==================== design 1
File: src/rtl/sru_multi_ch.sv
// Multi-channel synaptic response unit.
// Each accepted tick decays the four postsynaptic traces once, then sweeps
// the presynaptic channels in order, fetching each spiking channel's weight
// from an external memory (one-cycle read latency) and accumulating it into
// the excitatory or inhibitory trace pair. done marks final traces.
//
// Weight memory handshake: w_rd_en/w_addr are asserted for one cycle and the
// memory returns w_data on the following cycle; there is no backpressure.
module sru_multi_ch #(
  parameter int N_CH     = 16,
  parameter int W_WIDTH  = 16,
  parameter int TR_WIDTH = 16,
  parameter int W_SHIFT  = 5,
  parameter int EP_DECAY = 2,
  parameter int EM_DECAY = 3,
  parameter int IP_DECAY = 2,
  parameter int IM_DECAY = 1,
  parameter int SATURATE = 1,
  parameter int ADDR_W   = (N_CH > 1) ? $clog2(N_CH) : 1
) (
  input  logic                clk,
  input  logic                reset_n,
  input  logic                tick,
  input  logic                clr,
  input  logic [N_CH-1:0]     spike_vec,
  input  logic [N_CH-1:0]     exc_mask,
  output logic                w_rd_en,
  output logic [ADDR_W-1:0]   w_addr,
  input  logic [W_WIDTH-1:0]  w_data,
  output logic [TR_WIDTH-1:0] ES_plus,
  output logic [TR_WIDTH-1:0] ES_minus,
  output logic [TR_WIDTH-1:0] IS_plus,
  output logic [TR_WIDTH-1:0] IS_minus,
  output logic                busy,
  output logic                done,
  output logic                tick_miss,
  output logic                sat_flag,
  output logic [1:0]          dbg_state
);

  typedef enum logic [1:0] {S_IDLE, S_DECAY, S_SWEEP, S_DONE} state_e;

  // Sum is formed wide enough that neither the shift nor the add can overflow.
  localparam int                 SUM_W  = TR_WIDTH + W_WIDTH + W_SHIFT;
  localparam logic [TR_WIDTH-1:0] TR_MAX = '1;
  localparam logic [ADDR_W-1:0]  LAST_K = ADDR_W'(N_CH - 1);
  localparam logic [ADDR_W-1:0]  ONE_K  = ADDR_W'(1);

  state_e              state_q, state_d;
  logic [ADDR_W-1:0]   k_q, k_d, k_next;
  logic [N_CH-1:0]     spike_q, spike_d, exc_q, exc_d;
  logic [TR_WIDTH-1:0] ep_q, ep_d, em_q, em_d, ip_q, ip_d, im_q, im_d;
  logic                sat_q, sat_d;
  logic [TR_WIDTH:0]   add_a, add_b;

  // Exponential decay step; tr >> sh never exceeds tr, so no underflow.
  function automatic logic [TR_WIDTH-1:0] decay(input logic [TR_WIDTH-1:0] tr,
                                                input int sh);
    return tr - (tr >> sh);
  endfunction

  // Returns {clamped, result}; clamped is only ever set in saturating mode.
  function automatic logic [TR_WIDTH:0] acc_add(input logic [TR_WIDTH-1:0] tr,
                                                input logic [W_WIDTH-1:0] w);
    logic [SUM_W-1:0] sum;
    sum = SUM_W'(tr) + (SUM_W'(w) << W_SHIFT);
    if ((SATURATE != 0) && (sum > SUM_W'(TR_MAX)))
      return {1'b1, TR_MAX};
    return {1'b0, sum[TR_WIDTH-1:0]};
  endfunction

  // State, sweep counter, latched vectors, traces and sticky flag.
  always_ff @(posedge clk or negedge reset_n) begin
    if (!reset_n) begin
      state_q <= S_IDLE;
      k_q     <= '0;
      spike_q <= '0;
      exc_q   <= '0;
      ep_q    <= '0;
      em_q    <= '0;
      ip_q    <= '0;
      im_q    <= '0;
      sat_q   <= 1'b0;
    end else begin
      state_q <= state_d;
      k_q     <= k_d;
      spike_q <= spike_d;
      exc_q   <= exc_d;
      ep_q    <= ep_d;
      em_q    <= em_d;
      ip_q    <= ip_d;
      im_q    <= im_d;
      sat_q   <= sat_d;
    end
  end

  assign k_next = k_q + ONE_K;

  // Next-state, trace update and weight-read request.
  always_comb begin
    state_d = state_q;
    k_d     = k_q;
    spike_d = spike_q;
    exc_d   = exc_q;
    ep_d    = ep_q;
    em_d    = em_q;
    ip_d    = ip_q;
    im_d    = im_q;
    sat_d   = sat_q;
    add_a   = '0;
    add_b   = '0;
    w_rd_en = 1'b0;
    w_addr  = '0;
    case (state_q)
      S_IDLE: begin
        if (tick) begin
          spike_d = spike_vec;
          exc_d   = exc_mask;
          state_d = S_DECAY;
        end else if (clr) begin
          ep_d = '0;
          em_d = '0;
          ip_d = '0;
          im_d = '0;
        end
      end
      S_DECAY: begin
        ep_d    = decay(ep_q, EP_DECAY);
        em_d    = decay(em_q, EM_DECAY);
        ip_d    = decay(ip_q, IP_DECAY);
        im_d    = decay(im_q, IM_DECAY);
        w_addr  = '0;
        w_rd_en = spike_q[0];
        k_d     = '0;
        state_d = S_SWEEP;
      end
      S_SWEEP: begin
        // w_data here answers the read issued in the previous cycle.
        if (spike_q[k_q]) begin
          if (exc_q[k_q]) begin
            add_a = acc_add(ep_q, w_data);
            add_b = acc_add(em_q, w_data);
            ep_d  = add_a[TR_WIDTH-1:0];
            em_d  = add_b[TR_WIDTH-1:0];
          end else begin
            add_a = acc_add(ip_q, w_data);
            add_b = acc_add(im_q, w_data);
            ip_d  = add_a[TR_WIDTH-1:0];
            im_d  = add_b[TR_WIDTH-1:0];
          end
          sat_d = sat_q | add_a[TR_WIDTH] | add_b[TR_WIDTH];
        end
        if (k_q == LAST_K) begin
          state_d = S_DONE;
        end else begin
          w_addr  = k_next;
          w_rd_en = spike_q[k_next];
          k_d     = k_next;
        end
      end
      S_DONE: begin
        k_d     = '0;
        state_d = S_IDLE;
      end
      default: state_d = S_IDLE;
    endcase
  end

  assign busy      = (state_q != S_IDLE);
  assign done      = (state_q == S_DONE);
  assign tick_miss = tick & busy;
  assign sat_flag  = sat_q;
  assign ES_plus   = ep_q;
  assign ES_minus  = em_q;
  assign IS_plus   = ip_q;
  assign IS_minus  = im_q;
  assign dbg_state = state_q;

endmodule

File: config.mk
export PLATFORM = sky130hd
export DESIGN_NAME = sru_multi_ch
export DESIGN_NICKNAME = d
export VERILOG_FILES = /design/src/rtl/sru_multi_ch.sv
export SDC_FILE = /design/constraint.sdc
export NUM_CORES = 1
export LEC_CHECK = 0
export CORE_UTILIZATION = 39
export DETAILED_ROUTE_END_ITERATION = 6
export PLACE_DENSITY_LB_ADDON = 0.15
export SETUP_SLACK_MARGIN = 0.1
export SYNTH_ARGS = -nofsm -noshare
export SYNTH_HDL_FRONTEND = slang
export SYNTH_SLANG_ARGS = --single-unit
export TNS_END_PERCENT = 1
File: constraint.sdc
create_clock -name clk -period 6.8 [get_ports clk]
set_input_delay 1.36 -clock clk [delete_from_list [all_inputs] [get_ports clk]]
set_output_delay 1.36 -clock clk [all_outputs]
set_load 0.005 [all_outputs]
==================== design 2
--- config.mk ---
export PLATFORM = sky130hd
export DESIGN_NAME = tmds_gearbox_10to5
export DESIGN_NICKNAME = d
export VERILOG_FILES = /design/src/rtl/tmds_gearbox_10to5.sv
export SDC_FILE = /design/constraint.sdc
export NUM_CORES = 1
export LEC_CHECK = 0
export CAP_MARGIN = 30
export CORE_AREA = 2 2 56 58
export CTS_CLUSTER_DIAMETER = 30
export DETAILED_ROUTE_END_ITERATION = 7
export DIE_AREA = 0 0 58 60
export PLACE_DENSITY = 0.74
export SYNTH_ARGS = -nofsm -noshare
export SYNTH_HDL_FRONTEND = slang
export SYNTH_SLANG_ARGS = --single-unit
--- constraint.sdc ---
create_clock -name clkLoad -period 2.55 [get_ports clkLoad]
set_input_delay 0.6375 -clock clkLoad [delete_from_list [all_inputs] [get_ports clkLoad]]
set_output_delay 0.6375 -clock clkLoad [all_outputs]
set_load 0.005 [all_outputs]
--- src/rtl/tmds_gearbox_10to5.sv ---
// tmds_gearbox_10to5: buffers 10-bit TMDS symbols and emits them as 5-bit halves, low half first.
// Optional underflow event counter: define TMDS_GEARBOX_UNDERFLOW_COUNT_EN.
module tmds_gearbox_10to5 #(
    parameter logic [9:0] IDLE_SYMBOL = 10'b1101010100,
    parameter int         FIFO_DEPTH  = 2,
    parameter int         CNT_WIDTH   = 16
) (
    input  logic                 clkLoad,
    input  logic                 resetN,
    input  logic                 enable,
    input  logic [9:0]           symbolIn,
    input  logic                 symbolValid,
    output logic                 symbolReady,
    output logic [4:0]           serialData,
    output logic                 phase,
    output logic                 underflow,
    input  logic                 clearUnderflow
`ifdef TMDS_GEARBOX_UNDERFLOW_COUNT_EN
    ,
    output logic [CNT_WIDTH-1:0] underflowCount
`endif
);

    // Pointer width: 1 bit for depth 2, 2 bits for depth 4.
    localparam int            PW      = (FIFO_DEPTH > 2) ? 2 : 1;
    localparam logic [PW:0]   DEPTH_C = (PW+1)'(FIFO_DEPTH);

    logic [9:0]    r_mem [FIFO_DEPTH];
    logic [PW-1:0] r_wptr;
    logic [PW-1:0] r_rptr;
    logic [PW:0]   r_count;
    logic [9:0]    r_cur;
    logic [4:0]    r_data;
    logic          r_phase;
    logic          r_uflow;

    logic          w_push;
    logic          w_slot;
    logic          w_pop;
    logic          w_event;

    // Ready depends only on reset and registered occupancy, never on this cycle's pop.
    assign symbolReady = resetN && (r_count != DEPTH_C);
    assign w_push      = symbolValid && symbolReady;
    assign w_slot      = enable && !r_phase;
    assign w_pop       = w_slot && (r_count != '0);
    assign w_event     = w_slot && (r_count == '0);

    assign serialData  = r_data;
    assign phase       = r_phase;
    assign underflow   = r_uflow;

    // Symbol storage; writes are gated by ready, which is low during reset.
    always_ff @(posedge clkLoad) begin
        if (w_push) begin
            r_mem[r_wptr] <= symbolIn;
        end
    end

    // FIFO pointers and occupancy; pointers wrap at the power-of-two depth.
    always_ff @(posedge clkLoad) begin
        if (!resetN) begin
            r_wptr  <= '0;
            r_rptr  <= '0;
            r_count <= '0;
        end else begin
            if (w_push) begin
                r_wptr <= r_wptr + 1'b1;
            end
            if (w_pop) begin
                r_rptr <= r_rptr + 1'b1;
            end
            unique case ({w_push, w_pop})
                2'b10:   r_count <= r_count + 1'b1;
                2'b01:   r_count <= r_count - 1'b1;
                default: r_count <= r_count;
            endcase
        end
    end

    // Half-symbol sequencer: low half on the pop slot, high half on the next edge.
    always_ff @(posedge clkLoad) begin
        if (!resetN) begin
            r_data  <= IDLE_SYMBOL[4:0];
            r_phase <= 1'b0;
            r_cur   <= IDLE_SYMBOL;
        end else if (!enable) begin
            r_data  <= IDLE_SYMBOL[4:0];
            r_phase <= 1'b0;
        end else if (!r_phase) begin
            r_phase <= 1'b1;
            if (w_pop) begin
                r_cur  <= r_mem[r_rptr];
                r_data <= r_mem[r_rptr][4:0];
            end else begin
                r_cur  <= IDLE_SYMBOL;
                r_data <= IDLE_SYMBOL[4:0];
            end
        end else begin
            r_phase <= 1'b0;
            r_data  <= r_cur[9:5];
        end
    end

    // Sticky underflow flag; a new event beats a coincident clear.
    always_ff @(posedge clkLoad) begin
        if (!resetN) begin
            r_uflow <= 1'b0;
        end else if (w_event) begin
            r_uflow <= 1'b1;
        end else if (clearUnderflow) begin
            r_uflow <= 1'b0;
        end
    end

`ifdef TMDS_GEARBOX_UNDERFLOW_COUNT_EN
    logic [CNT_WIDTH-1:0] r_ucnt;

    assign underflowCount = r_ucnt;

    // Saturating event counter; clear with a coincident event leaves exactly one.
    always_ff @(posedge clkLoad) begin
        if (!resetN) begin
            r_ucnt <= '0;
        end else if (w_event) begin
            if (clearUnderflow) begin
                r_ucnt <= CNT_WIDTH'(1);
            end else if (r_ucnt != '1) begin
                r_ucnt <= r_ucnt + 1'b1;
            end
        end else if (clearUnderflow) begin
            r_ucnt <= '0;
        end
    end
`endif

endmodule

Fig. 1: design 1, met4 routing
The bar under the picture is 50 um long. Supply wires on this layer in grey.
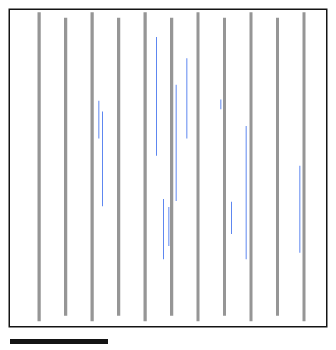
9 nets have wire on it. The layer holds 1.5% of the routed length.

==> results.yml, design 1 <==
# implementation run metrics
route:
  drtAntennaViolNets: 0
  wl_per_cell_um: 17.3
  vias: 9012
  via_per_inst: 5.60
power_and_ir_drop:
  largestPowerGroup: "combinational cells"
  powerSeq_w: 0.00122
  powerClk_w: 0.000532
synthesis:
  edf_count: 0
  synth_seq_share_pct: 25.8
  ys_cells: 1178
  top_cells_by_count: "105 x ha_1, 103 x a21oi_1, 103 x dfrtp_1"
place:
  postPlaceCellArea_mm2: 0.0115
timing:
  slew_headroom_pct: 36.6
  hold_viol: 0
  drv_slew: 0
  fin_crit_ps: 4760
layout:
  lay_top_cells: "125 x clkdlybuf4s50_1, 105 x ha_1, 103 x dfrtp_1, 103 x a21oi_1, 102 x o21ai_0"
critical_path:
  reg2reg_depth: 9
  worst_setup_path_start_kind: "input pin"
  reg2reg_to: "ES_plus[14]"
  critPathMaxFanout: 16
global_routing:
  grt_max_degree: 62
die:
  die-area_mm2: 0.0262
  die_x_um: 162
run_status:
  status: "completed"
clock_tree:
  post_cts_buffers: 0
worst_hold_path:
  hold_start: "exc_q[10]"
[design 1: cell type report]
cell class              count  area [um^2]  area share, %
flip-flops and latches    103         2580           21.9
well taps                 330          413           3.51
repair buffers            133         1310           11.1
inverters                  91          342           2.90
clock inverters             6         62.6          0.532
multi-input cells         938         6830           58.1
clock buffers               9          225           1.91
[design 1: sequential cells by signal, indices dropped and copies added (netlist names)]
name       flops
ES_minus      16
ES_plus       16
IS_minus      16
IS_plus       16
exc_q         16
spike_q       16
k_q            4
dbg_state      2
sat_flag       1
[design 1: worst max-delay path: stages]
cell and delay (ps):
clkdlybuf4s50_1 660, ha_1 280, inv_1 70, fa_1 410, nor2b_1 190, o31a_1 210, o41ai_2 110, o31a_2 390
nor3b_1 150, o21ai_1 320, or2_1 530, o21ai_0 190, a22oi_1 160
[design 1: layer usage]
| metal | track usage, % | vias to the layer above | wire length (um) |
|---|---|---|---|
| li1 | - | 4482 | - |
| met1 | 30.3 | 4310 | 13200 |
| met2 | 36.1 | 193 | 13000 |
| met3 | 3.24 | 27 | 1280 |
| met4 | 5.23 | 0 | 411 |
| met5 | 0 | - | 0 |
Fig. 2: design 2, met2 routing
Cells faint in the background.
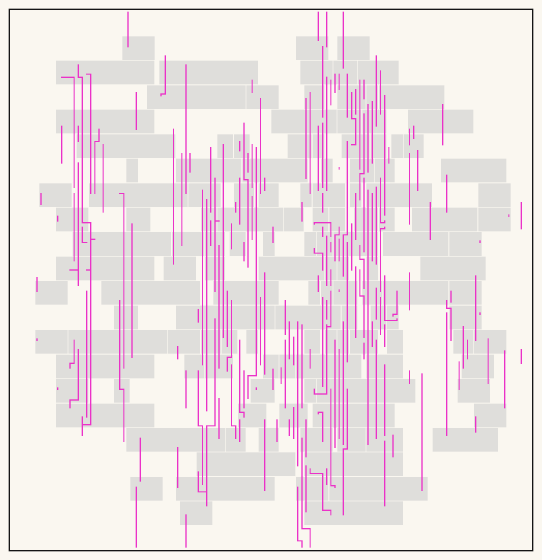
The wires run mostly vertical. The layer carries 1210 um of wire.

==> results.yml, design 2 <==
# implementation run metrics
run_status:
  status: "completed"
place:
  io_buffers: 22
  dp_cells: 162
critical_path:
  end_kind: "primary output"
  r2r_slack_ps: 690
  worstReg2RegStart: "r_count[0]"
timing:
  slew_headroom_pct: 63.4
  min_period_over_period_pct: 93.9
  setup_tns_ps: 0
  rsz0062_at_grt: "false"
  drv_slew: 0
synthesis:
  mux_share_pct: 5.93
  synth_cells: 108
  syn-cell-area_mm2: 0.00139
layout:
  n_clock_buffer: 7
  comb_share_pct: 23.8
  final_core_util_pct: 59.1
  stdcell_count: 170
  design.seq.count: 37
  area_delta_synth_final_pct: 23.3
worst_hold_path:
  min_path_type: "register to register"
  worstHoldEndpoint: "r_cur[5]"
global_routing:
  grt_pass1_vias: 877
  use_met1_pct: 17.6
power_and_ir_drop:
  largestPowerGroup: "registers"
  swShare_pct: 25.6
  power.leakage_nw: 0.587
clock_tree:
  post_cts_buffers: 0
  cts_tree: "yes"
design 2: critical path, cell delays in order:
cell and delay [ps]:
clkdlybuf4s50_1 480, o21a_1 140, clkdlybuf4s50_1 500
design 2: flip-flops by register name, indices dropped and copies added (netlist names), named ones only:
name / count
r_mem: 20
r_cur: 5
serialData: 5
r_count: 2
phase: 1
r_rptr: 1
r_wptr: 1
underflow: 1
design 2: Yosys cell counts:
cell type | n | area (um^2)
mux2i_1 | 6 | 60.1
dfxtp_1 | 17 | 340
edfxtp_1 | 20 | 601
nor2_2 | 1 | 6.26
o21a_1 | 1 | 7.51
xnor2_1 | 1 | 8.76
o21ai_0 | 5 | 25.0
mux2_2 | 2 | 22.5
o32ai_1 | 2 | 17.5
buf_2 | 1 | 5.00
nor2b_1 | 5 | 31.3
xor2_1 | 1 | 8.76
a21oi_1 | 9 | 45.0
a2111oi_0 | 3 | 26.3
nor2_1 | 8 | 30.0
inv_1 | 3 | 11.3
buf_6 | 2 | 22.5
nand2_1 | 7 | 26.3
nand3_1 | 2 | 10.0
nand2b_4 | 1 | 13.8
o211ai_1 | 1 | 7.51
clkbuf_1 | 1 | 3.75
or3_1 | 7 | 43.8
and3_1 | 1 | 6.26
ha_1 | 1 | 12.5

==> gallery <==
Metal 1.
Plate I
The bar under the picture is 20 um long. Supply wires on this layer in grey.
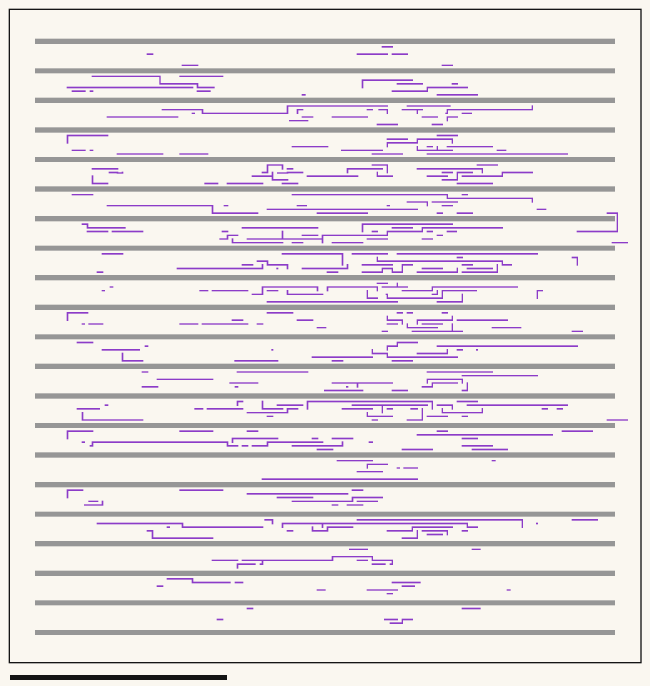
Plate II
The bar under the picture is 50 um long. Supply wires on this layer in grey.
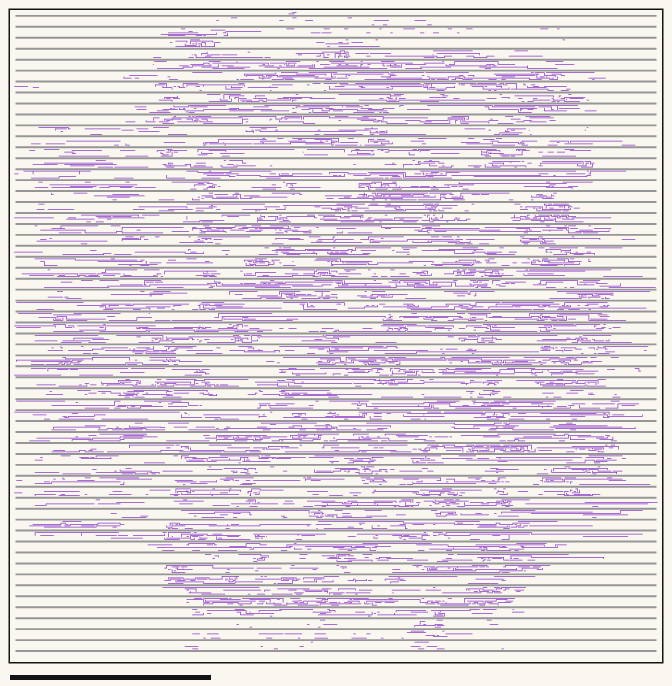
The one with the largest die is Plate II.
design 1: Plate II
design 2: Plate I


==================== design 3
Fig. 3: design 3, placed cells, one colour a class
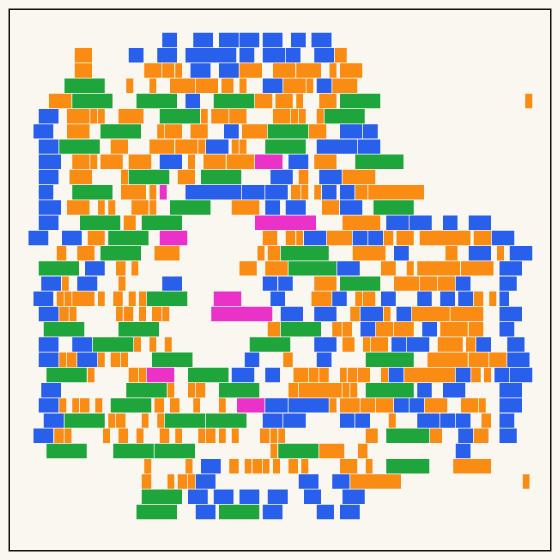

<file path="src/rtl/stack_sequencer.sv">
// Stack pointer owner: sequences PUSH/POP/CALL/RET into byte-wide memory accesses.
// Optional STACK_GUARD_EN macro turns overflow/underflow into a faulting no-op.
module stack_sequencer #(
  parameter int              ADDR_W   = 8,
  parameter logic [ADDR_W-1:0] SP_INIT  = 'h3E,
  parameter logic [ADDR_W-1:0] SP_LIMIT = 'h00
) (
  input  logic              clk,
  input  logic              reset_n,
  input  logic              op_valid,
  input  logic [1:0]        op_code,
  input  logic [15:0]       push_data,
  output logic              op_ready,
  output logic [ADDR_W-1:0] mem_addr,
  output logic [7:0]        mem_wdata,
  output logic              mem_we,
  output logic              mem_re,
  input  logic [7:0]        mem_rdata,
  output logic [15:0]       pop_data,
  output logic              done,
  output logic              jump_valid,
  output logic [ADDR_W-1:0] stack_ptr,
  output logic              empty,
  output logic              full,
  output logic              fault
);

  typedef enum logic [2:0] {
    IDLE, WR_LO, WR_HI, RD_LO, RD_HI, RD_CAP, DONE
  } state_t;

  state_t            state, state_nxt;
  logic [ADDR_W-1:0] sp;
  logic              jmp_q;
  logic [15:0]       data_q;
  logic [7:0]        lo_q;
  logic [15:0]       pop_q;
  logic              fault_q;
  logic              accept;
  logic              guard_hit;

  assign accept = op_valid && (state == IDLE);

`ifdef STACK_GUARD_EN
  // op_code[0] distinguishes pop-type (underflow check) from push-type (overflow check)
  assign guard_hit = op_code[0] ? (sp == SP_INIT) : (sp == SP_LIMIT);
`else
  assign guard_hit = 1'b0;
`endif

  always_ff @(posedge clk) begin
    if (!reset_n) begin
      state   <= IDLE;
      sp      <= SP_INIT;
      jmp_q   <= 1'b0;
      data_q  <= '0;
      lo_q    <= '0;
      pop_q   <= '0;
      fault_q <= 1'b0;
    end else begin
      state <= state_nxt;
      if (accept) begin
        jmp_q   <= op_code[1];
        data_q  <= push_data;
        fault_q <= guard_hit;
      end
      case (state)
        WR_HI:   sp <= sp - ADDR_W'(2);
        RD_HI:   lo_q <= mem_rdata;
        RD_CAP: begin
          pop_q <= {mem_rdata, lo_q};
          sp    <= sp + ADDR_W'(2);
        end
        default: ;
      endcase
    end
  end

  always_comb begin
    state_nxt = state;
    mem_we    = 1'b0;
    mem_re    = 1'b0;
    mem_addr  = '0;
    mem_wdata = '0;
    case (state)
      IDLE: begin
        if (op_valid) begin
          if (guard_hit)       state_nxt = DONE;
          else if (op_code[0]) state_nxt = RD_LO;
          else                 state_nxt = WR_LO;
        end
      end
      WR_LO: begin
        mem_we    = 1'b1;
        mem_addr  = sp - ADDR_W'(2);
        mem_wdata = data_q[7:0];
        state_nxt = WR_HI;
      end
      WR_HI: begin
        mem_we    = 1'b1;
        mem_addr  = sp - ADDR_W'(1);
        mem_wdata = data_q[15:8];
        state_nxt = DONE;
      end
      RD_LO: begin
        mem_re    = 1'b1;
        mem_addr  = sp;
        state_nxt = RD_HI;
      end
      RD_HI: begin
        mem_re    = 1'b1;
        mem_addr  = sp + ADDR_W'(1);
        state_nxt = RD_CAP;
      end
      RD_CAP:  state_nxt = DONE;
      DONE:    state_nxt = IDLE;
      default: state_nxt = IDLE;
    endcase
  end

  assign op_ready   = (state == IDLE);
  assign done       = (state == DONE);
  assign jump_valid = done && jmp_q && !fault_q;
  assign pop_data   = pop_q;
  assign stack_ptr  = sp;
  assign empty      = (sp == SP_INIT);
  assign full       = (sp == SP_LIMIT);

`ifdef STACK_GUARD_EN
  assign fault = done && fault_q;
`else
  assign fault = 1'b0;
`endif

endmodule

</file>
<file path="config.mk">
export PLATFORM = sky130hd
export DESIGN_NAME = stack_sequencer
export DESIGN_NICKNAME = d
export VERILOG_FILES = /design/src/rtl/stack_sequencer.sv
export SDC_FILE = /design/constraint.sdc
export NUM_CORES = 1
export LEC_CHECK = 0
export ABC_CLOCK_PERIOD_IN_PS = 1600
export CORE_MARGIN = 3
export CORE_UTILIZATION = 29
export DETAILED_ROUTE_END_ITERATION = 6
export HOLD_SLACK_MARGIN = 0.06
export PLACE_DENSITY = 0.68
export SYNTH_ARGS = -nofsm -noshare
export SYNTH_HDL_FRONTEND = slang
export SYNTH_SLANG_ARGS = --single-unit
</file>
<file path="constraint.sdc">
create_clock -name clk -period 1.6 [get_ports clk]
set_input_delay 0.24 -clock clk [delete_from_list [all_inputs] [get_ports clk]]
set_output_delay 0.24 -clock clk [all_outputs]
set_load 0.02 [all_outputs]
</file>
==================== design 4
**src/rtl/core_pkg.sv**
```systemverilog
// Shared definitions for the 5-stage RISC-V core: decoded control bundle,
// its all-zero bubble encoding and default datapath widths.
package core_pkg;

    localparam int XLEN_DEF = 32;
    localparam int RA_W_DEF = 5;
    localparam int FUNCT_W  = 10;   // {funct7, funct3}

    typedef struct packed {
        logic       jalr;
        logic       jal;
        logic       branch;
        logic       MemRead;
        logic       MemtoReg;
        logic [1:0] ALUOp;
        logic       MemWrite;
        logic       ALUSrc;
        logic       RegWrite;
    } ctrl_t;

    localparam int    CTRL_W   = $bits(ctrl_t);
    localparam ctrl_t CTRL_NOP = ctrl_t'(10'b00_0000_0000);

endpackage

```
**src/rtl/pipe_field_reg.sv**
```systemverilog
// Generic pipeline field register: async clear, synchronous clear that
// wins over load enable, otherwise holds.
module pipe_field_reg #(
    parameter int W = 8
) (
    input  logic         clk_i,
    input  logic         rst_i,
    input  logic         en_i,
    input  logic         clr_i,
    input  logic [W-1:0] d_i,
    output logic [W-1:0] q_o
);

    logic [W-1:0] q_q;

    // Field storage: reset > synchronous clear > load > hold.
    always_ff @(posedge clk_i or posedge rst_i) begin
        if (rst_i) begin
            q_q <= {W{1'b0}};
        end else if (clr_i) begin
            q_q <= {W{1'b0}};
        end else if (en_i) begin
            q_q <= d_i;
        end else begin
            q_q <= q_q;
        end
    end

    assign q_o = q_q;

endmodule

```
**src/rtl/id_ex_pipe_reg.sv**
```systemverilog
// ID/EX pipeline register: captures decoded control and operands, supports
// hold, squash to bubble, and counts injected bubbles (saturating).
module id_ex_pipe_reg
    import core_pkg::*;
#(
    parameter int XLEN  = XLEN_DEF,
    parameter int RA_W  = RA_W_DEF,
    parameter int CNT_W = 32
) (
    input  logic                 clk_i,
    input  logic                 rst_i,
    input  logic                 start_i,
    input  logic                 stall_i,
    input  logic                 flush_i,
    input  logic                 valid_i,
    input  logic                 jalr_i,
    input  logic                 jal_i,
    input  logic                 branch_i,
    input  logic                 MemRead_i,
    input  logic                 MemtoReg_i,
    input  logic                 MemWrite_i,
    input  logic                 ALUSrc_i,
    input  logic                 RegWrite_i,
    input  logic [1:0]           ALUOp_i,
    input  logic [FUNCT_W-1:0]   funct_i,
    input  logic [XLEN-1:0]      pc_i,
    input  logic [XLEN-1:0]      rs1_data_i,
    input  logic [XLEN-1:0]      rs2_data_i,
    input  logic [XLEN-1:0]      imm_i,
    input  logic [RA_W-1:0]      rs1_addr_i,
    input  logic [RA_W-1:0]      rs2_addr_i,
    input  logic [RA_W-1:0]      rd_addr_i,
    output logic                 valid_o,
    output logic                 jalr_o,
    output logic                 jal_o,
    output logic                 branch_o,
    output logic                 MemRead_o,
    output logic                 MemtoReg_o,
    output logic                 MemWrite_o,
    output logic                 ALUSrc_o,
    output logic                 RegWrite_o,
    output logic [1:0]           ALUOp_o,
    output logic [FUNCT_W-1:0]   funct_o,
    output logic [XLEN-1:0]      pc_o,
    output logic [XLEN-1:0]      rs1_data_o,
    output logic [XLEN-1:0]      rs2_data_o,
    output logic [XLEN-1:0]      imm_o,
    output logic [RA_W-1:0]      rs1_addr_o,
    output logic [RA_W-1:0]      rs2_addr_o,
    output logic [RA_W-1:0]      rd_addr_o,
    output logic [CNT_W-1:0]     bubble_cnt_o
);

    localparam int CB_W = CTRL_W + 1;
    localparam int DB_W = FUNCT_W + 4 * XLEN + 3 * RA_W;
    localparam logic [CNT_W-1:0] CNT_MAX = {CNT_W{1'b1}};
    localparam logic [CNT_W-1:0] CNT_ONE = {{(CNT_W-1){1'b0}}, 1'b1};

    ctrl_t             ctrl_in_s;
    ctrl_t             ctrl_d;
    ctrl_t             ctrl_q;
    logic              valid_q;
    logic [CB_W-1:0]   cbus_q;
    logic [DB_W-1:0]   dbus_d;
    logic [DB_W-1:0]   dbus_q;
    logic              load_s;
    logic              bubble_s;
    logic              cnt_inc_s;
    logic [CNT_W-1:0]  cnt_d;
    logic [CNT_W-1:0]  cnt_q;

    // start_i low freezes everything; flush beats stall.
    assign load_s    = start_i & ~flush_i & ~stall_i;
    assign bubble_s  = start_i & flush_i;
    assign cnt_inc_s = bubble_s | (load_s & ~valid_i);

    assign ctrl_in_s = '{jalr: jalr_i, jal: jal_i, branch: branch_i,
                         MemRead: MemRead_i, MemtoReg: MemtoReg_i,
                         ALUOp: ALUOp_i, MemWrite: MemWrite_i,
                         ALUSrc: ALUSrc_i, RegWrite: RegWrite_i};

    // A decode NoOp enters EX with every control bit cleared.
    always_comb begin
        ctrl_d = CTRL_NOP;
        if (valid_i) begin
            ctrl_d = ctrl_in_s;
        end else begin
            ctrl_d = CTRL_NOP;
        end
    end

    assign dbus_d = {funct_i, pc_i, rs1_data_i, rs2_data_i, imm_i,
                     rs1_addr_i, rs2_addr_i, rd_addr_i};

    pipe_field_reg #(.W(CB_W)) u_ctrl_reg (
        .clk_i (clk_i),
        .rst_i (rst_i),
        .en_i  (load_s),
        .clr_i (bubble_s),
        .d_i   ({valid_i, ctrl_d}),
        .q_o   (cbus_q)
    );

    pipe_field_reg #(.W(DB_W)) u_data_reg (
        .clk_i (clk_i),
        .rst_i (rst_i),
        .en_i  (load_s),
        .clr_i (bubble_s),
        .d_i   (dbus_d),
        .q_o   (dbus_q)
    );

    assign {valid_q, ctrl_q} = cbus_q;

    // Saturating bubble counter next state.
    always_comb begin
        cnt_d = cnt_q;
        if (cnt_inc_s && (cnt_q != CNT_MAX)) begin
            cnt_d = cnt_q + CNT_ONE;
        end else begin
            cnt_d = cnt_q;
        end
    end

    // Bubble counter storage.
    always_ff @(posedge clk_i or posedge rst_i) begin
        if (rst_i) begin
            cnt_q <= {CNT_W{1'b0}};
        end else begin
            cnt_q <= cnt_d;
        end
    end

    assign valid_o      = valid_q;
    assign jalr_o       = ctrl_q.jalr;
    assign jal_o        = ctrl_q.jal;
    assign branch_o     = ctrl_q.branch;
    assign MemRead_o    = ctrl_q.MemRead;
    assign MemtoReg_o   = ctrl_q.MemtoReg;
    assign ALUOp_o      = ctrl_q.ALUOp;
    assign MemWrite_o   = ctrl_q.MemWrite;
    assign ALUSrc_o     = ctrl_q.ALUSrc;
    assign RegWrite_o   = ctrl_q.RegWrite;
    assign {funct_o, pc_o, rs1_data_o, rs2_data_o, imm_o,
            rs1_addr_o, rs2_addr_o, rd_addr_o} = dbus_q;
    assign bubble_cnt_o = cnt_q;

endmodule
```
**config.mk**
```make
export PLATFORM = sky130hd
export DESIGN_NAME = id_ex_pipe_reg
export DESIGN_NICKNAME = d
export VERILOG_FILES = /design/src/rtl/core_pkg.sv /design/src/rtl/pipe_field_reg.sv /design/src/rtl/id_ex_pipe_reg.sv
export SDC_FILE = /design/constraint.sdc
export NUM_CORES = 1
export LEC_CHECK = 0
export CORE_ASPECT_RATIO = 0.6
export CORE_MARGIN = 2
export CORE_UTILIZATION = 40
export DETAILED_ROUTE_END_ITERATION = 10
export HOLD_SLACK_MARGIN = 0.03
export PLACE_DENSITY_LB_ADDON = 0.25
export SYNTH_ARGS = -nofsm -noshare
export SYNTH_HDL_FRONTEND = slang
export SYNTH_SLANG_ARGS = --single-unit
```
**constraint.sdc**
```tcl
create_clock -name clk_i -period 8.6 [get_ports clk_i]
set_input_delay 2.15 -clock clk_i [delete_from_list [all_inputs] [get_ports clk_i]]
set_output_delay 2.15 -clock clk_i [all_outputs]
set_load 0.05 [all_outputs]
```
==================== design 5
File: config.mk
export PLATFORM = sky130hd
export DESIGN_NAME = dmem_pipe
export DESIGN_NICKNAME = d
export VERILOG_FILES = /design/src/rtl/dmem_pipe.sv
export SDC_FILE = /design/constraint.sdc
export NUM_CORES = 1
export LEC_CHECK = 0
export CAP_MARGIN = 20
export CORE_MARGIN = 4
export CORE_UTILIZATION = 66
export DETAILED_ROUTE_END_ITERATION = 6
export GPL_ROUTABILITY_DRIVEN = 0
export PLACE_DENSITY = 0.82
export SLEW_MARGIN = 0
export SYNTH_ARGS = -nofsm -noshare
export SYNTH_HDL_FRONTEND = slang
export SYNTH_SLANG_ARGS = --single-unit
File: constraint.sdc
create_clock -name clk -period 7.55 [get_ports clk]
set_input_delay 0.755 -clock clk [delete_from_list [all_inputs] [get_ports clk]]
set_output_delay 0.755 -clock clk [all_outputs]
set_load 0.01 [all_outputs]
File: src/rtl/dmem_pipe.sv
// dmem_pipe -- parameterised data memory for the MEM stage.
//
// Takes one request per valid/ready handshake. Writes complete in the accepting
// cycle, and the block stays ready for the next request. A read takes a
// snapshot of the addressed word at acceptance. The result comes back as a
// one-cycle resp_valid pulse RD_LAT edges later. The block is busy from
// acceptance until the edge after that pulse. Only one read is outstanding at
// a time. The full address is decoded: an out-of-range write is dropped, and
// an out-of-range read returns 0 with resp_err set.
//
// Optional build macro DMEM_BYTE_EN adds a per-byte write enable (req_be).
//
// Ports:
//   clk, rst_n            clock (rising edge), synchronous active-low reset
//   req_valid/req_ready   request handshake; ready only while idle
//   req_wr                1 = write, 0 = read
//   req_addr, req_wdata   word address, write data
//   req_be                byte write enables (DMEM_BYTE_EN builds only)
//   resp_valid            one-cycle read response strobe, no backpressure
//   resp_rdata, resp_err  read data / out-of-range flag while resp_valid
//   busy                  ~req_ready
module dmem_pipe #(
  parameter int DATA_W   = 16,
  parameter int ADDR_W   = 16,
  parameter int DEPTH    = 32,
  parameter int RD_LAT   = 1,
  parameter int INIT_IDX = 1
) (
  input  logic              clk,
  input  logic              rst_n,
  input  logic              req_valid,
  output logic              req_ready,
  input  logic              req_wr,
  input  logic [ADDR_W-1:0] req_addr,
  input  logic [DATA_W-1:0] req_wdata,
`ifdef DMEM_BYTE_EN
  input  logic [DATA_W/8-1:0] req_be,
`endif
  output logic              resp_valid,
  output logic [DATA_W-1:0] resp_rdata,
  output logic              resp_err,
  output logic              busy
);

  localparam int IDX_W = (DEPTH > 1) ? $clog2(DEPTH) : 1;

  // Elaboration-time parameter checks
  if (DEPTH < 1 || longint'(DEPTH) > (longint'(1) << ADDR_W)) begin : g_bad_depth
    $error("dmem_pipe: DEPTH must be in 1..2**ADDR_W");
  end
  if (RD_LAT < 1 || RD_LAT > 4) begin : g_bad_lat
    $error("dmem_pipe: RD_LAT must be in 1..4");
  end

  typedef enum logic [1:0] {IDLE, WAIT, RESP} state_t;

  state_t            state;
  logic [1:0]        cnt;
  logic [DATA_W-1:0] hold_data;
  logic              hold_err;

  logic              in_range;
  logic [IDX_W-1:0]  idx;
  logic              wr_en;
  logic [DATA_W-1:0] wmask;
  logic [DATA_W-1:0] rd_word;
  logic [DATA_W-1:0] rd_vec [DEPTH];

  assign req_ready = (state == IDLE);
  assign busy      = ~req_ready;

  // The full-width compare stops addresses >= DEPTH from aliasing onto low entries.
  assign in_range = {1'b0, req_addr} < (ADDR_W+1)'(DEPTH);
  assign idx      = req_addr[IDX_W-1:0];
  assign wr_en    = rst_n && req_valid && req_ready && req_wr && in_range;
  assign rd_word  = in_range ? rd_vec[idx] : '0;

`ifdef DMEM_BYTE_EN
  if (DATA_W % 8 != 0) begin : g_bad_be
    $error("dmem_pipe: DATA_W must be a multiple of 8 with DMEM_BYTE_EN");
  end
  for (genvar b = 0; b < DATA_W/8; b++) begin : g_be
    assign wmask[8*b +: 8] = {8{req_be[b]}};
  end
`else
  assign wmask = '1;
`endif

  // One register per word. Contents are set only at time zero and are not
  // touched by reset.
  for (genvar i = 0; i < DEPTH; i++) begin : g_ent
    logic [DATA_W-1:0] q = (INIT_IDX != 0) ? DATA_W'(i) : '0;
    always_ff @(posedge clk) begin
      if (wr_en && idx == IDX_W'(i))
        q <= (q & ~wmask) | (req_wdata & wmask);
    end
    assign rd_vec[i] = q;
  end

  // The response outputs are registered, and they load at the edge that enters
  // RESP. WAIT therefore spans RD_LAT cycles, counted RD_LAT-1 down to 0. The
  // RESP cycle is the cycle that presents the pulse.
  always_ff @(posedge clk) begin
    if (!rst_n) begin
      state      <= IDLE;
      cnt        <= 2'd0;
      resp_valid <= 1'b0;
      resp_rdata <= '0;
      resp_err   <= 1'b0;
    end else begin
      resp_valid <= 1'b0;
      case (state)
        IDLE: begin
          if (req_valid && !req_wr) begin
            hold_data <= rd_word;
            hold_err  <= ~in_range;
            cnt       <= 2'(RD_LAT - 1);
            state     <= WAIT;
          end
        end
        WAIT: begin
          if (cnt == 2'd0) begin
            state      <= RESP;
            resp_valid <= 1'b1;
            resp_rdata <= hold_data;
            resp_err   <= hold_err;
          end else begin
            cnt <= cnt - 2'd1;
          end
        end
        RESP:    state <= IDLE;
        default: state <= IDLE;
      endcase
    end
  end

endmodule


==> notes/layouts.md <==
Pictures saved along the way, in no particular order.

Signal wires on met3.
panel A
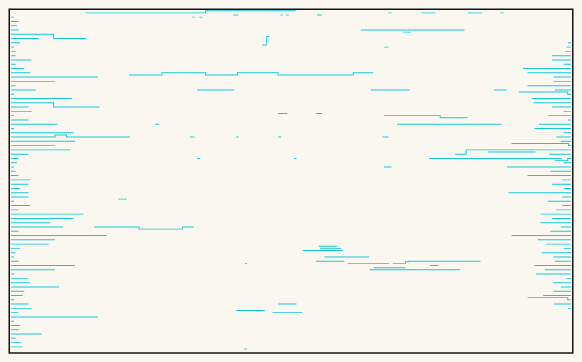
panel B
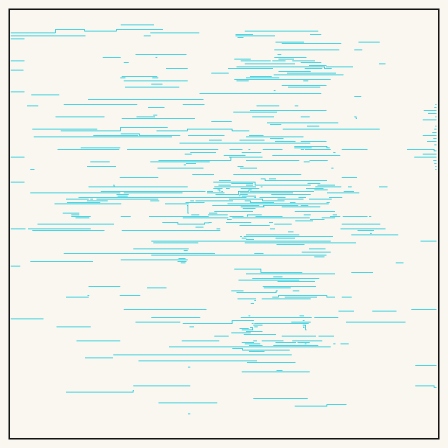
panel C
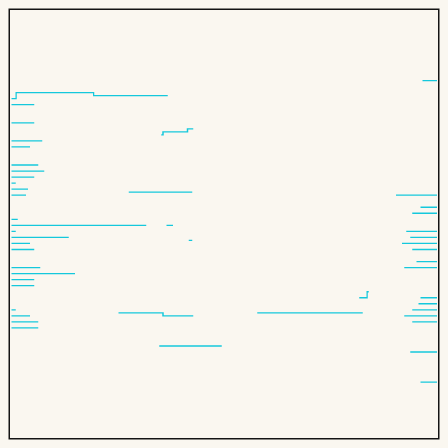
design 4: panel A
design 5: panel B
design 3: panel C

Fig. 4: design 4, met2 routing
Cells faint in the background.
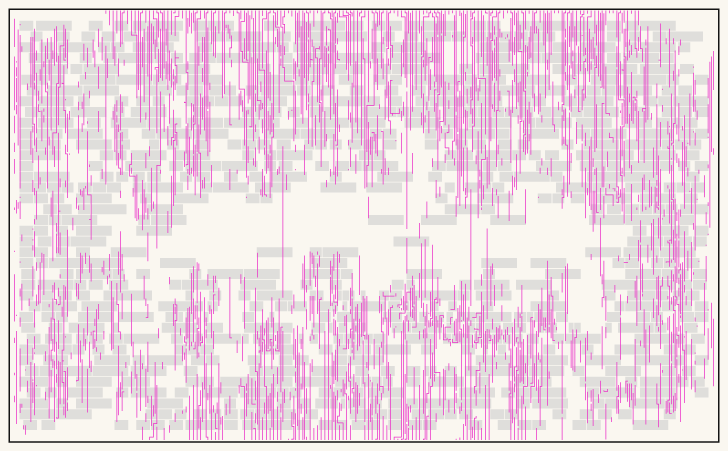
The wires run mostly vertical. 957 nets have wire on it.

==> results.yml, design 4 <==
# implementation run metrics
timing:
  min_period_over_period_pct: 50.3
  finalClockSkew_ps: 13.1
  whs_ps: 498
  hold_viol: 0
  fmax_ghz: 0.231
synthesis:
  flop_cell: "dfrtp_1"
  ys_sh_xor_pct: 3.36
  topCellsByArea: "dfrtp_1 67%, a22o_1 20%, xnor2_1 1.8%"
  edf_count: 0
run_status:
  status: "completed"
power_and_ir_drop:
  p_seq_share_pct: 42.1
die:
  die-area_mm2: 0.0194
  ios: 365
critical_path:
  crit_required_ps: 8960
  cp_slowest_cell: "buf_4"
place:
  post-dp-hpwl_mm: 16.3
clock_tree:
  cts_root_buf: "clkbuf_16"
global_routing:
  grt_use_met2_pct: 36.7
route:
  wl_met3_mm: 1.65
design 4: cell families (layout without fill, tap and decap cells):
group                      count (synthesis)  after routing
buffers and inverters                     41            406
adders and majority gates                  1              1
muxes                                      1              1
AOI/OAI and AO/OA                        173            173
xor gates and xnor gates                  28             28
DFF                                      196            196
and+or+nand+nor                           81             81
design 4: cell type report:
| type | instances | area (um^2) |
|---|---|---|
| Sequential cell | 196 | 4900 |
| Tap cell | 240 | 300 |
| Timing Repair Buffer | 369 | 3680 |
| Clock inverter | 14 | 173 |
| Fill cell | 1346 | 6180 |
| Multi-Input combinational cell | 284 | 2260 |
| Inverter | 5 | 26.3 |
| Clock buffer | 18 | 439 |
design 4: worst paths after layout:
path                                  startpoint                  end  slack (ps)  cells past startpoint
worst max-delay path                     start_i  u_data_reg.q_o[138]        4270                      5
worst min-delay path            bubble_cnt_o[28]     bubble_cnt_o[28]         500                      1
worst max register to register   bubble_cnt_o[0]     bubble_cnt_o[21]        6160                      6
worst min register to register  bubble_cnt_o[28]     bubble_cnt_o[28]         500                      1
max in group asynchronous                  rst_i   u_data_reg.q_o[65]        4790                      3
min in group asynchronous                  rst_i     bubble_cnt_o[30]        2260                      2
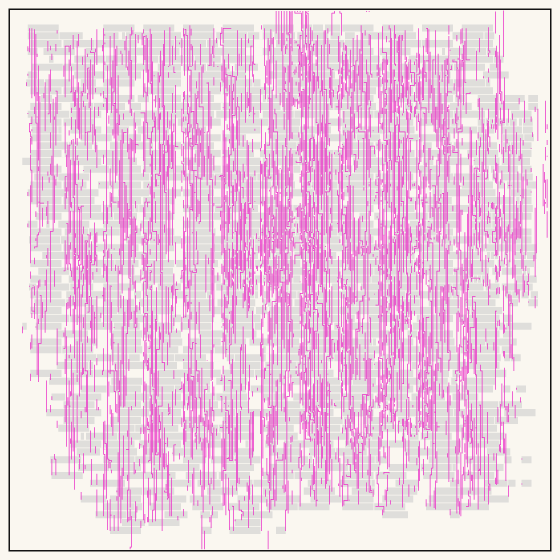
Fig. 5. Met2 routing (design 5).
Cells faint in the background.
The wires run mostly vertical. The layer carries 22.7 mm of wire. 1054 nets have wire on it. The longest straight run is 78.0 um. The layer holds 48% of the routed length.

==> results.yml, design 5 <==
# implementation run metrics
route:
  via_per_inst: 6.81
  drc_errors: 0
  wl_met2_mm: 22.7
die:
  num_tap_cells: 402
  die-height_um: 187
  die-area_mm2: 0.0350
power_and_ir_drop:
  p_switching_w: 0.00122
  power.leakage_nw: 7.65
  powerClk_w: 0.00239
  comb_power_share_pct: 4.9
worst_hold_path:
  worstHoldEndpoint: "resp_err"
  min_path_type: "register to register"
clock_tree:
  post_cts_buffers: 0
  ctsHtreeMaxLevel: 2
  cts_root_buf: "clkbuf_16"
  cts.hold.buffers_added: 0
run_status:
  status: "completed"
layout:
  drive_gt1_share_pct: 22.9
  inv_count: 7
  buffers: 113
critical_path:
  r2r_slack_ps: 4410
  worst-path-stages: 6
  critPathTopFamily: "simple AND/OR/NAND/NOR gates"
  cp-endpoint: "g_ent[25].q[1]"
  crit_arrival_ps: 4050
  worstReg2RegStart: "state[1]"
synthesis:
  synth_cells: 1023
  top_cell: "edfxtp_1"
timing:
  worst_slew_pin_slew_ps: 1040
global_routing:
  antenna_found_initial: 0
-- design 5: per-stage QoR --
stage          total power (W)  instances  area [um^2]  util (%)
2_1_floorplan          0.00358       1023        21200         -
3_3_place_gp           0.00370       1471        22300      70.4
3_5_place_dp           0.00370       1475        22300      70.6
4_1_cts                0.00606       1569        23900      75.5
5_1_grt                0.00624       1576        24000      75.9
6_report               0.00604       1576        24000      75.9
-- design 5: cells in the final DEF (no fill, tap or decap), types with 5 or more instances in the layout --
cell             netlist  final
clkbuf_16              0     53
buf_8                  0      6
mux2_2                44     44
o221ai_1              16     16
buf_4                 10     48
nor2_1                39     39
dfxtp_1               22     22
nand3_1                6      6
nor2b_1                5      5
a221o_1                6      6
a221oi_1              22     22
nand2_1               49     49
nor3_1                 6      6
a21boi_0              17     17
a211oi_1              16     16
clkinv_2               0      9
and2_1                 5      5
edfxtp_1             529    529
o22ai_1                8      8
clkinv_1               0     17
inv_1                  7      7
clkdlybuf4s50_1        0     52
clkbuf_1              25     12
mux4_2                96     96
mux2i_1               53     53
-- design 5: sequential cells by signal (all words and copies together), names as in the netlist --
signal	count
hold_data	16
resp_rdata	16
g_ent.q	512
resp_err	1
resp_valid	1
state	2
cnt	2
hold_err	1
Fig. 6: design 3, routing congestion
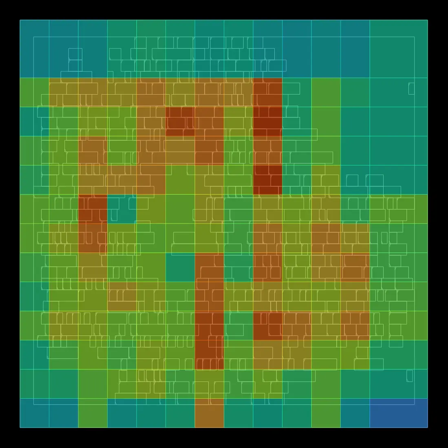
DR WL/cell: 14.3 um
M1 GR Usage: 20.3%
GRT Resource Usage Total: 16.0%
met2 Usage GRT: 27.9%

About Fig. 3:
Key: remaining buffers and delay cells = blue [cells 140, share of their area 32%]; sequential cells = green [cells 51, share of their area 25%]; remaining logic cells = orange [cells 235, share of their area 40%]; clock drivers and dummy loads = magenta [cells 8, share of their area 3.1%]

==> results.yml, design 3 <==
# implementation run metrics
run_status:
  status: "finished with violations"
  violations: "setup timing"
critical_path:
  crit_arrival_ps: 1670
  r2r_slack_ps: -40
  cp-endpoint: "mem_addr[2]"
synthesis:
  ys_sh_xor_pct: 2.58
  simple_gate_share_pct: 28.1
  topCellsByArea: "dfxtp_1 43%, nand2_1 15%, a21oi_1 9.5%"
die:
  fp_util_pct: 30.3
  num_rows: 32
  ios: 77
timing:
  setup_ws_ps: -312
  setup_tns_ps: -3880
  finalSetupViolCount: 25
layout:
  num-fill-cells: 730
  regArea_mm2: 0.00104
  stdcell_area_mm2: 0.00435
  insertedDiodeCount: 0
  seq_area_share_pct: 24.0
  drive_gt1_share_pct: 43.3
global_routing:
  grt_pass1_vias: 2406
power_and_ir_drop:
  power_w: 0.00439
  power_density_mw_per_mm2: 1010
worst_hold_path:
  worstHoldEndpoint: "pop_data[1]"
  hold_depth: 2
  hold_start: "lo_q[1]"
route:
  drc_errors: 0
==> design 3: worst max-delay path: cells and delay by family (launching register included) <==
kind            cells  cell delay [ps]
compound gates      1              140
simple gates        1              310
flops               1              380
xor+xnor            1              110
buf+inv             3              430
==> design 3: timing repair <==
item | in CTS | in global routing
resized | 198 | 80
pin swaps | 29 | 52
buffers inserted | 16 | 9
hold endpoints to repair | 0 | 0
endpoints found under the setup margin | 50 | 63
gates cloned | 2 | 1
==> design 3: routing by layer <==
layer | track usage (%) | wire (um)
met5 | 0 | 0
met4 | 4.21 | 57
met3 | 2.94 | 354
met1 | 20.3 | 3280
met2 | 27.9 | 3980
==> design 3: power breakdown <==
group | internal, W | leakage, nW | total [W] | switching (W)
Clock | 0.000625 | 0.0654 | 0.00107 | 0.000444
Combinational | 0.000945 | 1.29 | 0.00187 | 0.000921
Sequential | 0.00137 | 0.416 | 0.00146 | 0.0000858
Total | 0.00294 | 1.77 | 0.00439 | 0.00145

==================== design 6
Fig. 7: design 6, met4 routing
The bar under the picture is 50 um long. Supply wires on this layer in grey.
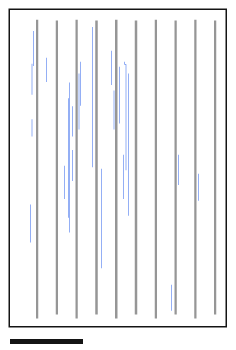

<file path="src/rtl/exp_accel_queued.sv">
// exp_accel_queued: fixed-point e^x series engine.
// Computes sum_{k=0..TERMS-1} x^k/k! with x = {ui,vi} (FRAC_W fraction bits).
// Has a 1-deep operand queue (wrStart/ready) and a held result port (wrReq/wrAck).
// Terms are formed iteratively: term *= x, then term *= floor(2^FRAC_W/k).
// Iteration stops early once a term truncates to zero.
// Both the term and the accumulator saturate to all-ones and set ovf.
module exp_accel_queued #(
    parameter int INT_W  = 2,
    parameter int FRAC_W = 5,
    parameter int OUT_W  = 21,
    parameter int TERMS  = 8
) (
    input  logic                clk,
    input  logic                rst,
    input  logic                wrStart,
    output logic                ready,
    input  logic [INT_W-1:0]    ui,
    input  logic [FRAC_W-1:0]   vi,
    output logic                wrReq,
    input  logic                wrAck,
    output logic [OUT_W-1:0]    wrData,
    output logic                ovf,
    output logic                done
);

    localparam int XW = INT_W + FRAC_W;
    localparam int PW = OUT_W + XW;
    localparam int KW = $clog2(TERMS);

    localparam logic [2:0] S_IDLE  = 3'd0;
    localparam logic [2:0] S_LOAD  = 3'd1;
    localparam logic [2:0] S_MULX  = 3'd2;
    localparam logic [2:0] S_MULR  = 3'd3;
    localparam logic [2:0] S_WRITE = 3'd4;

    localparam logic [OUT_W-1:0] ONE = OUT_W'(2 ** FRAC_W);

    logic [2:0]       state_q,  state_d;
    logic [XW-1:0]    x_q,      x_d;
    logic [XW-1:0]    p_q,      p_d;
    logic             p_valid_q, p_valid_d;
    logic [OUT_W-1:0] term_q,   term_d;
    logic [OUT_W-1:0] acc_q,    acc_d;
    logic [KW-1:0]    k_q,      k_d;
    logic             ovf_r_q,  ovf_r_d;
    logic [OUT_W-1:0] wrdata_q, wrdata_d;
    logic             ovf_o_q,  ovf_o_d;
    logic             done_q,   done_d;

    logic [FRAC_W:0]  recip_tbl [TERMS];
    logic [PW-1:0]    prod_x;
    logic [PW-1:0]    px;
    logic [PW-1:0]    prod_r;
    logic [OUT_W-1:0] term_r;
    logic [OUT_W:0]   acc_sum;
    logic             accept;

    // Constant reciprocal table R[k] = floor(2^FRAC_W / k); entry 0 is never used
    for (genvar gi = 0; gi < TERMS; gi++) begin : g_recip
        assign recip_tbl[gi] = (FRAC_W + 1)'((2 ** FRAC_W) / ((gi == 0) ? 1 : gi));
    end

    assign ready  = !p_valid_q;
    assign wrReq  = (state_q == S_WRITE);
    assign wrData = wrdata_q;
    assign ovf    = ovf_o_q;
    assign done   = done_q;

    // Shared datapath: x-multiply, reciprocal-multiply and accumulate
    always_comb begin
        prod_x  = PW'(term_q) * PW'(x_q);
        px      = prod_x >> FRAC_W;
        prod_r  = PW'(term_q) * PW'(recip_tbl[k_q]);
        term_r  = OUT_W'(prod_r >> FRAC_W);
        acc_sum = {1'b0, acc_q} + (OUT_W + 1)'(term_r);
    end

    // Next-state logic for the FSM, operand queue and result registers
    always_comb begin
        state_d   = state_q;
        x_d       = x_q;
        p_d       = p_q;
        p_valid_d = p_valid_q;
        term_d    = term_q;
        acc_d     = acc_q;
        k_d       = k_q;
        ovf_r_d   = ovf_r_q;
        wrdata_d  = wrdata_q;
        ovf_o_d   = ovf_o_q;
        done_d    = 1'b0;

        accept = wrStart && !p_valid_q;

        // Any accept while not idle lands in the pending slot
        if (accept && (state_q != S_IDLE)) begin
            p_d       = {ui, vi};
            p_valid_d = 1'b1;
        end

        case (state_q)
            S_IDLE: begin
                // A pending operand can be left over when it arrived in the
                // same cycle as the final ack; drain it before new accepts.
                if (p_valid_q) begin
                    x_d       = p_q;
                    p_valid_d = 1'b0;
                    state_d   = S_LOAD;
                end else if (accept) begin
                    x_d     = {ui, vi};
                    state_d = S_LOAD;
                end
            end
            S_LOAD: begin
                acc_d   = ONE;
                term_d  = ONE;
                k_d     = KW'(1);
                ovf_r_d = 1'b0;
                state_d = S_MULX;
            end
            S_MULX: begin
                if (|px[PW-1:OUT_W]) begin
                    term_d  = '1;
                    ovf_r_d = 1'b1;
                end else begin
                    term_d = px[OUT_W-1:0];
                end
                state_d = S_MULR;
            end
            S_MULR: begin
                term_d = term_r;
                if (acc_sum[OUT_W]) begin
                    acc_d   = '1;
                    ovf_r_d = 1'b1;
                end else begin
                    acc_d = acc_sum[OUT_W-1:0];
                end
                if ((term_r == '0) || (k_q == KW'(TERMS - 1))) begin
                    wrdata_d = acc_d;
                    ovf_o_d  = ovf_r_d;
                    state_d  = S_WRITE;
                end else begin
                    k_d     = k_q + KW'(1);
                    state_d = S_MULX;
                end
            end
            S_WRITE: begin
                if (wrAck) begin
                    done_d = 1'b1;
                    if (p_valid_q) begin
                        x_d       = p_q;
                        p_valid_d = 1'b0;
                        state_d   = S_LOAD;
                    end else begin
                        state_d = S_IDLE;
                    end
                end
            end
            default: state_d = S_IDLE;
        endcase
    end

    // State registers with asynchronous active-low reset
    always_ff @(posedge clk or negedge rst) begin
        if (!rst) begin
            state_q   <= S_IDLE;
            x_q       <= '0;
            p_q       <= '0;
            p_valid_q <= 1'b0;
            term_q    <= '0;
            acc_q     <= '0;
            k_q       <= '0;
            ovf_r_q   <= 1'b0;
            wrdata_q  <= '0;
            ovf_o_q   <= 1'b0;
            done_q    <= 1'b0;
        end else begin
            state_q   <= state_d;
            x_q       <= x_d;
            p_q       <= p_d;
            p_valid_q <= p_valid_d;
            term_q    <= term_d;
            acc_q     <= acc_d;
            k_q       <= k_d;
            ovf_r_q   <= ovf_r_d;
            wrdata_q  <= wrdata_d;
            ovf_o_q   <= ovf_o_d;
            done_q    <= done_d;
        end
    end

endmodule

</file>
<file path="config.mk">
export PLATFORM = sky130hd
export DESIGN_NAME = exp_accel_queued
export DESIGN_NICKNAME = d
export VERILOG_FILES = /design/src/rtl/exp_accel_queued.sv
export SDC_FILE = /design/constraint.sdc
export NUM_CORES = 1
export LEC_CHECK = 0
export CAP_MARGIN = 0
export CORE_ASPECT_RATIO = 1.5
export CORE_MARGIN = 5
export CORE_UTILIZATION = 45
export CTS_CLUSTER_DIAMETER = 40
export DETAILED_ROUTE_END_ITERATION = 6
export PLACE_DENSITY = 0.57
export RECOVER_POWER = 25
export SYNTH_ARGS = -nofsm -noshare
export SYNTH_HDL_FRONTEND = slang
export SYNTH_SLANG_ARGS = --single-unit
</file>
<file path="constraint.sdc">
create_clock -name clk -period 16.8 [get_ports clk]
set_input_delay 3.36 -clock clk [delete_from_list [all_inputs] [get_ports clk]]
set_output_delay 3.36 -clock clk [all_outputs]
set_load 0.01 [all_outputs]
</file>
==================== design 7
`config.mk`:
```
export PLATFORM = sky130hd
export DESIGN_NAME = pi_nlevel
export DESIGN_NICKNAME = d
export VERILOG_FILES = /design/src/rtl/pi_pkg.sv /design/src/rtl/pi_ffs.sv /design/src/rtl/pi_nlevel.sv
export SDC_FILE = /design/constraint.sdc
export NUM_CORES = 1
export LEC_CHECK = 0
export ABC_CLOCK_PERIOD_IN_PS = 3000
export CELL_PAD_IN_SITES_DETAIL_PLACEMENT = 1
export CELL_PAD_IN_SITES_GLOBAL_PLACEMENT = 2
export CORE_UTILIZATION = 30
export DETAILED_ROUTE_END_ITERATION = 6
export GPL_TIMING_DRIVEN = 0
export PLACE_DENSITY_LB_ADDON = 0.1
export SLEW_MARGIN = 20
export SYNTH_ARGS = -nofsm -noshare
export SYNTH_HDL_FRONTEND = slang
export SYNTH_SLANG_ARGS = --single-unit
```
`constraint.sdc`:
```
create_clock -name clk -period 3 [get_ports clk]
set_clock_uncertainty 0.15 [all_clocks]
set_input_delay 0.6 -clock clk [delete_from_list [all_inputs] [get_ports clk]]
set_output_delay 0.6 -clock clk [all_outputs]
set_load 0.005 [all_outputs]
```
`src/rtl/pi_pkg.sv`:
```
// Shared types and constants for the n-level priority interrupt block.
package pi_pkg;

  // Arbitration FSM states.
  typedef enum logic [1:0] {
    ST_IDLE = 2'd0,
    ST_LOAD = 2'd1,
    ST_TEST = 2'd2,
    ST_REQ  = 2'd3
  } pi_state_e;

  // Command word width and bit positions, {sys_clr .. act} MSB first.
  localparam int unsigned CMD_W       = 7;
  localparam int unsigned CMD_ACT     = 0;
  localparam int unsigned CMD_DEACT   = 1;
  localparam int unsigned CMD_ON_CLR  = 2;
  localparam int unsigned CMD_ON_SET  = 3;
  localparam int unsigned CMD_GEN_SET = 4;
  localparam int unsigned CMD_GEN_CLR = 5;
  localparam int unsigned CMD_SYS_CLR = 6;

endpackage

```
`src/rtl/pi_ffs.sv`:
```
// Find-first-set encoder: returns 1 + index of the lowest set bit, 0 if none.
module pi_ffs #(
  parameter int unsigned N = 7
) (
  input  logic [N-1:0]             vec_i,
  output logic [$clog2(N+1)-1:0]   idx_o
);

  localparam int unsigned LW = $clog2(N + 1);

  // Scan from the top so the lowest set bit is the last one written.
  always_comb begin
    idx_o = '0;
    for (int i = int'(N) - 1; i >= 0; i--) begin
      if (vec_i[i]) idx_o = LW'(i + 1);
    end
  end

endmodule

```
`src/rtl/pi_nlevel.sv`:
```
// N-level priority interrupt controller: per-level enable/software request,
// edge or level device sources, nested hold tracking and a request handshake.
module pi_nlevel
  import pi_pkg::*;
#(
  parameter int unsigned        NLEVELS   = 7,
  parameter logic [NLEVELS-1:0] EDGE_MASK = '0,
  localparam int unsigned       LW        = $clog2(NLEVELS + 1)
) (
  input  logic               clk,
  input  logic               RESET,
  input  logic               cono_stb,
  input  logic [CMD_W-1:0]   cono_cmd,
  input  logic [NLEVELS-1:0] cono_lvl,
  input  logic [NLEVELS-1:0] io_req,
  input  logic               pi_disable,
  output logic               req,
  output logic [LW-1:0]      req_lvl,
  input  logic               grant,
  input  logic               dismiss,
  output logic [NLEVELS-1:0] pih,
  output logic [NLEVELS-1:0] on,
  output logic [NLEVELS-1:0] gen,
  output logic               active,
  output logic [LW-1:0]      hold_lvl
);

  pi_state_e          state_q, state_d;
  logic               cono_dly_q;
  logic [CMD_W-1:0]   cmd_q;
  logic [NLEVELS-1:0] lvl_q;
  logic [NLEVELS-1:0] on_q, on_d, gen_q, gen_d, pih_q, pih_d;
  logic [NLEVELS-1:0] pir_q, pir_d, pend_q, pend_d, prev_q;
  logic               active_q, active_d, req_q, req_d;
  logic [LW-1:0]      req_lvl_q, req_lvl_d;
  logic [LW-1:0]      pir_lvl, hold_lvl_w, elig_lvl;
  logic               grant_ok;
  logic               c_sys, c_gen_clr, c_gen_set, c_on_set, c_on_clr, c_deact, c_act;
  logic [NLEVELS-1:0] src, grant_mask, dismiss_mask, pend_set, pend_clr;

  // Command bits qualified by the delayed strobe.
  assign c_sys     = cono_dly_q & cmd_q[CMD_SYS_CLR];
  assign c_gen_clr = cono_dly_q & cmd_q[CMD_GEN_CLR];
  assign c_gen_set = cono_dly_q & cmd_q[CMD_GEN_SET];
  assign c_on_set  = cono_dly_q & cmd_q[CMD_ON_SET];
  assign c_on_clr  = cono_dly_q & cmd_q[CMD_ON_CLR];
  assign c_deact   = cono_dly_q & cmd_q[CMD_DEACT];
  assign c_act     = cono_dly_q & cmd_q[CMD_ACT];

  pi_ffs #(.N(NLEVELS)) u_ffs_pir  (.vec_i(pir_q), .idx_o(pir_lvl));
  pi_ffs #(.N(NLEVELS)) u_ffs_hold (.vec_i(pih_q), .idx_o(hold_lvl_w));

  // Lowest requesting level is eligible only if it outranks every held level.
  assign elig_lvl = ((pir_lvl != '0) && ((hold_lvl_w == '0) || (pir_lvl < hold_lvl_w)))
                    ? pir_lvl : '0;

  assign grant_mask   = grant_ok ? (NLEVELS'(1) << (req_lvl_q - LW'(1))) : '0;
  assign dismiss_mask = (dismiss && (hold_lvl_w != '0))
                        ? (NLEVELS'(1) << (hold_lvl_w - LW'(1))) : '0;

  assign src      = (EDGE_MASK & pend_q) | (~EDGE_MASK & io_req);
  assign pend_set = EDGE_MASK & io_req & ~prev_q;
  assign pend_clr = grant_mask | (c_on_clr ? lvl_q : '0);

  // FSM state register.
  always_ff @(posedge clk or posedge RESET) begin
    if (RESET) state_q <= ST_IDLE;
    else       state_q <= state_d;
  end

  // FSM next state, request handshake and abort handling.
  always_comb begin
    state_d   = state_q;
    req_d     = req_q;
    req_lvl_d = req_lvl_q;
    grant_ok  = 1'b0;
    unique case (state_q)
      ST_IDLE: state_d = ST_LOAD;
      ST_LOAD: state_d = ST_TEST;
      ST_TEST: begin
        if ((elig_lvl != '0) && !pi_disable && !cono_dly_q) begin
          state_d   = ST_REQ;
          req_d     = 1'b1;
          req_lvl_d = elig_lvl;
        end else begin
          state_d = ST_IDLE;
        end
      end
      ST_REQ: begin
        if (cono_stb || pi_disable) begin
          state_d   = ST_IDLE;
          req_d     = 1'b0;
          req_lvl_d = '0;
        end else if (grant) begin
          grant_ok  = 1'b1;
          state_d   = ST_IDLE;
          req_d     = 1'b0;
          req_lvl_d = '0;
        end
      end
      default: state_d = ST_IDLE;
    endcase
  end

  // Level state update: clear-before-set, pending latch, hold stack, snapshot.
  always_comb begin
    on_d     = on_q;
    gen_d    = gen_q;
    active_d = active_q;
    if (c_on_clr)  on_d  = on_d & ~lvl_q;
    if (c_on_set)  on_d  = on_d | lvl_q;
    if (c_gen_clr) gen_d = gen_d & ~lvl_q;
    if (c_gen_set) gen_d = gen_d | lvl_q;
    if (c_deact)   active_d = 1'b0;
    if (c_act)     active_d = 1'b1;
    pih_d  = (pih_q & ~dismiss_mask) | grant_mask;
    pend_d = (pend_q & ~pend_clr) | pend_set;
    pir_d  = pir_q;
    if (state_q == ST_LOAD) pir_d = {NLEVELS{active_d}} & (gen_d | (on_d & src));
    if (c_sys) begin
      on_d     = '0;
      gen_d    = '0;
      pih_d    = '0;
      pir_d    = '0;
      active_d = 1'b0;
      pend_d   = pend_set;
    end
  end

  // Datapath registers.
  always_ff @(posedge clk or posedge RESET) begin
    if (RESET) begin
      cono_dly_q <= 1'b0;
      cmd_q      <= '0;
      lvl_q      <= '0;
      on_q       <= '0;
      gen_q      <= '0;
      pih_q      <= '0;
      pir_q      <= '0;
      pend_q     <= '0;
      prev_q     <= '0;
      active_q   <= 1'b0;
      req_q      <= 1'b0;
      req_lvl_q  <= '0;
    end else begin
      cono_dly_q <= cono_stb;
      cmd_q      <= cono_cmd;
      lvl_q      <= cono_lvl;
      on_q       <= on_d;
      gen_q      <= gen_d;
      pih_q      <= pih_d;
      pir_q      <= pir_d;
      pend_q     <= pend_d;
      prev_q     <= io_req;
      active_q   <= active_d;
      req_q      <= req_d;
      req_lvl_q  <= req_lvl_d;
    end
  end

  assign req      = req_q;
  assign req_lvl  = req_lvl_q;
  assign pih      = pih_q;
  assign on       = on_q;
  assign gen      = gen_q;
  assign active   = active_q;
  assign hold_lvl = hold_lvl_w;

endmodule

```
==================== design 8
==> src/rtl/ham_pkg.sv <==
// Shared types and constants for the pairwise Hamming-distance sweep controller.
// Optional build macro HAM_PAIR_IDX_EN is consumed by ham_sweep_ctrl.
package ham_pkg;

    localparam int DIST_W = 5;
    localparam logic [DIST_W-1:0] MIN_INIT = 5'd16;
    localparam logic [DIST_W-1:0] MAX_INIT = 5'd0;

    typedef enum logic [3:0] {
        IDLE,
        FJH,
        FJL,
        FKH,
        FKL,
        CMP,
        WMIN,
        WMAX,
        WIJ,
        WIK,
        DONE
    } state_t;

endpackage

==> src/rtl/ham_sweep_ctrl_if.sv <==
// Control and byte-wide data-memory bus of the Hamming sweep controller.
interface ham_sweep_ctrl_if
    import ham_pkg::*;
#(
    parameter int AW = 8
);
    // start is a level sampled only in IDLE/DONE and ignored while busy; done
    // stays high until the next accepted start; mem_rd_data returns the byte at
    // the previous cycle's mem_addr; mem_wr_en is a single-cycle byte strobe.
    logic          start;
    logic          done;
    logic          busy;
    logic [AW-1:0] mem_addr;
    logic [7:0]    mem_rd_data;
    logic          mem_wr_en;
    logic [7:0]    mem_wr_data;
    state_t        dbg_state;

    modport master (
        input  start, mem_rd_data,
        output done, busy, mem_addr, mem_wr_en, mem_wr_data, dbg_state
    );

    modport slave (
        output start, mem_rd_data,
        input  done, busy, mem_addr, mem_wr_en, mem_wr_data, dbg_state
    );

endinterface

==> src/rtl/ham_popcount16.sv <==
// Combinational population count of a 16-bit word.
module ham_popcount16
    import ham_pkg::*;
(
    input  logic [15:0]       i_word,
    output logic [DIST_W-1:0] o_count
);

    always_comb begin
        o_count = '0;
        for (int i = 0; i < 16; i++) begin
            o_count = o_count + DIST_W'(i_word[i]);
        end
    end

endmodule

==> src/rtl/ham_sweep_ctrl.sv <==
// Sweeps all word pairs j<k, tracks min/max Hamming distance, writes results.
// Define HAM_PAIR_IDX_EN to also write the first min-distance pair indices.
module ham_sweep_ctrl
    import ham_pkg::*;
#(
    parameter int NUM_WORDS = 32,
    parameter int BASE_ADDR = 0,
    parameter int MIN_ADDR  = 64,
    parameter int MAX_ADDR  = 65,
    parameter int AW        = 8
) (
    input logic              clk,
    input logic              reset,
    ham_sweep_ctrl_if.master bus
);

    localparam int IW = $clog2(NUM_WORDS);
    localparam logic [IW-1:0] ONE    = IW'(1);
    localparam logic [IW-1:0] TWO    = IW'(2);
    localparam logic [IW-1:0] LAST_K = IW'(NUM_WORDS - 1);
    localparam logic [IW-1:0] LAST_J = IW'(NUM_WORDS - 2);

    state_t            r_state;
    logic [IW-1:0]     r_j, r_k;
    logic [DIST_W-1:0] r_min, r_max;
    logic [7:0]        r_jhi, r_jlo, r_khi;
    logic              r_jlo_pend;
    logic [AW-1:0]     r_addr;
    logic              r_wr_en;
    logic [7:0]        r_wr_data;
    logic              r_done, r_busy;
`ifdef HAM_PAIR_IDX_EN
    logic [IW-1:0]     r_min_j, r_min_k;
`endif

    logic [15:0]       w_xor;
    logic [DIST_W-1:0] w_dist, w_min_nxt, w_max_nxt;
    logic              w_lt, w_gt;

    function automatic logic [AW-1:0] byte_addr(input logic [IW-1:0] idx, input logic lo);
        return AW'(BASE_ADDR) + AW'({idx, lo});
    endfunction

    // The k low byte is not registered: it arrives on mem_rd_data during CMP.
    assign w_xor = {r_jhi, r_jlo} ^ {r_khi, bus.mem_rd_data};

    ham_popcount16 u_popcount (
        .i_word  (w_xor),
        .o_count (w_dist)
    );

    assign w_lt      = (w_dist < r_min);
    assign w_gt      = (w_dist > r_max);
    assign w_min_nxt = w_lt ? w_dist : r_min;
    assign w_max_nxt = w_gt ? w_dist : r_max;

    always_ff @(posedge clk) begin
        if (reset) begin
            r_state    <= IDLE;
            r_j        <= '0;
            r_k        <= ONE;
            r_min      <= MIN_INIT;
            r_max      <= MAX_INIT;
            r_jhi      <= '0;
            r_jlo      <= '0;
            r_khi      <= '0;
            r_jlo_pend <= 1'b0;
            r_addr     <= '0;
            r_wr_en    <= 1'b0;
            r_wr_data  <= '0;
            r_done     <= 1'b0;
            r_busy     <= 1'b0;
`ifdef HAM_PAIR_IDX_EN
            r_min_j    <= '0;
            r_min_k    <= '0;
`endif
        end else begin
            r_wr_en <= 1'b0;
            case (r_state)
                IDLE, DONE: begin
                    if (bus.start) begin
                        r_j     <= '0;
                        r_k     <= ONE;
                        r_min   <= MIN_INIT;
                        r_max   <= MAX_INIT;
                        r_addr  <= byte_addr('0, 1'b0);
                        r_done  <= 1'b0;
                        r_busy  <= 1'b1;
                        r_state <= FJH;
                    end
                end
                FJH: begin
                    r_addr  <= byte_addr(r_j, 1'b1);
                    r_state <= FJL;
                end
                FJL: begin
                    r_jhi      <= bus.mem_rd_data;
                    r_jlo_pend <= 1'b1;
                    r_addr     <= byte_addr(r_k, 1'b0);
                    r_state    <= FKH;
                end
                FKH: begin
                    // Only the first k after a fresh j sees the j low byte here.
                    if (r_jlo_pend) begin
                        r_jlo <= bus.mem_rd_data;
                    end
                    r_jlo_pend <= 1'b0;
                    r_addr     <= byte_addr(r_k, 1'b1);
                    r_state    <= FKL;
                end
                FKL: begin
                    r_khi   <= bus.mem_rd_data;
                    r_state <= CMP;
                end
                CMP: begin
                    r_min <= w_min_nxt;
                    r_max <= w_max_nxt;
`ifdef HAM_PAIR_IDX_EN
                    if (w_lt) begin
                        r_min_j <= r_j;
                        r_min_k <= r_k;
                    end
`endif
                    if (r_k < LAST_K) begin
                        r_k     <= r_k + ONE;
                        r_addr  <= byte_addr(r_k + ONE, 1'b0);
                        r_state <= FKH;
                    end else if (r_j < LAST_J) begin
                        r_j     <= r_j + ONE;
                        r_k     <= r_j + TWO;
                        r_addr  <= byte_addr(r_j + ONE, 1'b0);
                        r_state <= FJH;
                    end else begin
                        r_addr    <= AW'(MIN_ADDR);
                        r_wr_en   <= 1'b1;
                        r_wr_data <= 8'(w_min_nxt);
                        r_state   <= WMIN;
                    end
                end
                WMIN: begin
                    r_addr    <= AW'(MAX_ADDR);
                    r_wr_en   <= 1'b1;
                    r_wr_data <= 8'(r_max);
                    r_state   <= WMAX;
                end
`ifdef HAM_PAIR_IDX_EN
                WMAX: begin
                    r_addr    <= AW'(MIN_ADDR + 2);
                    r_wr_en   <= 1'b1;
                    r_wr_data <= 8'(r_min_j);
                    r_state   <= WIJ;
                end
                WIJ: begin
                    r_addr    <= AW'(MIN_ADDR + 3);
                    r_wr_en   <= 1'b1;
                    r_wr_data <= 8'(r_min_k);
                    r_state   <= WIK;
                end
                WIK: begin
                    r_done  <= 1'b1;
                    r_busy  <= 1'b0;
                    r_state <= DONE;
                end
`else
                WMAX: begin
                    r_done  <= 1'b1;
                    r_busy  <= 1'b0;
                    r_state <= DONE;
                end
`endif
                default: r_state <= IDLE;
            endcase
        end
    end

    assign bus.done        = r_done;
    assign bus.busy        = r_busy;
    assign bus.mem_addr    = r_addr;
    assign bus.mem_wr_en   = r_wr_en;
    assign bus.mem_wr_data = r_wr_data;
    assign bus.dbg_state   = r_state;

endmodule
==> src/flat_wrapper.sv <==
// flat-port wrapper written by rule: the top's interface ports become plain ports
module ham_sweep_ctrl_flat import ham_pkg::*;
#(
    parameter int NUM_WORDS = 32,
    parameter int BASE_ADDR = 0,
    parameter int MIN_ADDR  = 64,
    parameter int MAX_ADDR  = 65,
    parameter int AW        = 8
)
  (clk, reset, bus_start, bus_mem_rd_data, bus_done, bus_busy, bus_mem_addr, bus_mem_wr_en, bus_mem_wr_data, bus_dbg_state);
  ham_sweep_ctrl_if #(.AW(AW)) bus_i ();
  input logic clk;
  input logic reset;
  input wire logic [$bits(bus_i.start)-1:0] bus_start;
  input wire logic [$bits(bus_i.mem_rd_data)-1:0] bus_mem_rd_data;
  output wire logic [$bits(bus_i.done)-1:0] bus_done;
  output wire logic [$bits(bus_i.busy)-1:0] bus_busy;
  output wire logic [$bits(bus_i.mem_addr)-1:0] bus_mem_addr;
  output wire logic [$bits(bus_i.mem_wr_en)-1:0] bus_mem_wr_en;
  output wire logic [$bits(bus_i.mem_wr_data)-1:0] bus_mem_wr_data;
  output wire logic [$bits(bus_i.dbg_state)-1:0] bus_dbg_state;
  assign bus_i.start = bus_start;
  assign bus_i.mem_rd_data = bus_mem_rd_data;
  assign bus_done = bus_i.done;
  assign bus_busy = bus_i.busy;
  assign bus_mem_addr = bus_i.mem_addr;
  assign bus_mem_wr_en = bus_i.mem_wr_en;
  assign bus_mem_wr_data = bus_i.mem_wr_data;
  assign bus_dbg_state = bus_i.dbg_state;
  ham_sweep_ctrl #(.NUM_WORDS(NUM_WORDS), .BASE_ADDR(BASE_ADDR), .MIN_ADDR(MIN_ADDR), .MAX_ADDR(MAX_ADDR), .AW(AW)) u_core (.clk(clk), .reset(reset), .bus(bus_i));
endmodule
==> config.mk <==
export PLATFORM = sky130hd
export DESIGN_NAME = ham_sweep_ctrl_flat
export DESIGN_NICKNAME = d
export VERILOG_FILES = /design/src/rtl/ham_pkg.sv /design/src/rtl/ham_sweep_ctrl_if.sv /design/src/rtl/ham_popcount16.sv /design/src/rtl/ham_sweep_ctrl.sv /design/src/flat_wrapper.sv
export SDC_FILE = /design/constraint.sdc
export NUM_CORES = 1
export LEC_CHECK = 0
export ABC_AREA = 1
export CORE_MARGIN = 5
export CORE_UTILIZATION = 58
export DETAILED_ROUTE_END_ITERATION = 10
export HOLD_SLACK_MARGIN = 0.08
export MAX_ROUTING_LAYER = met4
export PLACE_DENSITY_LB_ADDON = 0.1
export RECOVER_POWER = 100
export SYNTH_ARGS = -nofsm -noshare
export SYNTH_HDL_FRONTEND = slang
export SYNTH_SLANG_ARGS = --single-unit
==> constraint.sdc <==
create_clock -name clk -period 6 [get_ports clk]
set_input_delay 1.2 -clock clk [delete_from_list [all_inputs] [get_ports clk]]
set_output_delay 1.2 -clock clk [all_outputs]
set_load 0.1 [all_outputs]
==================== design 9
<file path="src/rtl/send_pkt_sched.sv">
// Fixed-priority send-packet scheduler with per-source starvation promotion.
// One registered output slot; sources are granted only when the slot can take a packet.
module send_pkt_sched #(
    parameter int unsigned NUM_SRCS     = 3,
    parameter int unsigned DATA_W       = 64,
    parameter int unsigned STARVE_LIMIT = 8
) (
    input  logic                         clk,
    input  logic                         rst,
    input  logic [NUM_SRCS-1:0]          src_val,
    input  logic [NUM_SRCS*DATA_W-1:0]   src_data,
    output logic [NUM_SRCS-1:0]          src_rdy,
    output logic                         dst_val,
    output logic [DATA_W-1:0]            dst_data,
    input  logic                         dst_rdy,
    output logic [NUM_SRCS-1:0]          urgent
);

    localparam int unsigned CNT_W = $clog2(STARVE_LIMIT + 1);
    localparam logic [CNT_W-1:0] CNT_MAX = CNT_W'(STARVE_LIMIT);

    logic                  in_rdy_c;
    logic                  accept_c;
    logic [NUM_SRCS-1:0]   urg_val_c;
    logic [NUM_SRCS-1:0]   pick_vec_c;
    logic [NUM_SRCS-1:0]   grant_c;
    logic [DATA_W-1:0]     sel_data_c;
    logic [CNT_W-1:0]      cnt_q [NUM_SRCS];
    logic [CNT_W-1:0]      cnt_d [NUM_SRCS];

    assign in_rdy_c   = !dst_val || dst_rdy;
    assign urg_val_c  = src_val & urgent;
    assign pick_vec_c = (|urg_val_c) ? urg_val_c : src_val;

    // Lowest set bit of the candidate vector wins; scanning downward lets it overwrite higher ones.
    always_comb begin
        grant_c    = '0;
        sel_data_c = '0;
        for (int i = NUM_SRCS - 1; i >= 0; i--) begin
            if (pick_vec_c[i]) begin
                grant_c    = '0;
                grant_c[i] = 1'b1;
                sel_data_c = src_data[i*DATA_W +: DATA_W];
            end
        end
    end

    assign accept_c = rst && in_rdy_c && (|src_val);
    assign src_rdy  = grant_c & {NUM_SRCS{in_rdy_c && rst}};

    // Wait counters freeze while the output slot is stalled.
    always_comb begin
        for (int i = 0; i < NUM_SRCS; i++) begin
            cnt_d[i] = cnt_q[i];
            if (in_rdy_c) begin
                if (!src_val[i] || grant_c[i]) begin
                    cnt_d[i] = '0;
                end else if (cnt_q[i] != CNT_MAX) begin
                    cnt_d[i] = cnt_q[i] + CNT_W'(1);
                end
            end
        end
    end

    always_ff @(posedge clk or negedge rst) begin
        if (!rst) begin
            dst_val  <= 1'b0;
            dst_data <= '0;
            urgent   <= '0;
            for (int i = 0; i < NUM_SRCS; i++) begin
                cnt_q[i] <= '0;
            end
        end else begin
            for (int i = 0; i < NUM_SRCS; i++) begin
                cnt_q[i]  <= cnt_d[i];
                urgent[i] <= (cnt_d[i] == CNT_MAX);
            end
            if (accept_c) begin
                dst_val  <= 1'b1;
                dst_data <= sel_data_c;
            end else if (dst_rdy) begin
                dst_val  <= 1'b0;
            end
        end
    end

endmodule

</file>
<file path="config.mk">
export PLATFORM = sky130hd
export DESIGN_NAME = send_pkt_sched
export DESIGN_NICKNAME = d
export VERILOG_FILES = /design/src/rtl/send_pkt_sched.sv
export SDC_FILE = /design/constraint.sdc
export NUM_CORES = 1
export LEC_CHECK = 0
export ABC_AREA = 1
export ABC_CLOCK_PERIOD_IN_PS = 3190
export CAP_MARGIN = 20
export CORE_MARGIN = 2
export CORE_UTILIZATION = 42
export CTS_CLUSTER_SIZE = 14
export DETAILED_ROUTE_END_ITERATION = 12
export PLACE_DENSITY_LB_ADDON = 0.2
export RECOVER_POWER = 50
export SLEW_MARGIN = 5
export SYNTH_ARGS = -nofsm -noshare
export SYNTH_HDL_FRONTEND = slang
export SYNTH_SLANG_ARGS = --single-unit
</file>
<file path="constraint.sdc">
create_clock -name clk -period 3.19 [get_ports clk]
set_clock_uncertainty 0.2 [all_clocks]
set_input_delay 0.4785 -clock clk [delete_from_list [all_inputs] [get_ports clk]]
set_output_delay 0.4785 -clock clk [all_outputs]
set_load 0.1 [all_outputs]
</file>
Fig. 8: design 7, met2 routing
Cells faint in the background.
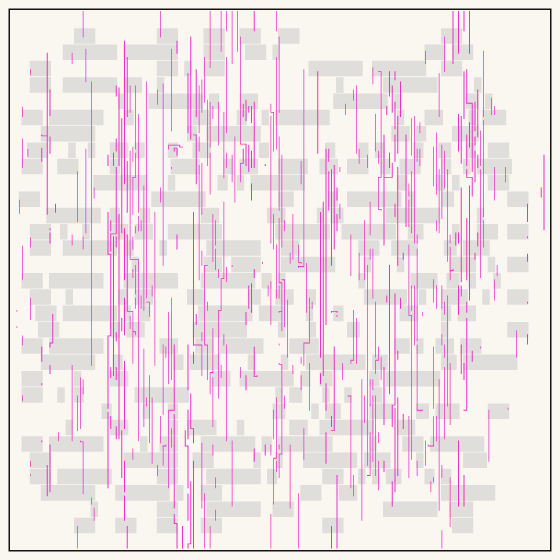
277 nets have wire on it. The layer carries 3040 um of wire. The wires run mostly vertical. The layer holds 49% of the routed length.

==> results.yml, design 7 <==
# implementation run metrics
run_status:
  status: "completed"
worst_hold_path:
  min_path_type: "register to register"
  worstHoldEndpoint: "active"
layout:
  lay_top_cells: "55 x clkdlybuf4s50_1, 50 x dfrtp_1, 28 x nor2_1"
  insertedDiodeCount: 0
  stdcell_count: 386
  logic_area_um2: 973
clock_tree:
  clkSlewWorstSetupHoldPaths_ps: 90
  cts_resized: 0
critical_path:
  crit_arrival_ps: 2890
  cp_slowest_cell: "dfrtp_1"
  reg2reg_to: "req_lvl[1]"
  cp_cell_sequence: "nand2b_1, a221o_2, nand2_1, nor2_1, ha_1, or3_1, dlygate4sd1_1, o2111a_1, a311o_1"
synthesis:
  synth_cells: 223
  synth_adder_area_share_pct: 2.69
timing:
  hold_viol: 0
  finalSetupViolCount: 0
global_routing:
  antenna_found_initial: 0
  use_met1_pct: 21.7
route:
  via_per_inst: 5.12
die:
  die-area_mm2: 0.00810
[design 7: cell type report]
| type | count | share of cell area [%] |
|---|---|---|
| Sequential cell | 50 | 39.9 |
| Multi-Input combinational cell | 147 | 31.0 |
| Timing Repair Buffer | 56 | 18.2 |
| Tap cell | 99 | 3.95 |
| Clock buffer | 6 | 2.63 |
| Inverter | 17 | 2.03 |
| Buffer | 9 | 1.76 |
| Clock inverter | 2 | 0.519 |
[design 7: synthesized netlist by cell type (2+ instances only)]
library cell	number
nor4b_1	2
o211ai_1	3
ha_1	5
nand3_1	17
buf_6	2
a22o_1	7
nor2_1	28
dfrtp_1	50
nor2b_1	4
nor4_1	2
o21ai_0	17
o2111a_1	2
nor3_1	3
a21oi_1	6
a32oi_1	14
a22oi_1	2
nand2_1	11
nand4_1	2
clkbuf_1	5
nand2b_1	2
inv_1	17
[design 7: worst max-delay path by stage]
stage,slack [ps],cells past startpoint,end,startpoint
floorplan,330,9,req_lvl[1],pih[5]
global placement,-10,2,pih[5],RESET
detailed placement,40,8,req_lvl[1],pir_q[6]
CTS,20,8,req_lvl[1],pir_q[6]
global route,10,9,req_lvl[1],pih[5]
finish,150,9,req_lvl[1],pih[5]
Fig. 9: design 9, met4 routing
The bar under the picture is 20 um long. Supply wires on this layer in grey.
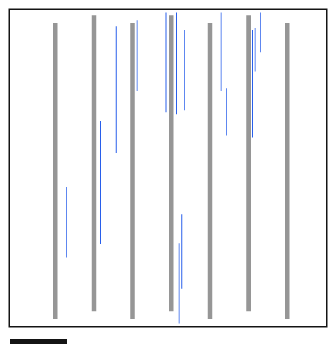
The layer holds 2.5% of the routed length. The layer carries 397 um of wire. 13 nets have wire on it. The longest straight run is 44.2 um. The wires run mostly vertical.

==> results.yml, design 9 <==
# implementation run metrics
timing:
  worst_slew_pin_slew_ps: 2270
  rsz0062_at_grt: "false"
  fin_crit_ps: 2890
  fmax_ghz: 0.347
  drv_slew: 40
run_status:
  violations: "capacitance limit, slew limit"
  status: "finished with violations"
global_routing:
  use_met1_pct: 31.8
  grt_use_met2_pct: 45.4
  overflow: 0
critical_path:
  crit_required_ps: 2510
  worst_setup_path_start_kind: "input pin"
  cp-startpoint: "src_val[1]"
  end_kind: "primary output"
layout:
  area_delta_synth_final_pct: 59.7
  num-fill-cells: 956
  comb_share_pct: 29.8
  design.seq.count: 80
flow_run:
  maxCapViolCount: 1
synthesis:
  top_area_cell: "dfrtp_1"
  floorplan.nets: 872
worst_hold_path:
  min_path_type: "register to register"
die:
  die-height_um: 111
==> design 9: worst min-delay path by stage <==
| stage | end | cells after the start | from |
|---|---|---|---|
| after floorplan | cnt_q[0] | 0 | rst |
| after global placement | dst_data[1] | 2 | dst_data[1] |
| after detailed placement | dst_data[60] | 2 | dst_data[60] |
| after CTS | dst_data[41] | 2 | rst |
| after global routing | dst_data[3] | 2 | dst_data[3] |
| final | dst_data[41] | 2 | dst_data[41] |
==> design 9: state kept, by name, summed over array words and instances, names as in the netlist <==
name,flops
cnt_q,12
dst_data,64
dst_val,1
urgent,3
==> design 9: through the flow <==
step	utilization, %	worst slack (ps)	instance area [um^2]	cells	hold WS [ps]
detailed placement	65.8	302	7410	1053	272
CTS	69.0	343	7780	1069	278
floorplan	-	-2.14	4800	668	-17.1
global placement	65.8	413	7410	1053	273
global route	68.0	178	7660	1070	307
finish	68.0	305	7660	1070	284
==> design 9: logic make-up after synthesis <==
| family | Yosys count | synth area share [%] |
|---|---|---|
| flops | 80 | 41.7 |
| xor+xnor | 8 | 1.46 |
| fa+ha+maj | 6 | 1.56 |
| buf+inv | 116 | 10.9 |
| compound gates | 77 | 8.29 |
| simple gates | 381 | 36.0 |
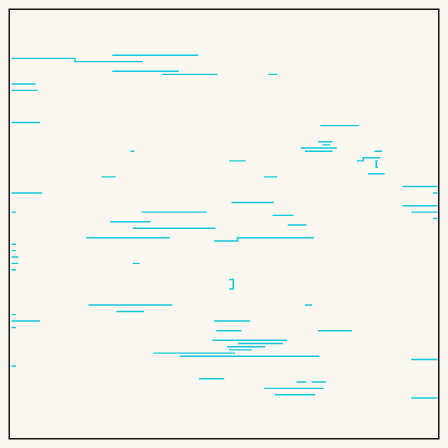
Fig. 10. Signal wires on met3 (design 8).
The wires run mostly horizontal. The layer holds 4.9% of the routed length. 54 nets have wire on it.

==> results.yml, design 8 <==
# implementation run metrics
die:
  core_mm2: 0.00635
layout:
  area_delta_synth_final_pct: 15.0
  seq_area_share_pct: 29.4
  logic_area_mm2: 0.00217
  n_clock_buffer: 12
  comb.multi_input.count: 381
  inv_count: 65
  largest_cell_class: "combinational gates"
place:
  place_ws_ps: -322
  gp_congestion: 0.880
route:
  drtPass1Iterations: 6
  drc_errors: 0
  drtAntennaViolNets: 0
synthesis:
  flop_cell: "dfxtp_1"
  top_area_cell: "dfxtp_1"
  edf_count: 0
timing:
  worst_slew_pin_slew_ps: 984
  slew_headroom_pct: 34.2
  setup_tns_ps: 0
flow_run:
  maxCapViolCount: 0
  warnings: 26
critical_path:
  cpPeakStageDelay_ps: 540
  end_kind: "register"
  cp_cell_sequence: "clkdlybuf4s50_1, xnor2_1, fa_1, inv_1, fa_1, fa_1, inv_1, fa_1, inv_1, ha_1, fa_2, nand2_1, a21oi_1, ha_1, a21oi_1, nand2_1, nor2_2, nand2_1, nand2_1, nand2_1, o21ai_0, nand2_1"
  reg2reg_depth: 21
run_status:
  status: "completed"
clock_tree:
  cts-buffers-inserted: 9
## design 8: metrics by stage
stage | hold WS, ps | util (%) | cell area [um^2] | std cells
2_1_floorplan | 443 | - | 3800 | 527
3_3_place_gp | 454 | 65.1 | 4130 | 623
3_5_place_dp | 458 | 65.1 | 4130 | 623
4_1_cts | 469 | 68.6 | 4350 | 638
5_1_grt | 485 | 68.7 | 4360 | 638
6_report | 462 | 68.7 | 4360 | 638
## design 8: cell families (layout without fill, tap and decap cells)
family	after synthesis	after routing	share of synthesized area (%)
AND/OR/NAND/NOR	246	246	29.0
AND-OR/OR-AND	83	83	11.9
buffers and inverters	82	116	9.41
flip-flops	64	64	33.8
adder cells (fa/ha/maj)	27	27	10.9
XOR/XNOR	21	21	4.85
other	1	4	0.0989
## design 8: layer usage
layer	global-route usage, %	part of all wire (%)
met2	35.5	46
met3	3.67	4.9
met4	7.33	1.2
met5	-	0
met1	31.3	48
Fig. 11: design 6, met2 routing
Cells faint in the background.
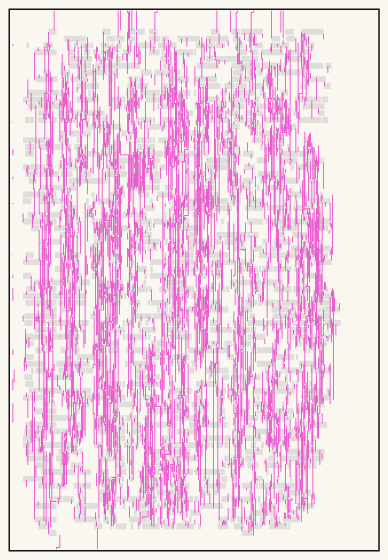
The layer carries 16700 um of wire. The layer holds 53% of the routed length. The wires run mostly vertical.

Notes on Fig. 7 above:
The wires run mostly vertical. The longest straight run is 103 um. 18 nets have wire on it.

==> results.yml, design 6 <==
# implementation run metrics
run_status:
  status: "finished with violations"
  violations: "capacitance limit, slew limit"
timing:
  min_period_over_period_pct: 48.1
  drv_slew: 90
  setup_tns_ps: 0
route:
  drc_errors: 0
  via_per_inst: 5.49
die:
  num_tap_cells: 346
global_routing:
  grt_use_met2_pct: 38.3
  grt_pass1_vias: 10900
synthesis:
  flop_cell: "dfrtp_1"
  syn-cell-area_mm2: 0.0128
critical_path:
  r2r_slack_ps: 8710
  cp-endpoint: "wrData[3]"
clock_tree:
  clkLatencyLatePin_ps: 370
  clkSlewWorstSetupHoldPaths_ps: 70
layout:
  inv_count: 201
  lay_top_count: "inv_1"
  stdcell_count: 1793
  buffers: 54
flow_run:
  maxCapViolCount: 2
place:
  io_buffers: 35
  place_ws_ps: 8750
## design 6: metal layers
metal | share of wire, % | wire length (um) | vias to the layer above
li1 | - | - | 4708
met1 | 41 | 12900 | 4961
met2 | 53 | 16700 | 120
met3 | 2.1 | 646 | 51
met4 | 3.0 | 925 | 0
met5 | 0 | 0 | -
## design 6: registers in the layout (all words and copies together), names as in the netlist, 3 cells and up
register  flops
acc_q        21
term_q       21
wrData       21
p_q           7
x_q           7
k_q           3
state_q       3
## design 6: Yosys cell counts, drive strengths merged, types with 26 or more instances
library cell,count,area [um^2]
a21o,26,195
a21oi,54,270
and2,115,719
clkbuf,65,244
dfrtp,87,2180
fa,169,3380
ha,101,1260
inv,201,754
nand2,190,713
nor2,63,244
nor2b,32,200
o21ai,54,270
xnor2,31,272
## design 6: kinds of logic (layout without fill, tap and decap cells)
family	count (synthesis)	after routing
compound gates	250	250
xor+xnor	48	48
fa+ha+maj	272	272
buf+inv	271	271
flops	87	87
mux	39	39
simple gates	480	480

==> layout pictures side by side <==
Metal 1.
(a)
The bar under the picture is 20 um long. Supply wires on this layer in grey.
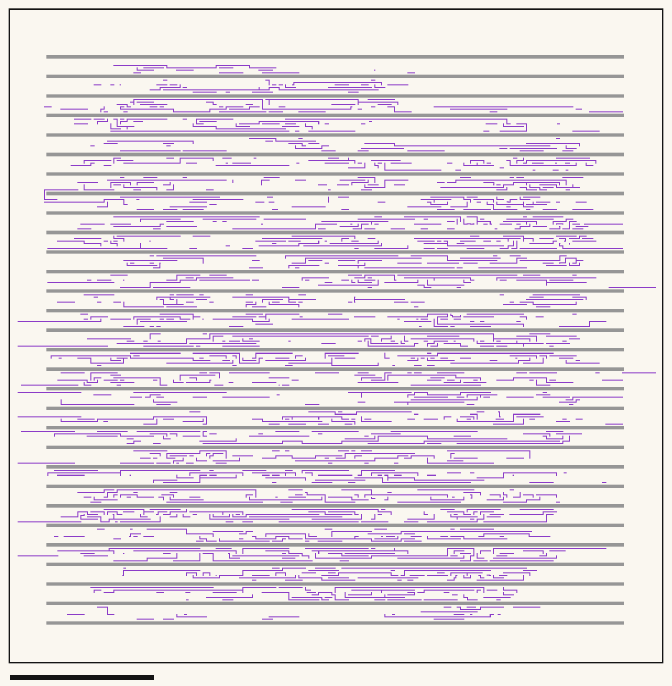
(b)
The bar under the picture is 20 um long. Supply wires on this layer in grey.
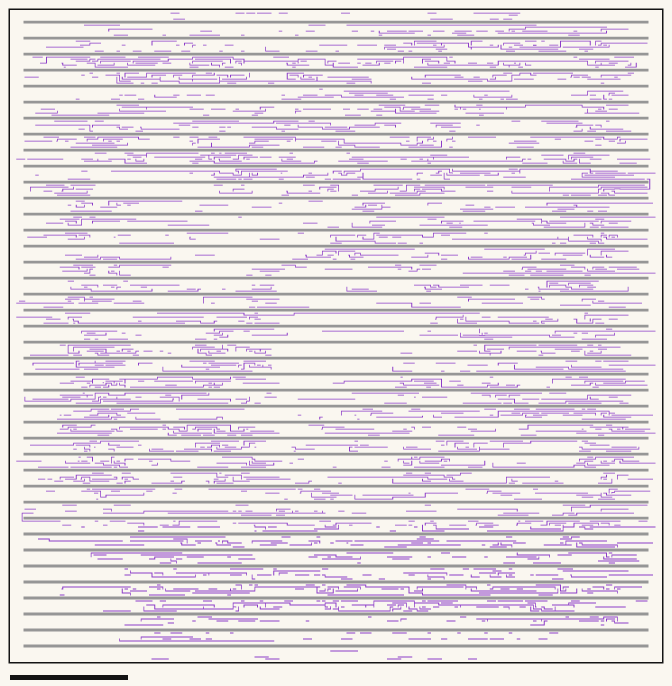
(c)
The bar under the picture is 50 um long. Supply wires on this layer in grey.
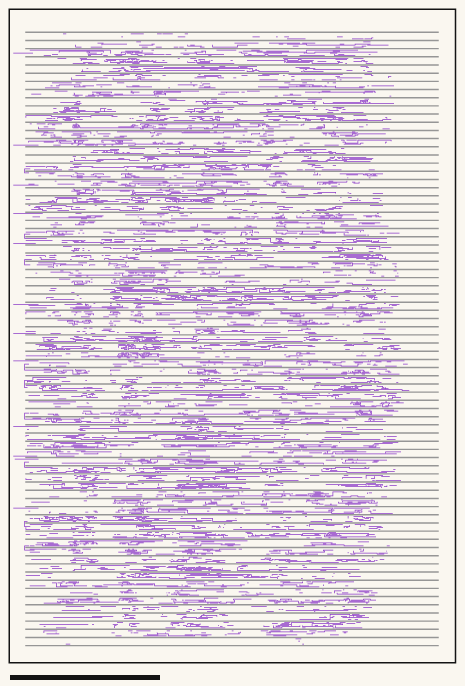
(d)
The bar under the picture is 20 um long. Supply wires on this layer in grey.
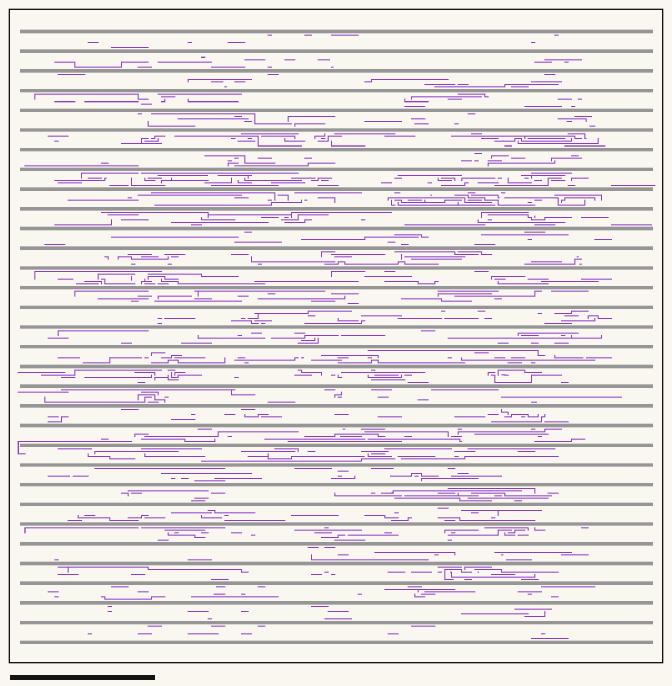
- (a) = design 8
- (c) = design 6
- (d) = design 7
- (b) = design 9
The one with the largest die is (c).

Key to (a):
553 nets have wire on it. The layer carries 4340 um of wire.


==================== design 10
Fig. 12: design 10, routing congestion
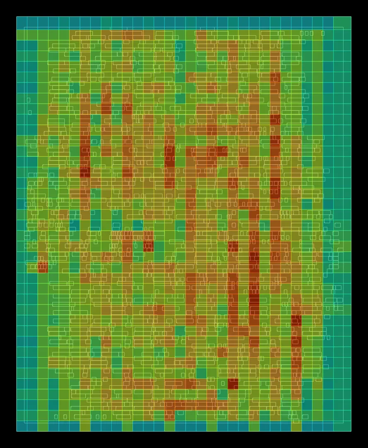

### src/rtl/layer_fm_buffer_if.sv
// layer_fm_buffer_if: capture/replay stream bundle of the feature-map buffer
interface layer_fm_buffer_if #(
    parameter int DATA_W = 16,
    parameter int CW     = 1
);
    logic              fm_wea;
    logic [CW-1:0]     wr_ch;
    logic              pre_vsync;
    logic              pre_href;
    logic [DATA_W-1:0] pre_data;
    logic              start_output;
    logic [CW-1:0]     rd_ch;
    logic              save_fm_acmp;
    logic              busy;
    logic              end_output;
    logic              post_vsync;
    logic              post_href;
    logic [DATA_W-1:0] post_data;

    modport master (
        output fm_wea, wr_ch, pre_vsync, pre_href, pre_data, start_output, rd_ch,
        input  save_fm_acmp, busy, end_output, post_vsync, post_href, post_data
    );

    modport slave (
        input  fm_wea, wr_ch, pre_vsync, pre_href, pre_data, start_output, rd_ch,
        output save_fm_acmp, busy, end_output, post_vsync, post_href, post_data
    );
endinterface

### src/rtl/layer_fm_buffer.sv
// layer_fm_buffer: multi-channel feature-map store with blanked per-channel replay
module layer_fm_buffer #(
    parameter int DATA_W    = 16,
    parameter int FM_WIDTH  = 4,
    parameter int FM_HEIGHT = 4,
    parameter int CH_NUM    = 2,
    parameter int HBLANK    = 16
) (
    input logic               clk,
    input logic               rst_n,
    layer_fm_buffer_if.slave  fm
);
    localparam int CW      = CH_NUM > 1 ? $clog2(CH_NUM) : 1;
    localparam int FM_SIZE = FM_WIDTH * FM_HEIGHT;
    localparam int AW      = $clog2(CH_NUM * FM_SIZE);
    localparam int PW      = $clog2(FM_SIZE + 1);
    localparam int XW      = $clog2(FM_WIDTH);
    localparam int YW      = FM_HEIGHT > 1 ? $clog2(FM_HEIGHT) : 1;
    localparam int BW      = HBLANK > 1 ? $clog2(HBLANK) : 1;

    typedef enum logic [1:0] {IDLE, LINE, BLANK, DONE} state_t;

    logic [DATA_W-1:0] mem [CH_NUM*FM_SIZE];
    logic [DATA_W-1:0] rd_q;

    logic          vs_q, full_q, acmp_q;
    logic [CW-1:0] wch_q;
    logic [PW-1:0] ptr_q;
    logic          vs_rise, full, we, last_wr;
    logic [CW-1:0] wch;
    logic [PW-1:0] ptr;
    logic [AW-1:0] wr_addr, rd_addr;

    state_t        state_q, state_d;
    logic [CW-1:0] rch_q, rch_d;
    logic [XW-1:0] col_q, col_d;
    logic [YW-1:0] row_q, row_d;
    logic [BW-1:0] bk_q, bk_d;
    logic          href_q, vsync_q, end_q;

    // a pixel coinciding with the vsync rising edge already belongs to the new frame
    always_comb begin
        vs_rise = fm.pre_vsync && !vs_q;
        wch     = vs_rise ? fm.wr_ch : wch_q;
        ptr     = vs_rise ? '0 : ptr_q;
        full    = vs_rise ? 1'b0 : full_q;
        we      = fm.pre_href && fm.fm_wea && fm.pre_vsync && !full && (32'(wch) < CH_NUM);
        last_wr = we && (32'(ptr) == FM_SIZE - 1);
        wr_addr = AW'(32'(wch) * FM_SIZE + 32'(ptr));
    end

    always_ff @(posedge clk) begin
        if (!rst_n) begin
            vs_q   <= 1'b0;
            wch_q  <= '0;
            ptr_q  <= '0;
            full_q <= 1'b0;
            acmp_q <= 1'b0;
        end else begin
            vs_q   <= fm.pre_vsync;
            wch_q  <= wch;
            ptr_q  <= we ? ptr + 1'b1 : ptr;
            full_q <= full || last_wr;
            acmp_q <= last_wr;
        end
    end

    // read-before-write: a same-address collision returns the previous contents
    always_ff @(posedge clk) begin
        if (we && rst_n)
            mem[wr_addr] <= fm.pre_data;
        rd_q <= mem[rd_addr];
    end

    always_comb begin
        state_d = state_q;
        rch_d   = rch_q;
        col_d   = col_q;
        row_d   = row_q;
        bk_d    = bk_q;
        rd_addr = AW'(32'(rch_q) * FM_SIZE + 32'(row_q) * FM_WIDTH + 32'(col_q));
        case (state_q)
            IDLE: if (fm.start_output && 32'(fm.rd_ch) < CH_NUM) begin
                state_d = LINE;
                rch_d   = fm.rd_ch;
                col_d   = '0;
                row_d   = '0;
            end
            LINE: if (32'(col_q) == FM_WIDTH - 1) begin
                col_d = '0;
                if (32'(row_q) == FM_HEIGHT - 1) begin
                    state_d = DONE;
                end else begin
                    row_d   = row_q + 1'b1;
                    bk_d    = '0;
                    state_d = BLANK;
                end
            end else begin
                col_d = col_q + 1'b1;
            end
            BLANK: if (32'(bk_q) == HBLANK - 1) begin
                bk_d    = '0;
                state_d = LINE;
            end else begin
                bk_d = bk_q + 1'b1;
            end
            default: state_d = IDLE;
        endcase
    end

    always_ff @(posedge clk) begin
        if (!rst_n) begin
            state_q <= IDLE;
            rch_q   <= '0;
            col_q   <= '0;
            row_q   <= '0;
            bk_q    <= '0;
            href_q  <= 1'b0;
            vsync_q <= 1'b0;
            end_q   <= 1'b0;
        end else begin
            state_q <= state_d;
            rch_q   <= rch_d;
            col_q   <= col_d;
            row_q   <= row_d;
            bk_q    <= bk_d;
            href_q  <= state_q == LINE;
            vsync_q <= state_q == LINE || state_q == BLANK;
            end_q   <= state_q == DONE;
        end
    end

    assign fm.save_fm_acmp = acmp_q;
    assign fm.busy         = state_q != IDLE;
    assign fm.end_output   = end_q;
    assign fm.post_vsync   = vsync_q;
    assign fm.post_href    = href_q;
    assign fm.post_data    = href_q ? rd_q : '0;
endmodule

### src/flat_wrapper.sv
// flat-port wrapper written by rule: the top's interface ports become plain ports
module layer_fm_buffer_flat 
#(
    parameter int DATA_W    = 16,
    parameter int FM_WIDTH  = 4,
    parameter int FM_HEIGHT = 4,
    parameter int CH_NUM    = 2,
    parameter int HBLANK    = 16
)
  (clk, rst_n, fm_fm_wea, fm_wr_ch, fm_pre_vsync, fm_pre_href, fm_pre_data, fm_start_output, fm_rd_ch, fm_save_fm_acmp, fm_busy, fm_end_output, fm_post_vsync, fm_post_href, fm_post_data);
  layer_fm_buffer_if #(.DATA_W(DATA_W), .CW(1)) fm_i ();
  input logic clk;
  input logic rst_n;
  input wire logic [$bits(fm_i.fm_wea)-1:0] fm_fm_wea;
  input wire logic [$bits(fm_i.wr_ch)-1:0] fm_wr_ch;
  input wire logic [$bits(fm_i.pre_vsync)-1:0] fm_pre_vsync;
  input wire logic [$bits(fm_i.pre_href)-1:0] fm_pre_href;
  input wire logic [$bits(fm_i.pre_data)-1:0] fm_pre_data;
  input wire logic [$bits(fm_i.start_output)-1:0] fm_start_output;
  input wire logic [$bits(fm_i.rd_ch)-1:0] fm_rd_ch;
  output wire logic [$bits(fm_i.save_fm_acmp)-1:0] fm_save_fm_acmp;
  output wire logic [$bits(fm_i.busy)-1:0] fm_busy;
  output wire logic [$bits(fm_i.end_output)-1:0] fm_end_output;
  output wire logic [$bits(fm_i.post_vsync)-1:0] fm_post_vsync;
  output wire logic [$bits(fm_i.post_href)-1:0] fm_post_href;
  output wire logic [$bits(fm_i.post_data)-1:0] fm_post_data;
  assign fm_i.fm_wea = fm_fm_wea;
  assign fm_i.wr_ch = fm_wr_ch;
  assign fm_i.pre_vsync = fm_pre_vsync;
  assign fm_i.pre_href = fm_pre_href;
  assign fm_i.pre_data = fm_pre_data;
  assign fm_i.start_output = fm_start_output;
  assign fm_i.rd_ch = fm_rd_ch;
  assign fm_save_fm_acmp = fm_i.save_fm_acmp;
  assign fm_busy = fm_i.busy;
  assign fm_end_output = fm_i.end_output;
  assign fm_post_vsync = fm_i.post_vsync;
  assign fm_post_href = fm_i.post_href;
  assign fm_post_data = fm_i.post_data;
  layer_fm_buffer #(.DATA_W(DATA_W), .FM_WIDTH(FM_WIDTH), .FM_HEIGHT(FM_HEIGHT), .CH_NUM(CH_NUM), .HBLANK(HBLANK)) u_core (.clk(clk), .rst_n(rst_n), .fm(fm_i));
endmodule
### config.mk
export PLATFORM = sky130hd
export DESIGN_NAME = layer_fm_buffer_flat
export DESIGN_NICKNAME = d
export VERILOG_FILES = /design/src/rtl/layer_fm_buffer_if.sv /design/src/rtl/layer_fm_buffer.sv /design/src/flat_wrapper.sv
export SDC_FILE = /design/constraint.sdc
export NUM_CORES = 1
export LEC_CHECK = 0
export ABC_CLOCK_PERIOD_IN_PS = 7480
export CELL_PAD_IN_SITES_DETAIL_PLACEMENT = 0
export CELL_PAD_IN_SITES_GLOBAL_PLACEMENT = 1
export CORE_ASPECT_RATIO = 1.25
export CORE_MARGIN = 5
export CORE_UTILIZATION = 40
export CTS_CLUSTER_DIAMETER = 50
export DETAILED_ROUTE_END_ITERATION = 16
export PLACE_DENSITY_LB_ADDON = 0.1
export SLEW_MARGIN = 5
export SYNTH_ARGS = -nofsm -noshare
export SYNTH_HDL_FRONTEND = slang
export SYNTH_SLANG_ARGS = --single-unit
### constraint.sdc
create_clock -name clk -period 7.48 [get_ports clk]
set_clock_uncertainty 0.05 [all_clocks]
set_input_delay 1.496 -clock clk [delete_from_list [all_inputs] [get_ports clk]]
set_output_delay 1.496 -clock clk [all_outputs]
set_load 0.005 [all_outputs]
==================== design 11
<file path="src/rtl/case_enc_if.sv">
// Handshake bundle for the case encoder: decoded vector in, recovered code out.
interface case_enc_if #(parameter int SIZE = 3);
    logic            in_valid;
    logic            in_ready;
    logic [SIZE-1:0] b;
    logic            out_valid;
    logic            out_ready;
    logic [1:0]      a;
    logic            err;

    modport master (
        output in_valid, b, out_ready,
        input  in_ready, out_valid, a, err
    );

    modport slave (
        input  in_valid, b, out_ready,
        output in_ready, out_valid, a, err
    );
endinterface

</file>
<file path="src/rtl/case_enc.sv">
// Recovers the 2-bit code from a one-hot-style decoded vector through a 2-entry
// output buffer; illegal vectors are flagged, counted (saturating) and captured.
//
// state | meaning
// EMPTY | buffer holds no entries, out_valid low
// ONE   | one entry buffered, can accept and release in the same cycle
// FULL  | two entries buffered, in_ready low
module case_enc #(
    parameter int SIZE  = 3,
    parameter int ERR_W = 4
) (
    input  logic             clock,
    input  logic             reset_n,
    case_enc_if.slave        bus,
    output logic [ERR_W-1:0] err_cnt,
    output logic [SIZE-1:0]  err_last
);

    typedef enum logic [1:0] {
        EMPTY = 2'd0,
        ONE   = 2'd1,
        FULL  = 2'd2
    } state_t;

    state_t           state_q, state_d;
    logic             wr_ptr_q, wr_ptr_d;
    logic             rd_ptr_q, rd_ptr_d;
    logic [1:0]       buf_a_q [2];
    logic [1:0]       buf_a_d [2];
    logic             buf_err_q [2];
    logic             buf_err_d [2];
    logic [ERR_W-1:0] err_cnt_q, err_cnt_d;
    logic [SIZE-1:0]  err_last_q, err_last_d;

    logic [2:0]       b_ext;
    logic [1:0]       dec_a;
    logic             dec_ill;
    logic             accept;
    logic             release_head;

    // Narrow vectors are zero-extended so the same map covers every SIZE.
    always_comb begin
        b_ext             = '0;
        b_ext[SIZE-1:0]   = bus.b;
        dec_a             = 2'd0;
        dec_ill           = 1'b0;
        case (b_ext)
            3'b000:  dec_a = 2'd0;
            3'b001:  dec_a = 2'd1;
            3'b010:  dec_a = 2'd2;
            3'b100:  dec_a = 2'd3;
            default: dec_ill = 1'b1;
        endcase
    end

    assign bus.in_ready  = (state_q != FULL);
    assign bus.out_valid = (state_q != EMPTY);
    assign bus.a         = buf_a_q[rd_ptr_q];
    assign bus.err       = buf_err_q[rd_ptr_q];
    assign err_cnt       = err_cnt_q;
    assign err_last      = err_last_q;

    assign accept       = bus.in_valid & bus.in_ready;
    assign release_head = bus.out_valid & bus.out_ready;

    always_comb begin
        state_d    = state_q;
        wr_ptr_d   = wr_ptr_q ^ accept;
        rd_ptr_d   = rd_ptr_q ^ release_head;
        buf_a_d    = buf_a_q;
        buf_err_d  = buf_err_q;
        err_cnt_d  = err_cnt_q;
        err_last_d = err_last_q;

        case (state_q)
            EMPTY: if (accept) state_d = ONE;
            ONE: begin
                if (accept && !release_head)      state_d = FULL;
                else if (release_head && !accept) state_d = EMPTY;
            end
            FULL:    if (release_head) state_d = ONE;
            default: state_d = EMPTY;
        endcase

        if (accept) begin
            buf_a_d[wr_ptr_q]   = dec_a;
            buf_err_d[wr_ptr_q] = dec_ill;
            if (dec_ill) begin
                err_last_d = bus.b;
                if (err_cnt_q != {ERR_W{1'b1}}) err_cnt_d = err_cnt_q + ERR_W'(1);
            end
        end
    end

    always_ff @(posedge clock or negedge reset_n) begin
        if (!reset_n) begin
            state_q      <= EMPTY;
            wr_ptr_q     <= 1'b0;
            rd_ptr_q     <= 1'b0;
            buf_a_q[0]   <= 2'd0;
            buf_a_q[1]   <= 2'd0;
            buf_err_q[0] <= 1'b0;
            buf_err_q[1] <= 1'b0;
            err_cnt_q    <= '0;
            err_last_q   <= '0;
        end else begin
            state_q    <= state_d;
            wr_ptr_q   <= wr_ptr_d;
            rd_ptr_q   <= rd_ptr_d;
            buf_a_q    <= buf_a_d;
            buf_err_q  <= buf_err_d;
            err_cnt_q  <= err_cnt_d;
            err_last_q <= err_last_d;
        end
    end

endmodule

</file>
<file path="src/flat_wrapper.sv">
// flat-port wrapper written by rule: the top's interface ports become plain ports
module case_enc_flat 
#(
    parameter int SIZE  = 3,
    parameter int ERR_W = 4
)
  (clock, reset_n, err_cnt, err_last, bus_in_valid, bus_b, bus_out_ready, bus_in_ready, bus_out_valid, bus_a, bus_err);
  case_enc_if #(.SIZE(SIZE)) bus_i ();
  input  logic clock;
  input  logic reset_n;
  output logic [ERR_W-1:0] err_cnt;
  output logic [SIZE-1:0] err_last;
  input wire logic [$bits(bus_i.in_valid)-1:0] bus_in_valid;
  input wire logic [$bits(bus_i.b)-1:0] bus_b;
  input wire logic [$bits(bus_i.out_ready)-1:0] bus_out_ready;
  output wire logic [$bits(bus_i.in_ready)-1:0] bus_in_ready;
  output wire logic [$bits(bus_i.out_valid)-1:0] bus_out_valid;
  output wire logic [$bits(bus_i.a)-1:0] bus_a;
  output wire logic [$bits(bus_i.err)-1:0] bus_err;
  assign bus_i.in_valid = bus_in_valid;
  assign bus_i.b = bus_b;
  assign bus_i.out_ready = bus_out_ready;
  assign bus_in_ready = bus_i.in_ready;
  assign bus_out_valid = bus_i.out_valid;
  assign bus_a = bus_i.a;
  assign bus_err = bus_i.err;
  case_enc #(.SIZE(SIZE), .ERR_W(ERR_W)) u_core (.clock(clock), .reset_n(reset_n), .bus(bus_i), .err_cnt(err_cnt), .err_last(err_last));
endmodule
</file>
<file path="config.mk">
export PLATFORM = sky130hd
export DESIGN_NAME = case_enc_flat
export DESIGN_NICKNAME = d
export VERILOG_FILES = /design/src/rtl/case_enc_if.sv /design/src/rtl/case_enc.sv /design/src/flat_wrapper.sv
export SDC_FILE = /design/constraint.sdc
export NUM_CORES = 1
export LEC_CHECK = 0
export CORE_UTILIZATION = 50
export DETAILED_ROUTE_END_ITERATION = 10
export GPL_ROUTABILITY_DRIVEN = 0
export HOLD_SLACK_MARGIN = 0.02
export PLACE_DENSITY = 0.79
export SLEW_MARGIN = 20
export SYNTH_ARGS = -nofsm -noshare
export SYNTH_HDL_FRONTEND = slang
export SYNTH_SLANG_ARGS = --single-unit
export TNS_END_PERCENT = 5
</file>
<file path="constraint.sdc">
create_clock -name clock -period 2.1 [get_ports clock]
set_input_delay 0.42 -clock clock [delete_from_list [all_inputs] [get_ports clock]]
set_output_delay 0.42 -clock clock [all_outputs]
set_load 0.02 [all_outputs]
</file>

==> layout pictures side by side <==
Metal 1.
shot_01.png
The bar under the picture is 10 um long. Supply wires on this layer in grey.
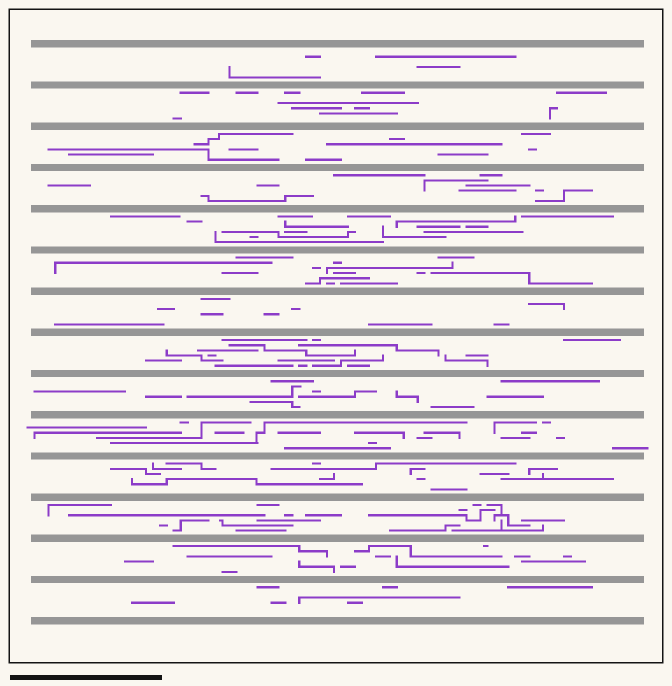
shot_02.png
The bar under the picture is 50 um long. Supply wires on this layer in grey.
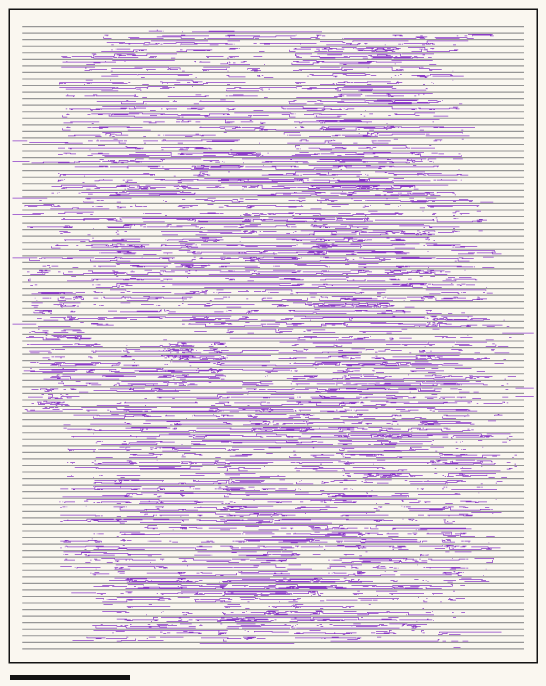
shot_02.png comes from design 10.
shot_01.png comes from design 11.

Fig. 13: design 10, met2 routing
Cells faint in the background.
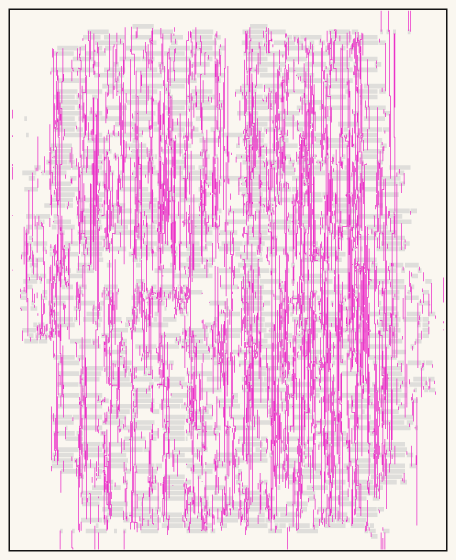
The longest straight run is 154 um. The layer holds 49% of the routed length. 1054 nets have wire on it. The layer carries 27.1 mm of wire. The wires run mostly vertical.

## Picture notes: Fig. 12
GR peak layer: met2
grt met3 use: 2.99%

==> results.yml, design 10 <==
# implementation run metrics
critical_path:
  crit_required_ps: 7640
  critPathTopFamily: "simple AND/OR/NAND/NOR gates"
clock_tree:
  cts_root_buf: "clkbuf_16"
  cts_tree: "yes"
worst_hold_path:
  min_path_type: "register to register"
timing:
  finalSetupViolCount: 0
flow_run:
  maxCapViolCount: 0
global_routing:
  antenna_found_initial: 0
layout:
  stdcell_area_mm2: 0.0246
  area_delta_synth_final_pct: 13.0
  final_core_util_pct: 45.6
  layout.nets: 1370
route:
  wl_per_cell_um: 26.4
run_status:
  status: "completed"
place:
  post-dp-hpwl_mm: 32.9
power_and_ir_drop:
  powerComb_w: 0.000519
-- design 10: cell usage in the layout (no fill, tap or decap), types with 19 or more instances in the layout --
master,n
clkbuf_16,59
a21oi_1,36
clkdlybuf4s50_1,28
nor2_2,28
and2_1,27
edfxtp_1,512
mux2i_1,260
nand4_1,19
a22oi_1,64
nand3_1,38
nand2_1,53
a22o_1,32
dfxtp_1,38
-- design 10: final timing paths --
| check | from | endpoint | slack [ps] | cells past startpoint |
|---|---|---|---|---|
| max reg2reg | u_core.vs_q | u_core.mem[31][2] | 4360 | 6 |
| max | fm_pre_vsync | u_core.mem[31][2] | 3360 | 7 |
| min | u_core.rch_q | u_core.rch_q | 430 | 2 |
| min reg2reg | u_core.rch_q | u_core.rch_q | 430 | 2 |
-- design 10: area by class of cell --
class	count	area [um^2]	share of cell area, %
multi-input combinational	664	5150	21.0
clock inverter	22	285	1.16
sequential	551	16200	65.8
antenna	2	5.00	0.0204
timing repair buffer	56	475	1.94
tap	727	910	3.70
clock buffer	74	1560	6.36
inverter	6	22.5	0.0917
-- design 10: routing by layer --
layer / routed length, um / up-vias
met5: 0 / -
met4: 1040 / 0
met3: 2650 / 64
met2: 27100 / 272
met1: 24700 / 5719
li1: - / 5148
Fig. 14: design 11, placed cells, one colour a class
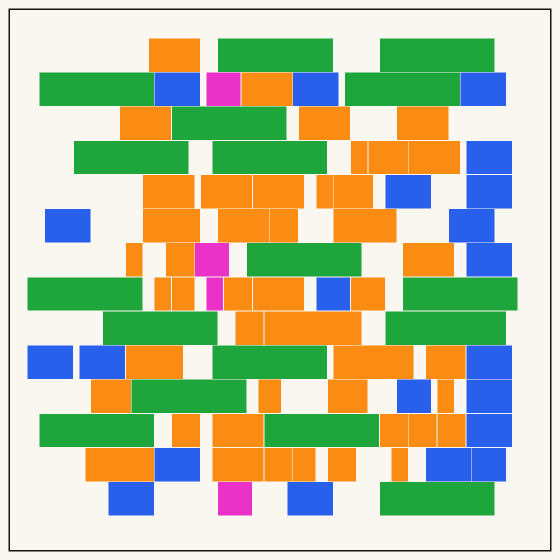
Key: clock drivers and dummy loads = magenta [cells 4, share of their area 2.5%]; remaining logic cells = orange [cells 45, share of their area 38%]; sequential cells = green [cells 17, share of their area 40%]; remaining buffers and delay cells = blue [cells 21, share of their area 19%]

Fig. 15: design 11, met2 routing
Cells faint in the background.
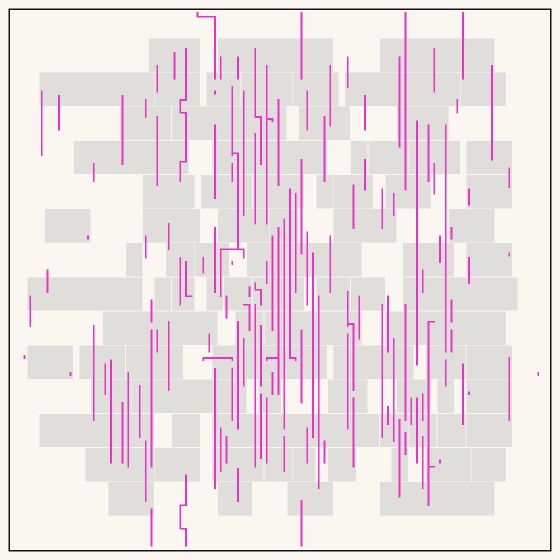
87 nets have wire on it. The layer holds 46% of the routed length. The wires run mostly vertical. The longest straight run is 19.4 um.

==> results.yml, design 11 <==
# implementation run metrics
run_status:
  status: "completed"
route:
  drtAntennaViolNets: 0
  drtPass1Iterations: 4
  wl_met2_um: 648
  wl_met1_um: 665
critical_path:
  worst_setup_path_start_kind: "register"
  cpPeakStageDelay_ps: 530
  crit_arrival_ps: 1610
  path_buffers: 1
timing:
  fmax_ghz: 0.493
  hold_viol: 0
  whs_ps: 432
  finalSetupViolCount: 0
die:
  ios: 19
  die-height_um: 43.0
global_routing:
  grt_max_degree: 18
  use_met1_pct: 27.0
power_and_ir_drop:
  power_w: 0.00143
  powerSeq_w: 0.000568
synthesis:
  top_cell: "dfrtp_1"
clock_tree:
  cts_tree: "yes"
place:
  dp_cells: 99
layout:
  stdcell_count: 103
  num-fill-cells: 125
  area_delta_synth_final_pct: 27.9
-- design 11: kinds of logic (layout without fill, tap and decap cells) --
group | after synthesis | in the layout | synth area share, %
XOR/XNOR | 5 | 5 | 5.20
AND/OR/NAND/NOR | 17 | 17 | 14.7
adder cells (fa/ha/maj) | 3 | 3 | 4.61
AND-OR/OR-AND | 2 | 2 | 1.34
flip-flops | 17 | 17 | 50.5
multiplexers | 15 | 15 | 20.5
buffers and inverters | 5 | 28 | 3.12
-- design 11: repair_timing --
action | 4_1_cts | 5_1_grt
hold buffers | 0 | 0
setup endpoints to repair | 0 | 3
resized | 0 | 1
-- design 11: flip-flops by register name, summed over array words and instances (netlist names) --
name and flops:
u_core.buf_a_q 4, u_core.err_cnt 4, u_core.err_last 3, u_core.buf_err_q 2
u_core.state_q 2, u_core.rd_ptr_q 1, u_core.wr_ptr_q 1
-- design 11: cell type report --
cell class	count	share of cell area (%)
flip-flops and latches	17	39.6
multi-input cells	42	36.2
repair buffers	21	18.8
clock buffers	4	2.44
well taps	16	1.86
inverters	3	1.05


==> screenshots <==
Met4 routing.
The bar under the picture is 50 um long. Supply wires on this layer in grey.
image #1
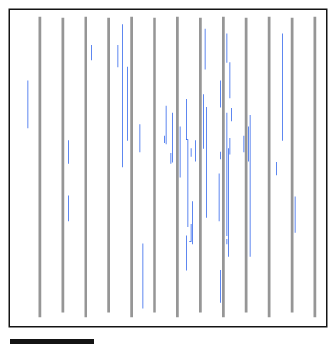
image #2
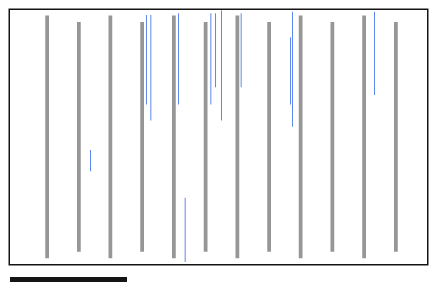
image #3
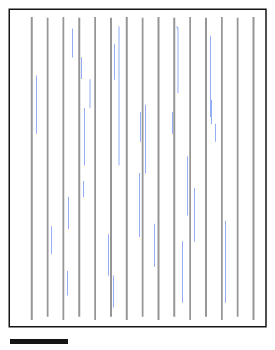
Of these, smallest die: image #2
| from | picture |
|---|---|
| design 5 | image #1 |
| design 10 | image #3 |
| design 4 | image #2 |


==> notes/layouts.md <==
Pictures saved along the way, in no particular order.

Signal wires on met3.
picture 1
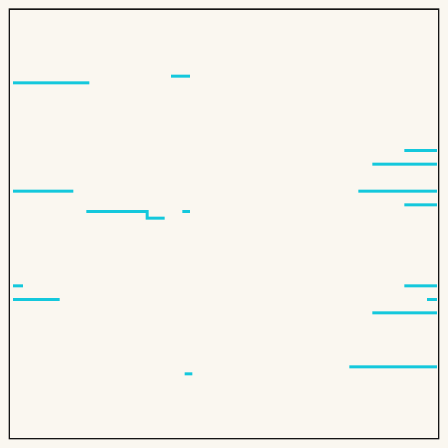
picture 2
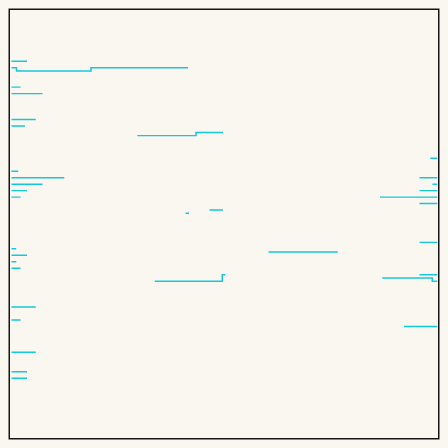
picture 3
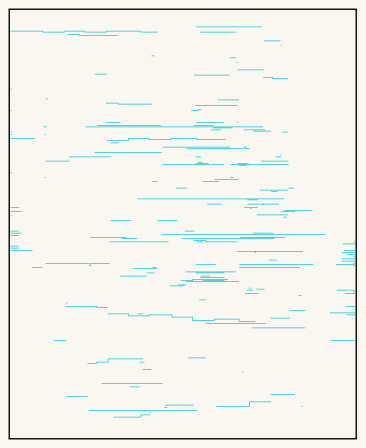
picture 4
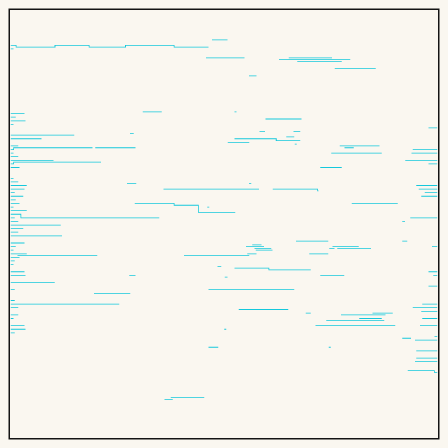
picture 5
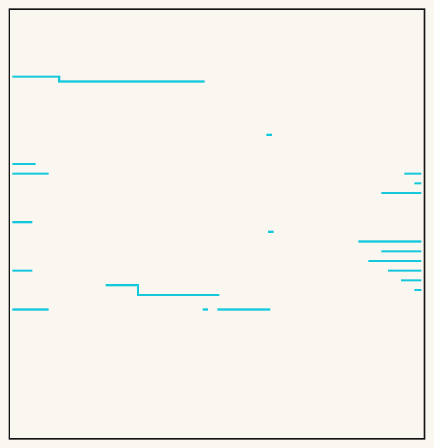
picture 6
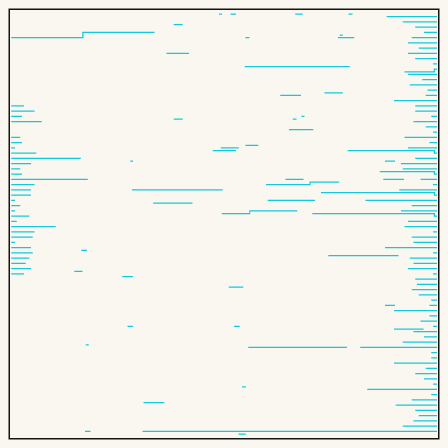
Design 9 is picture 6.
Design 11 is picture 1.
Design 2 is picture 5.
Design 1 is picture 4.
Design 7 is picture 2.
Design 10 is picture 3.

Key to picture 4:
The layer carries 1280 um of wire. The longest straight run is 52.2 um.

Power figures rest on the tool's default switching activity, not on a simulated workload.
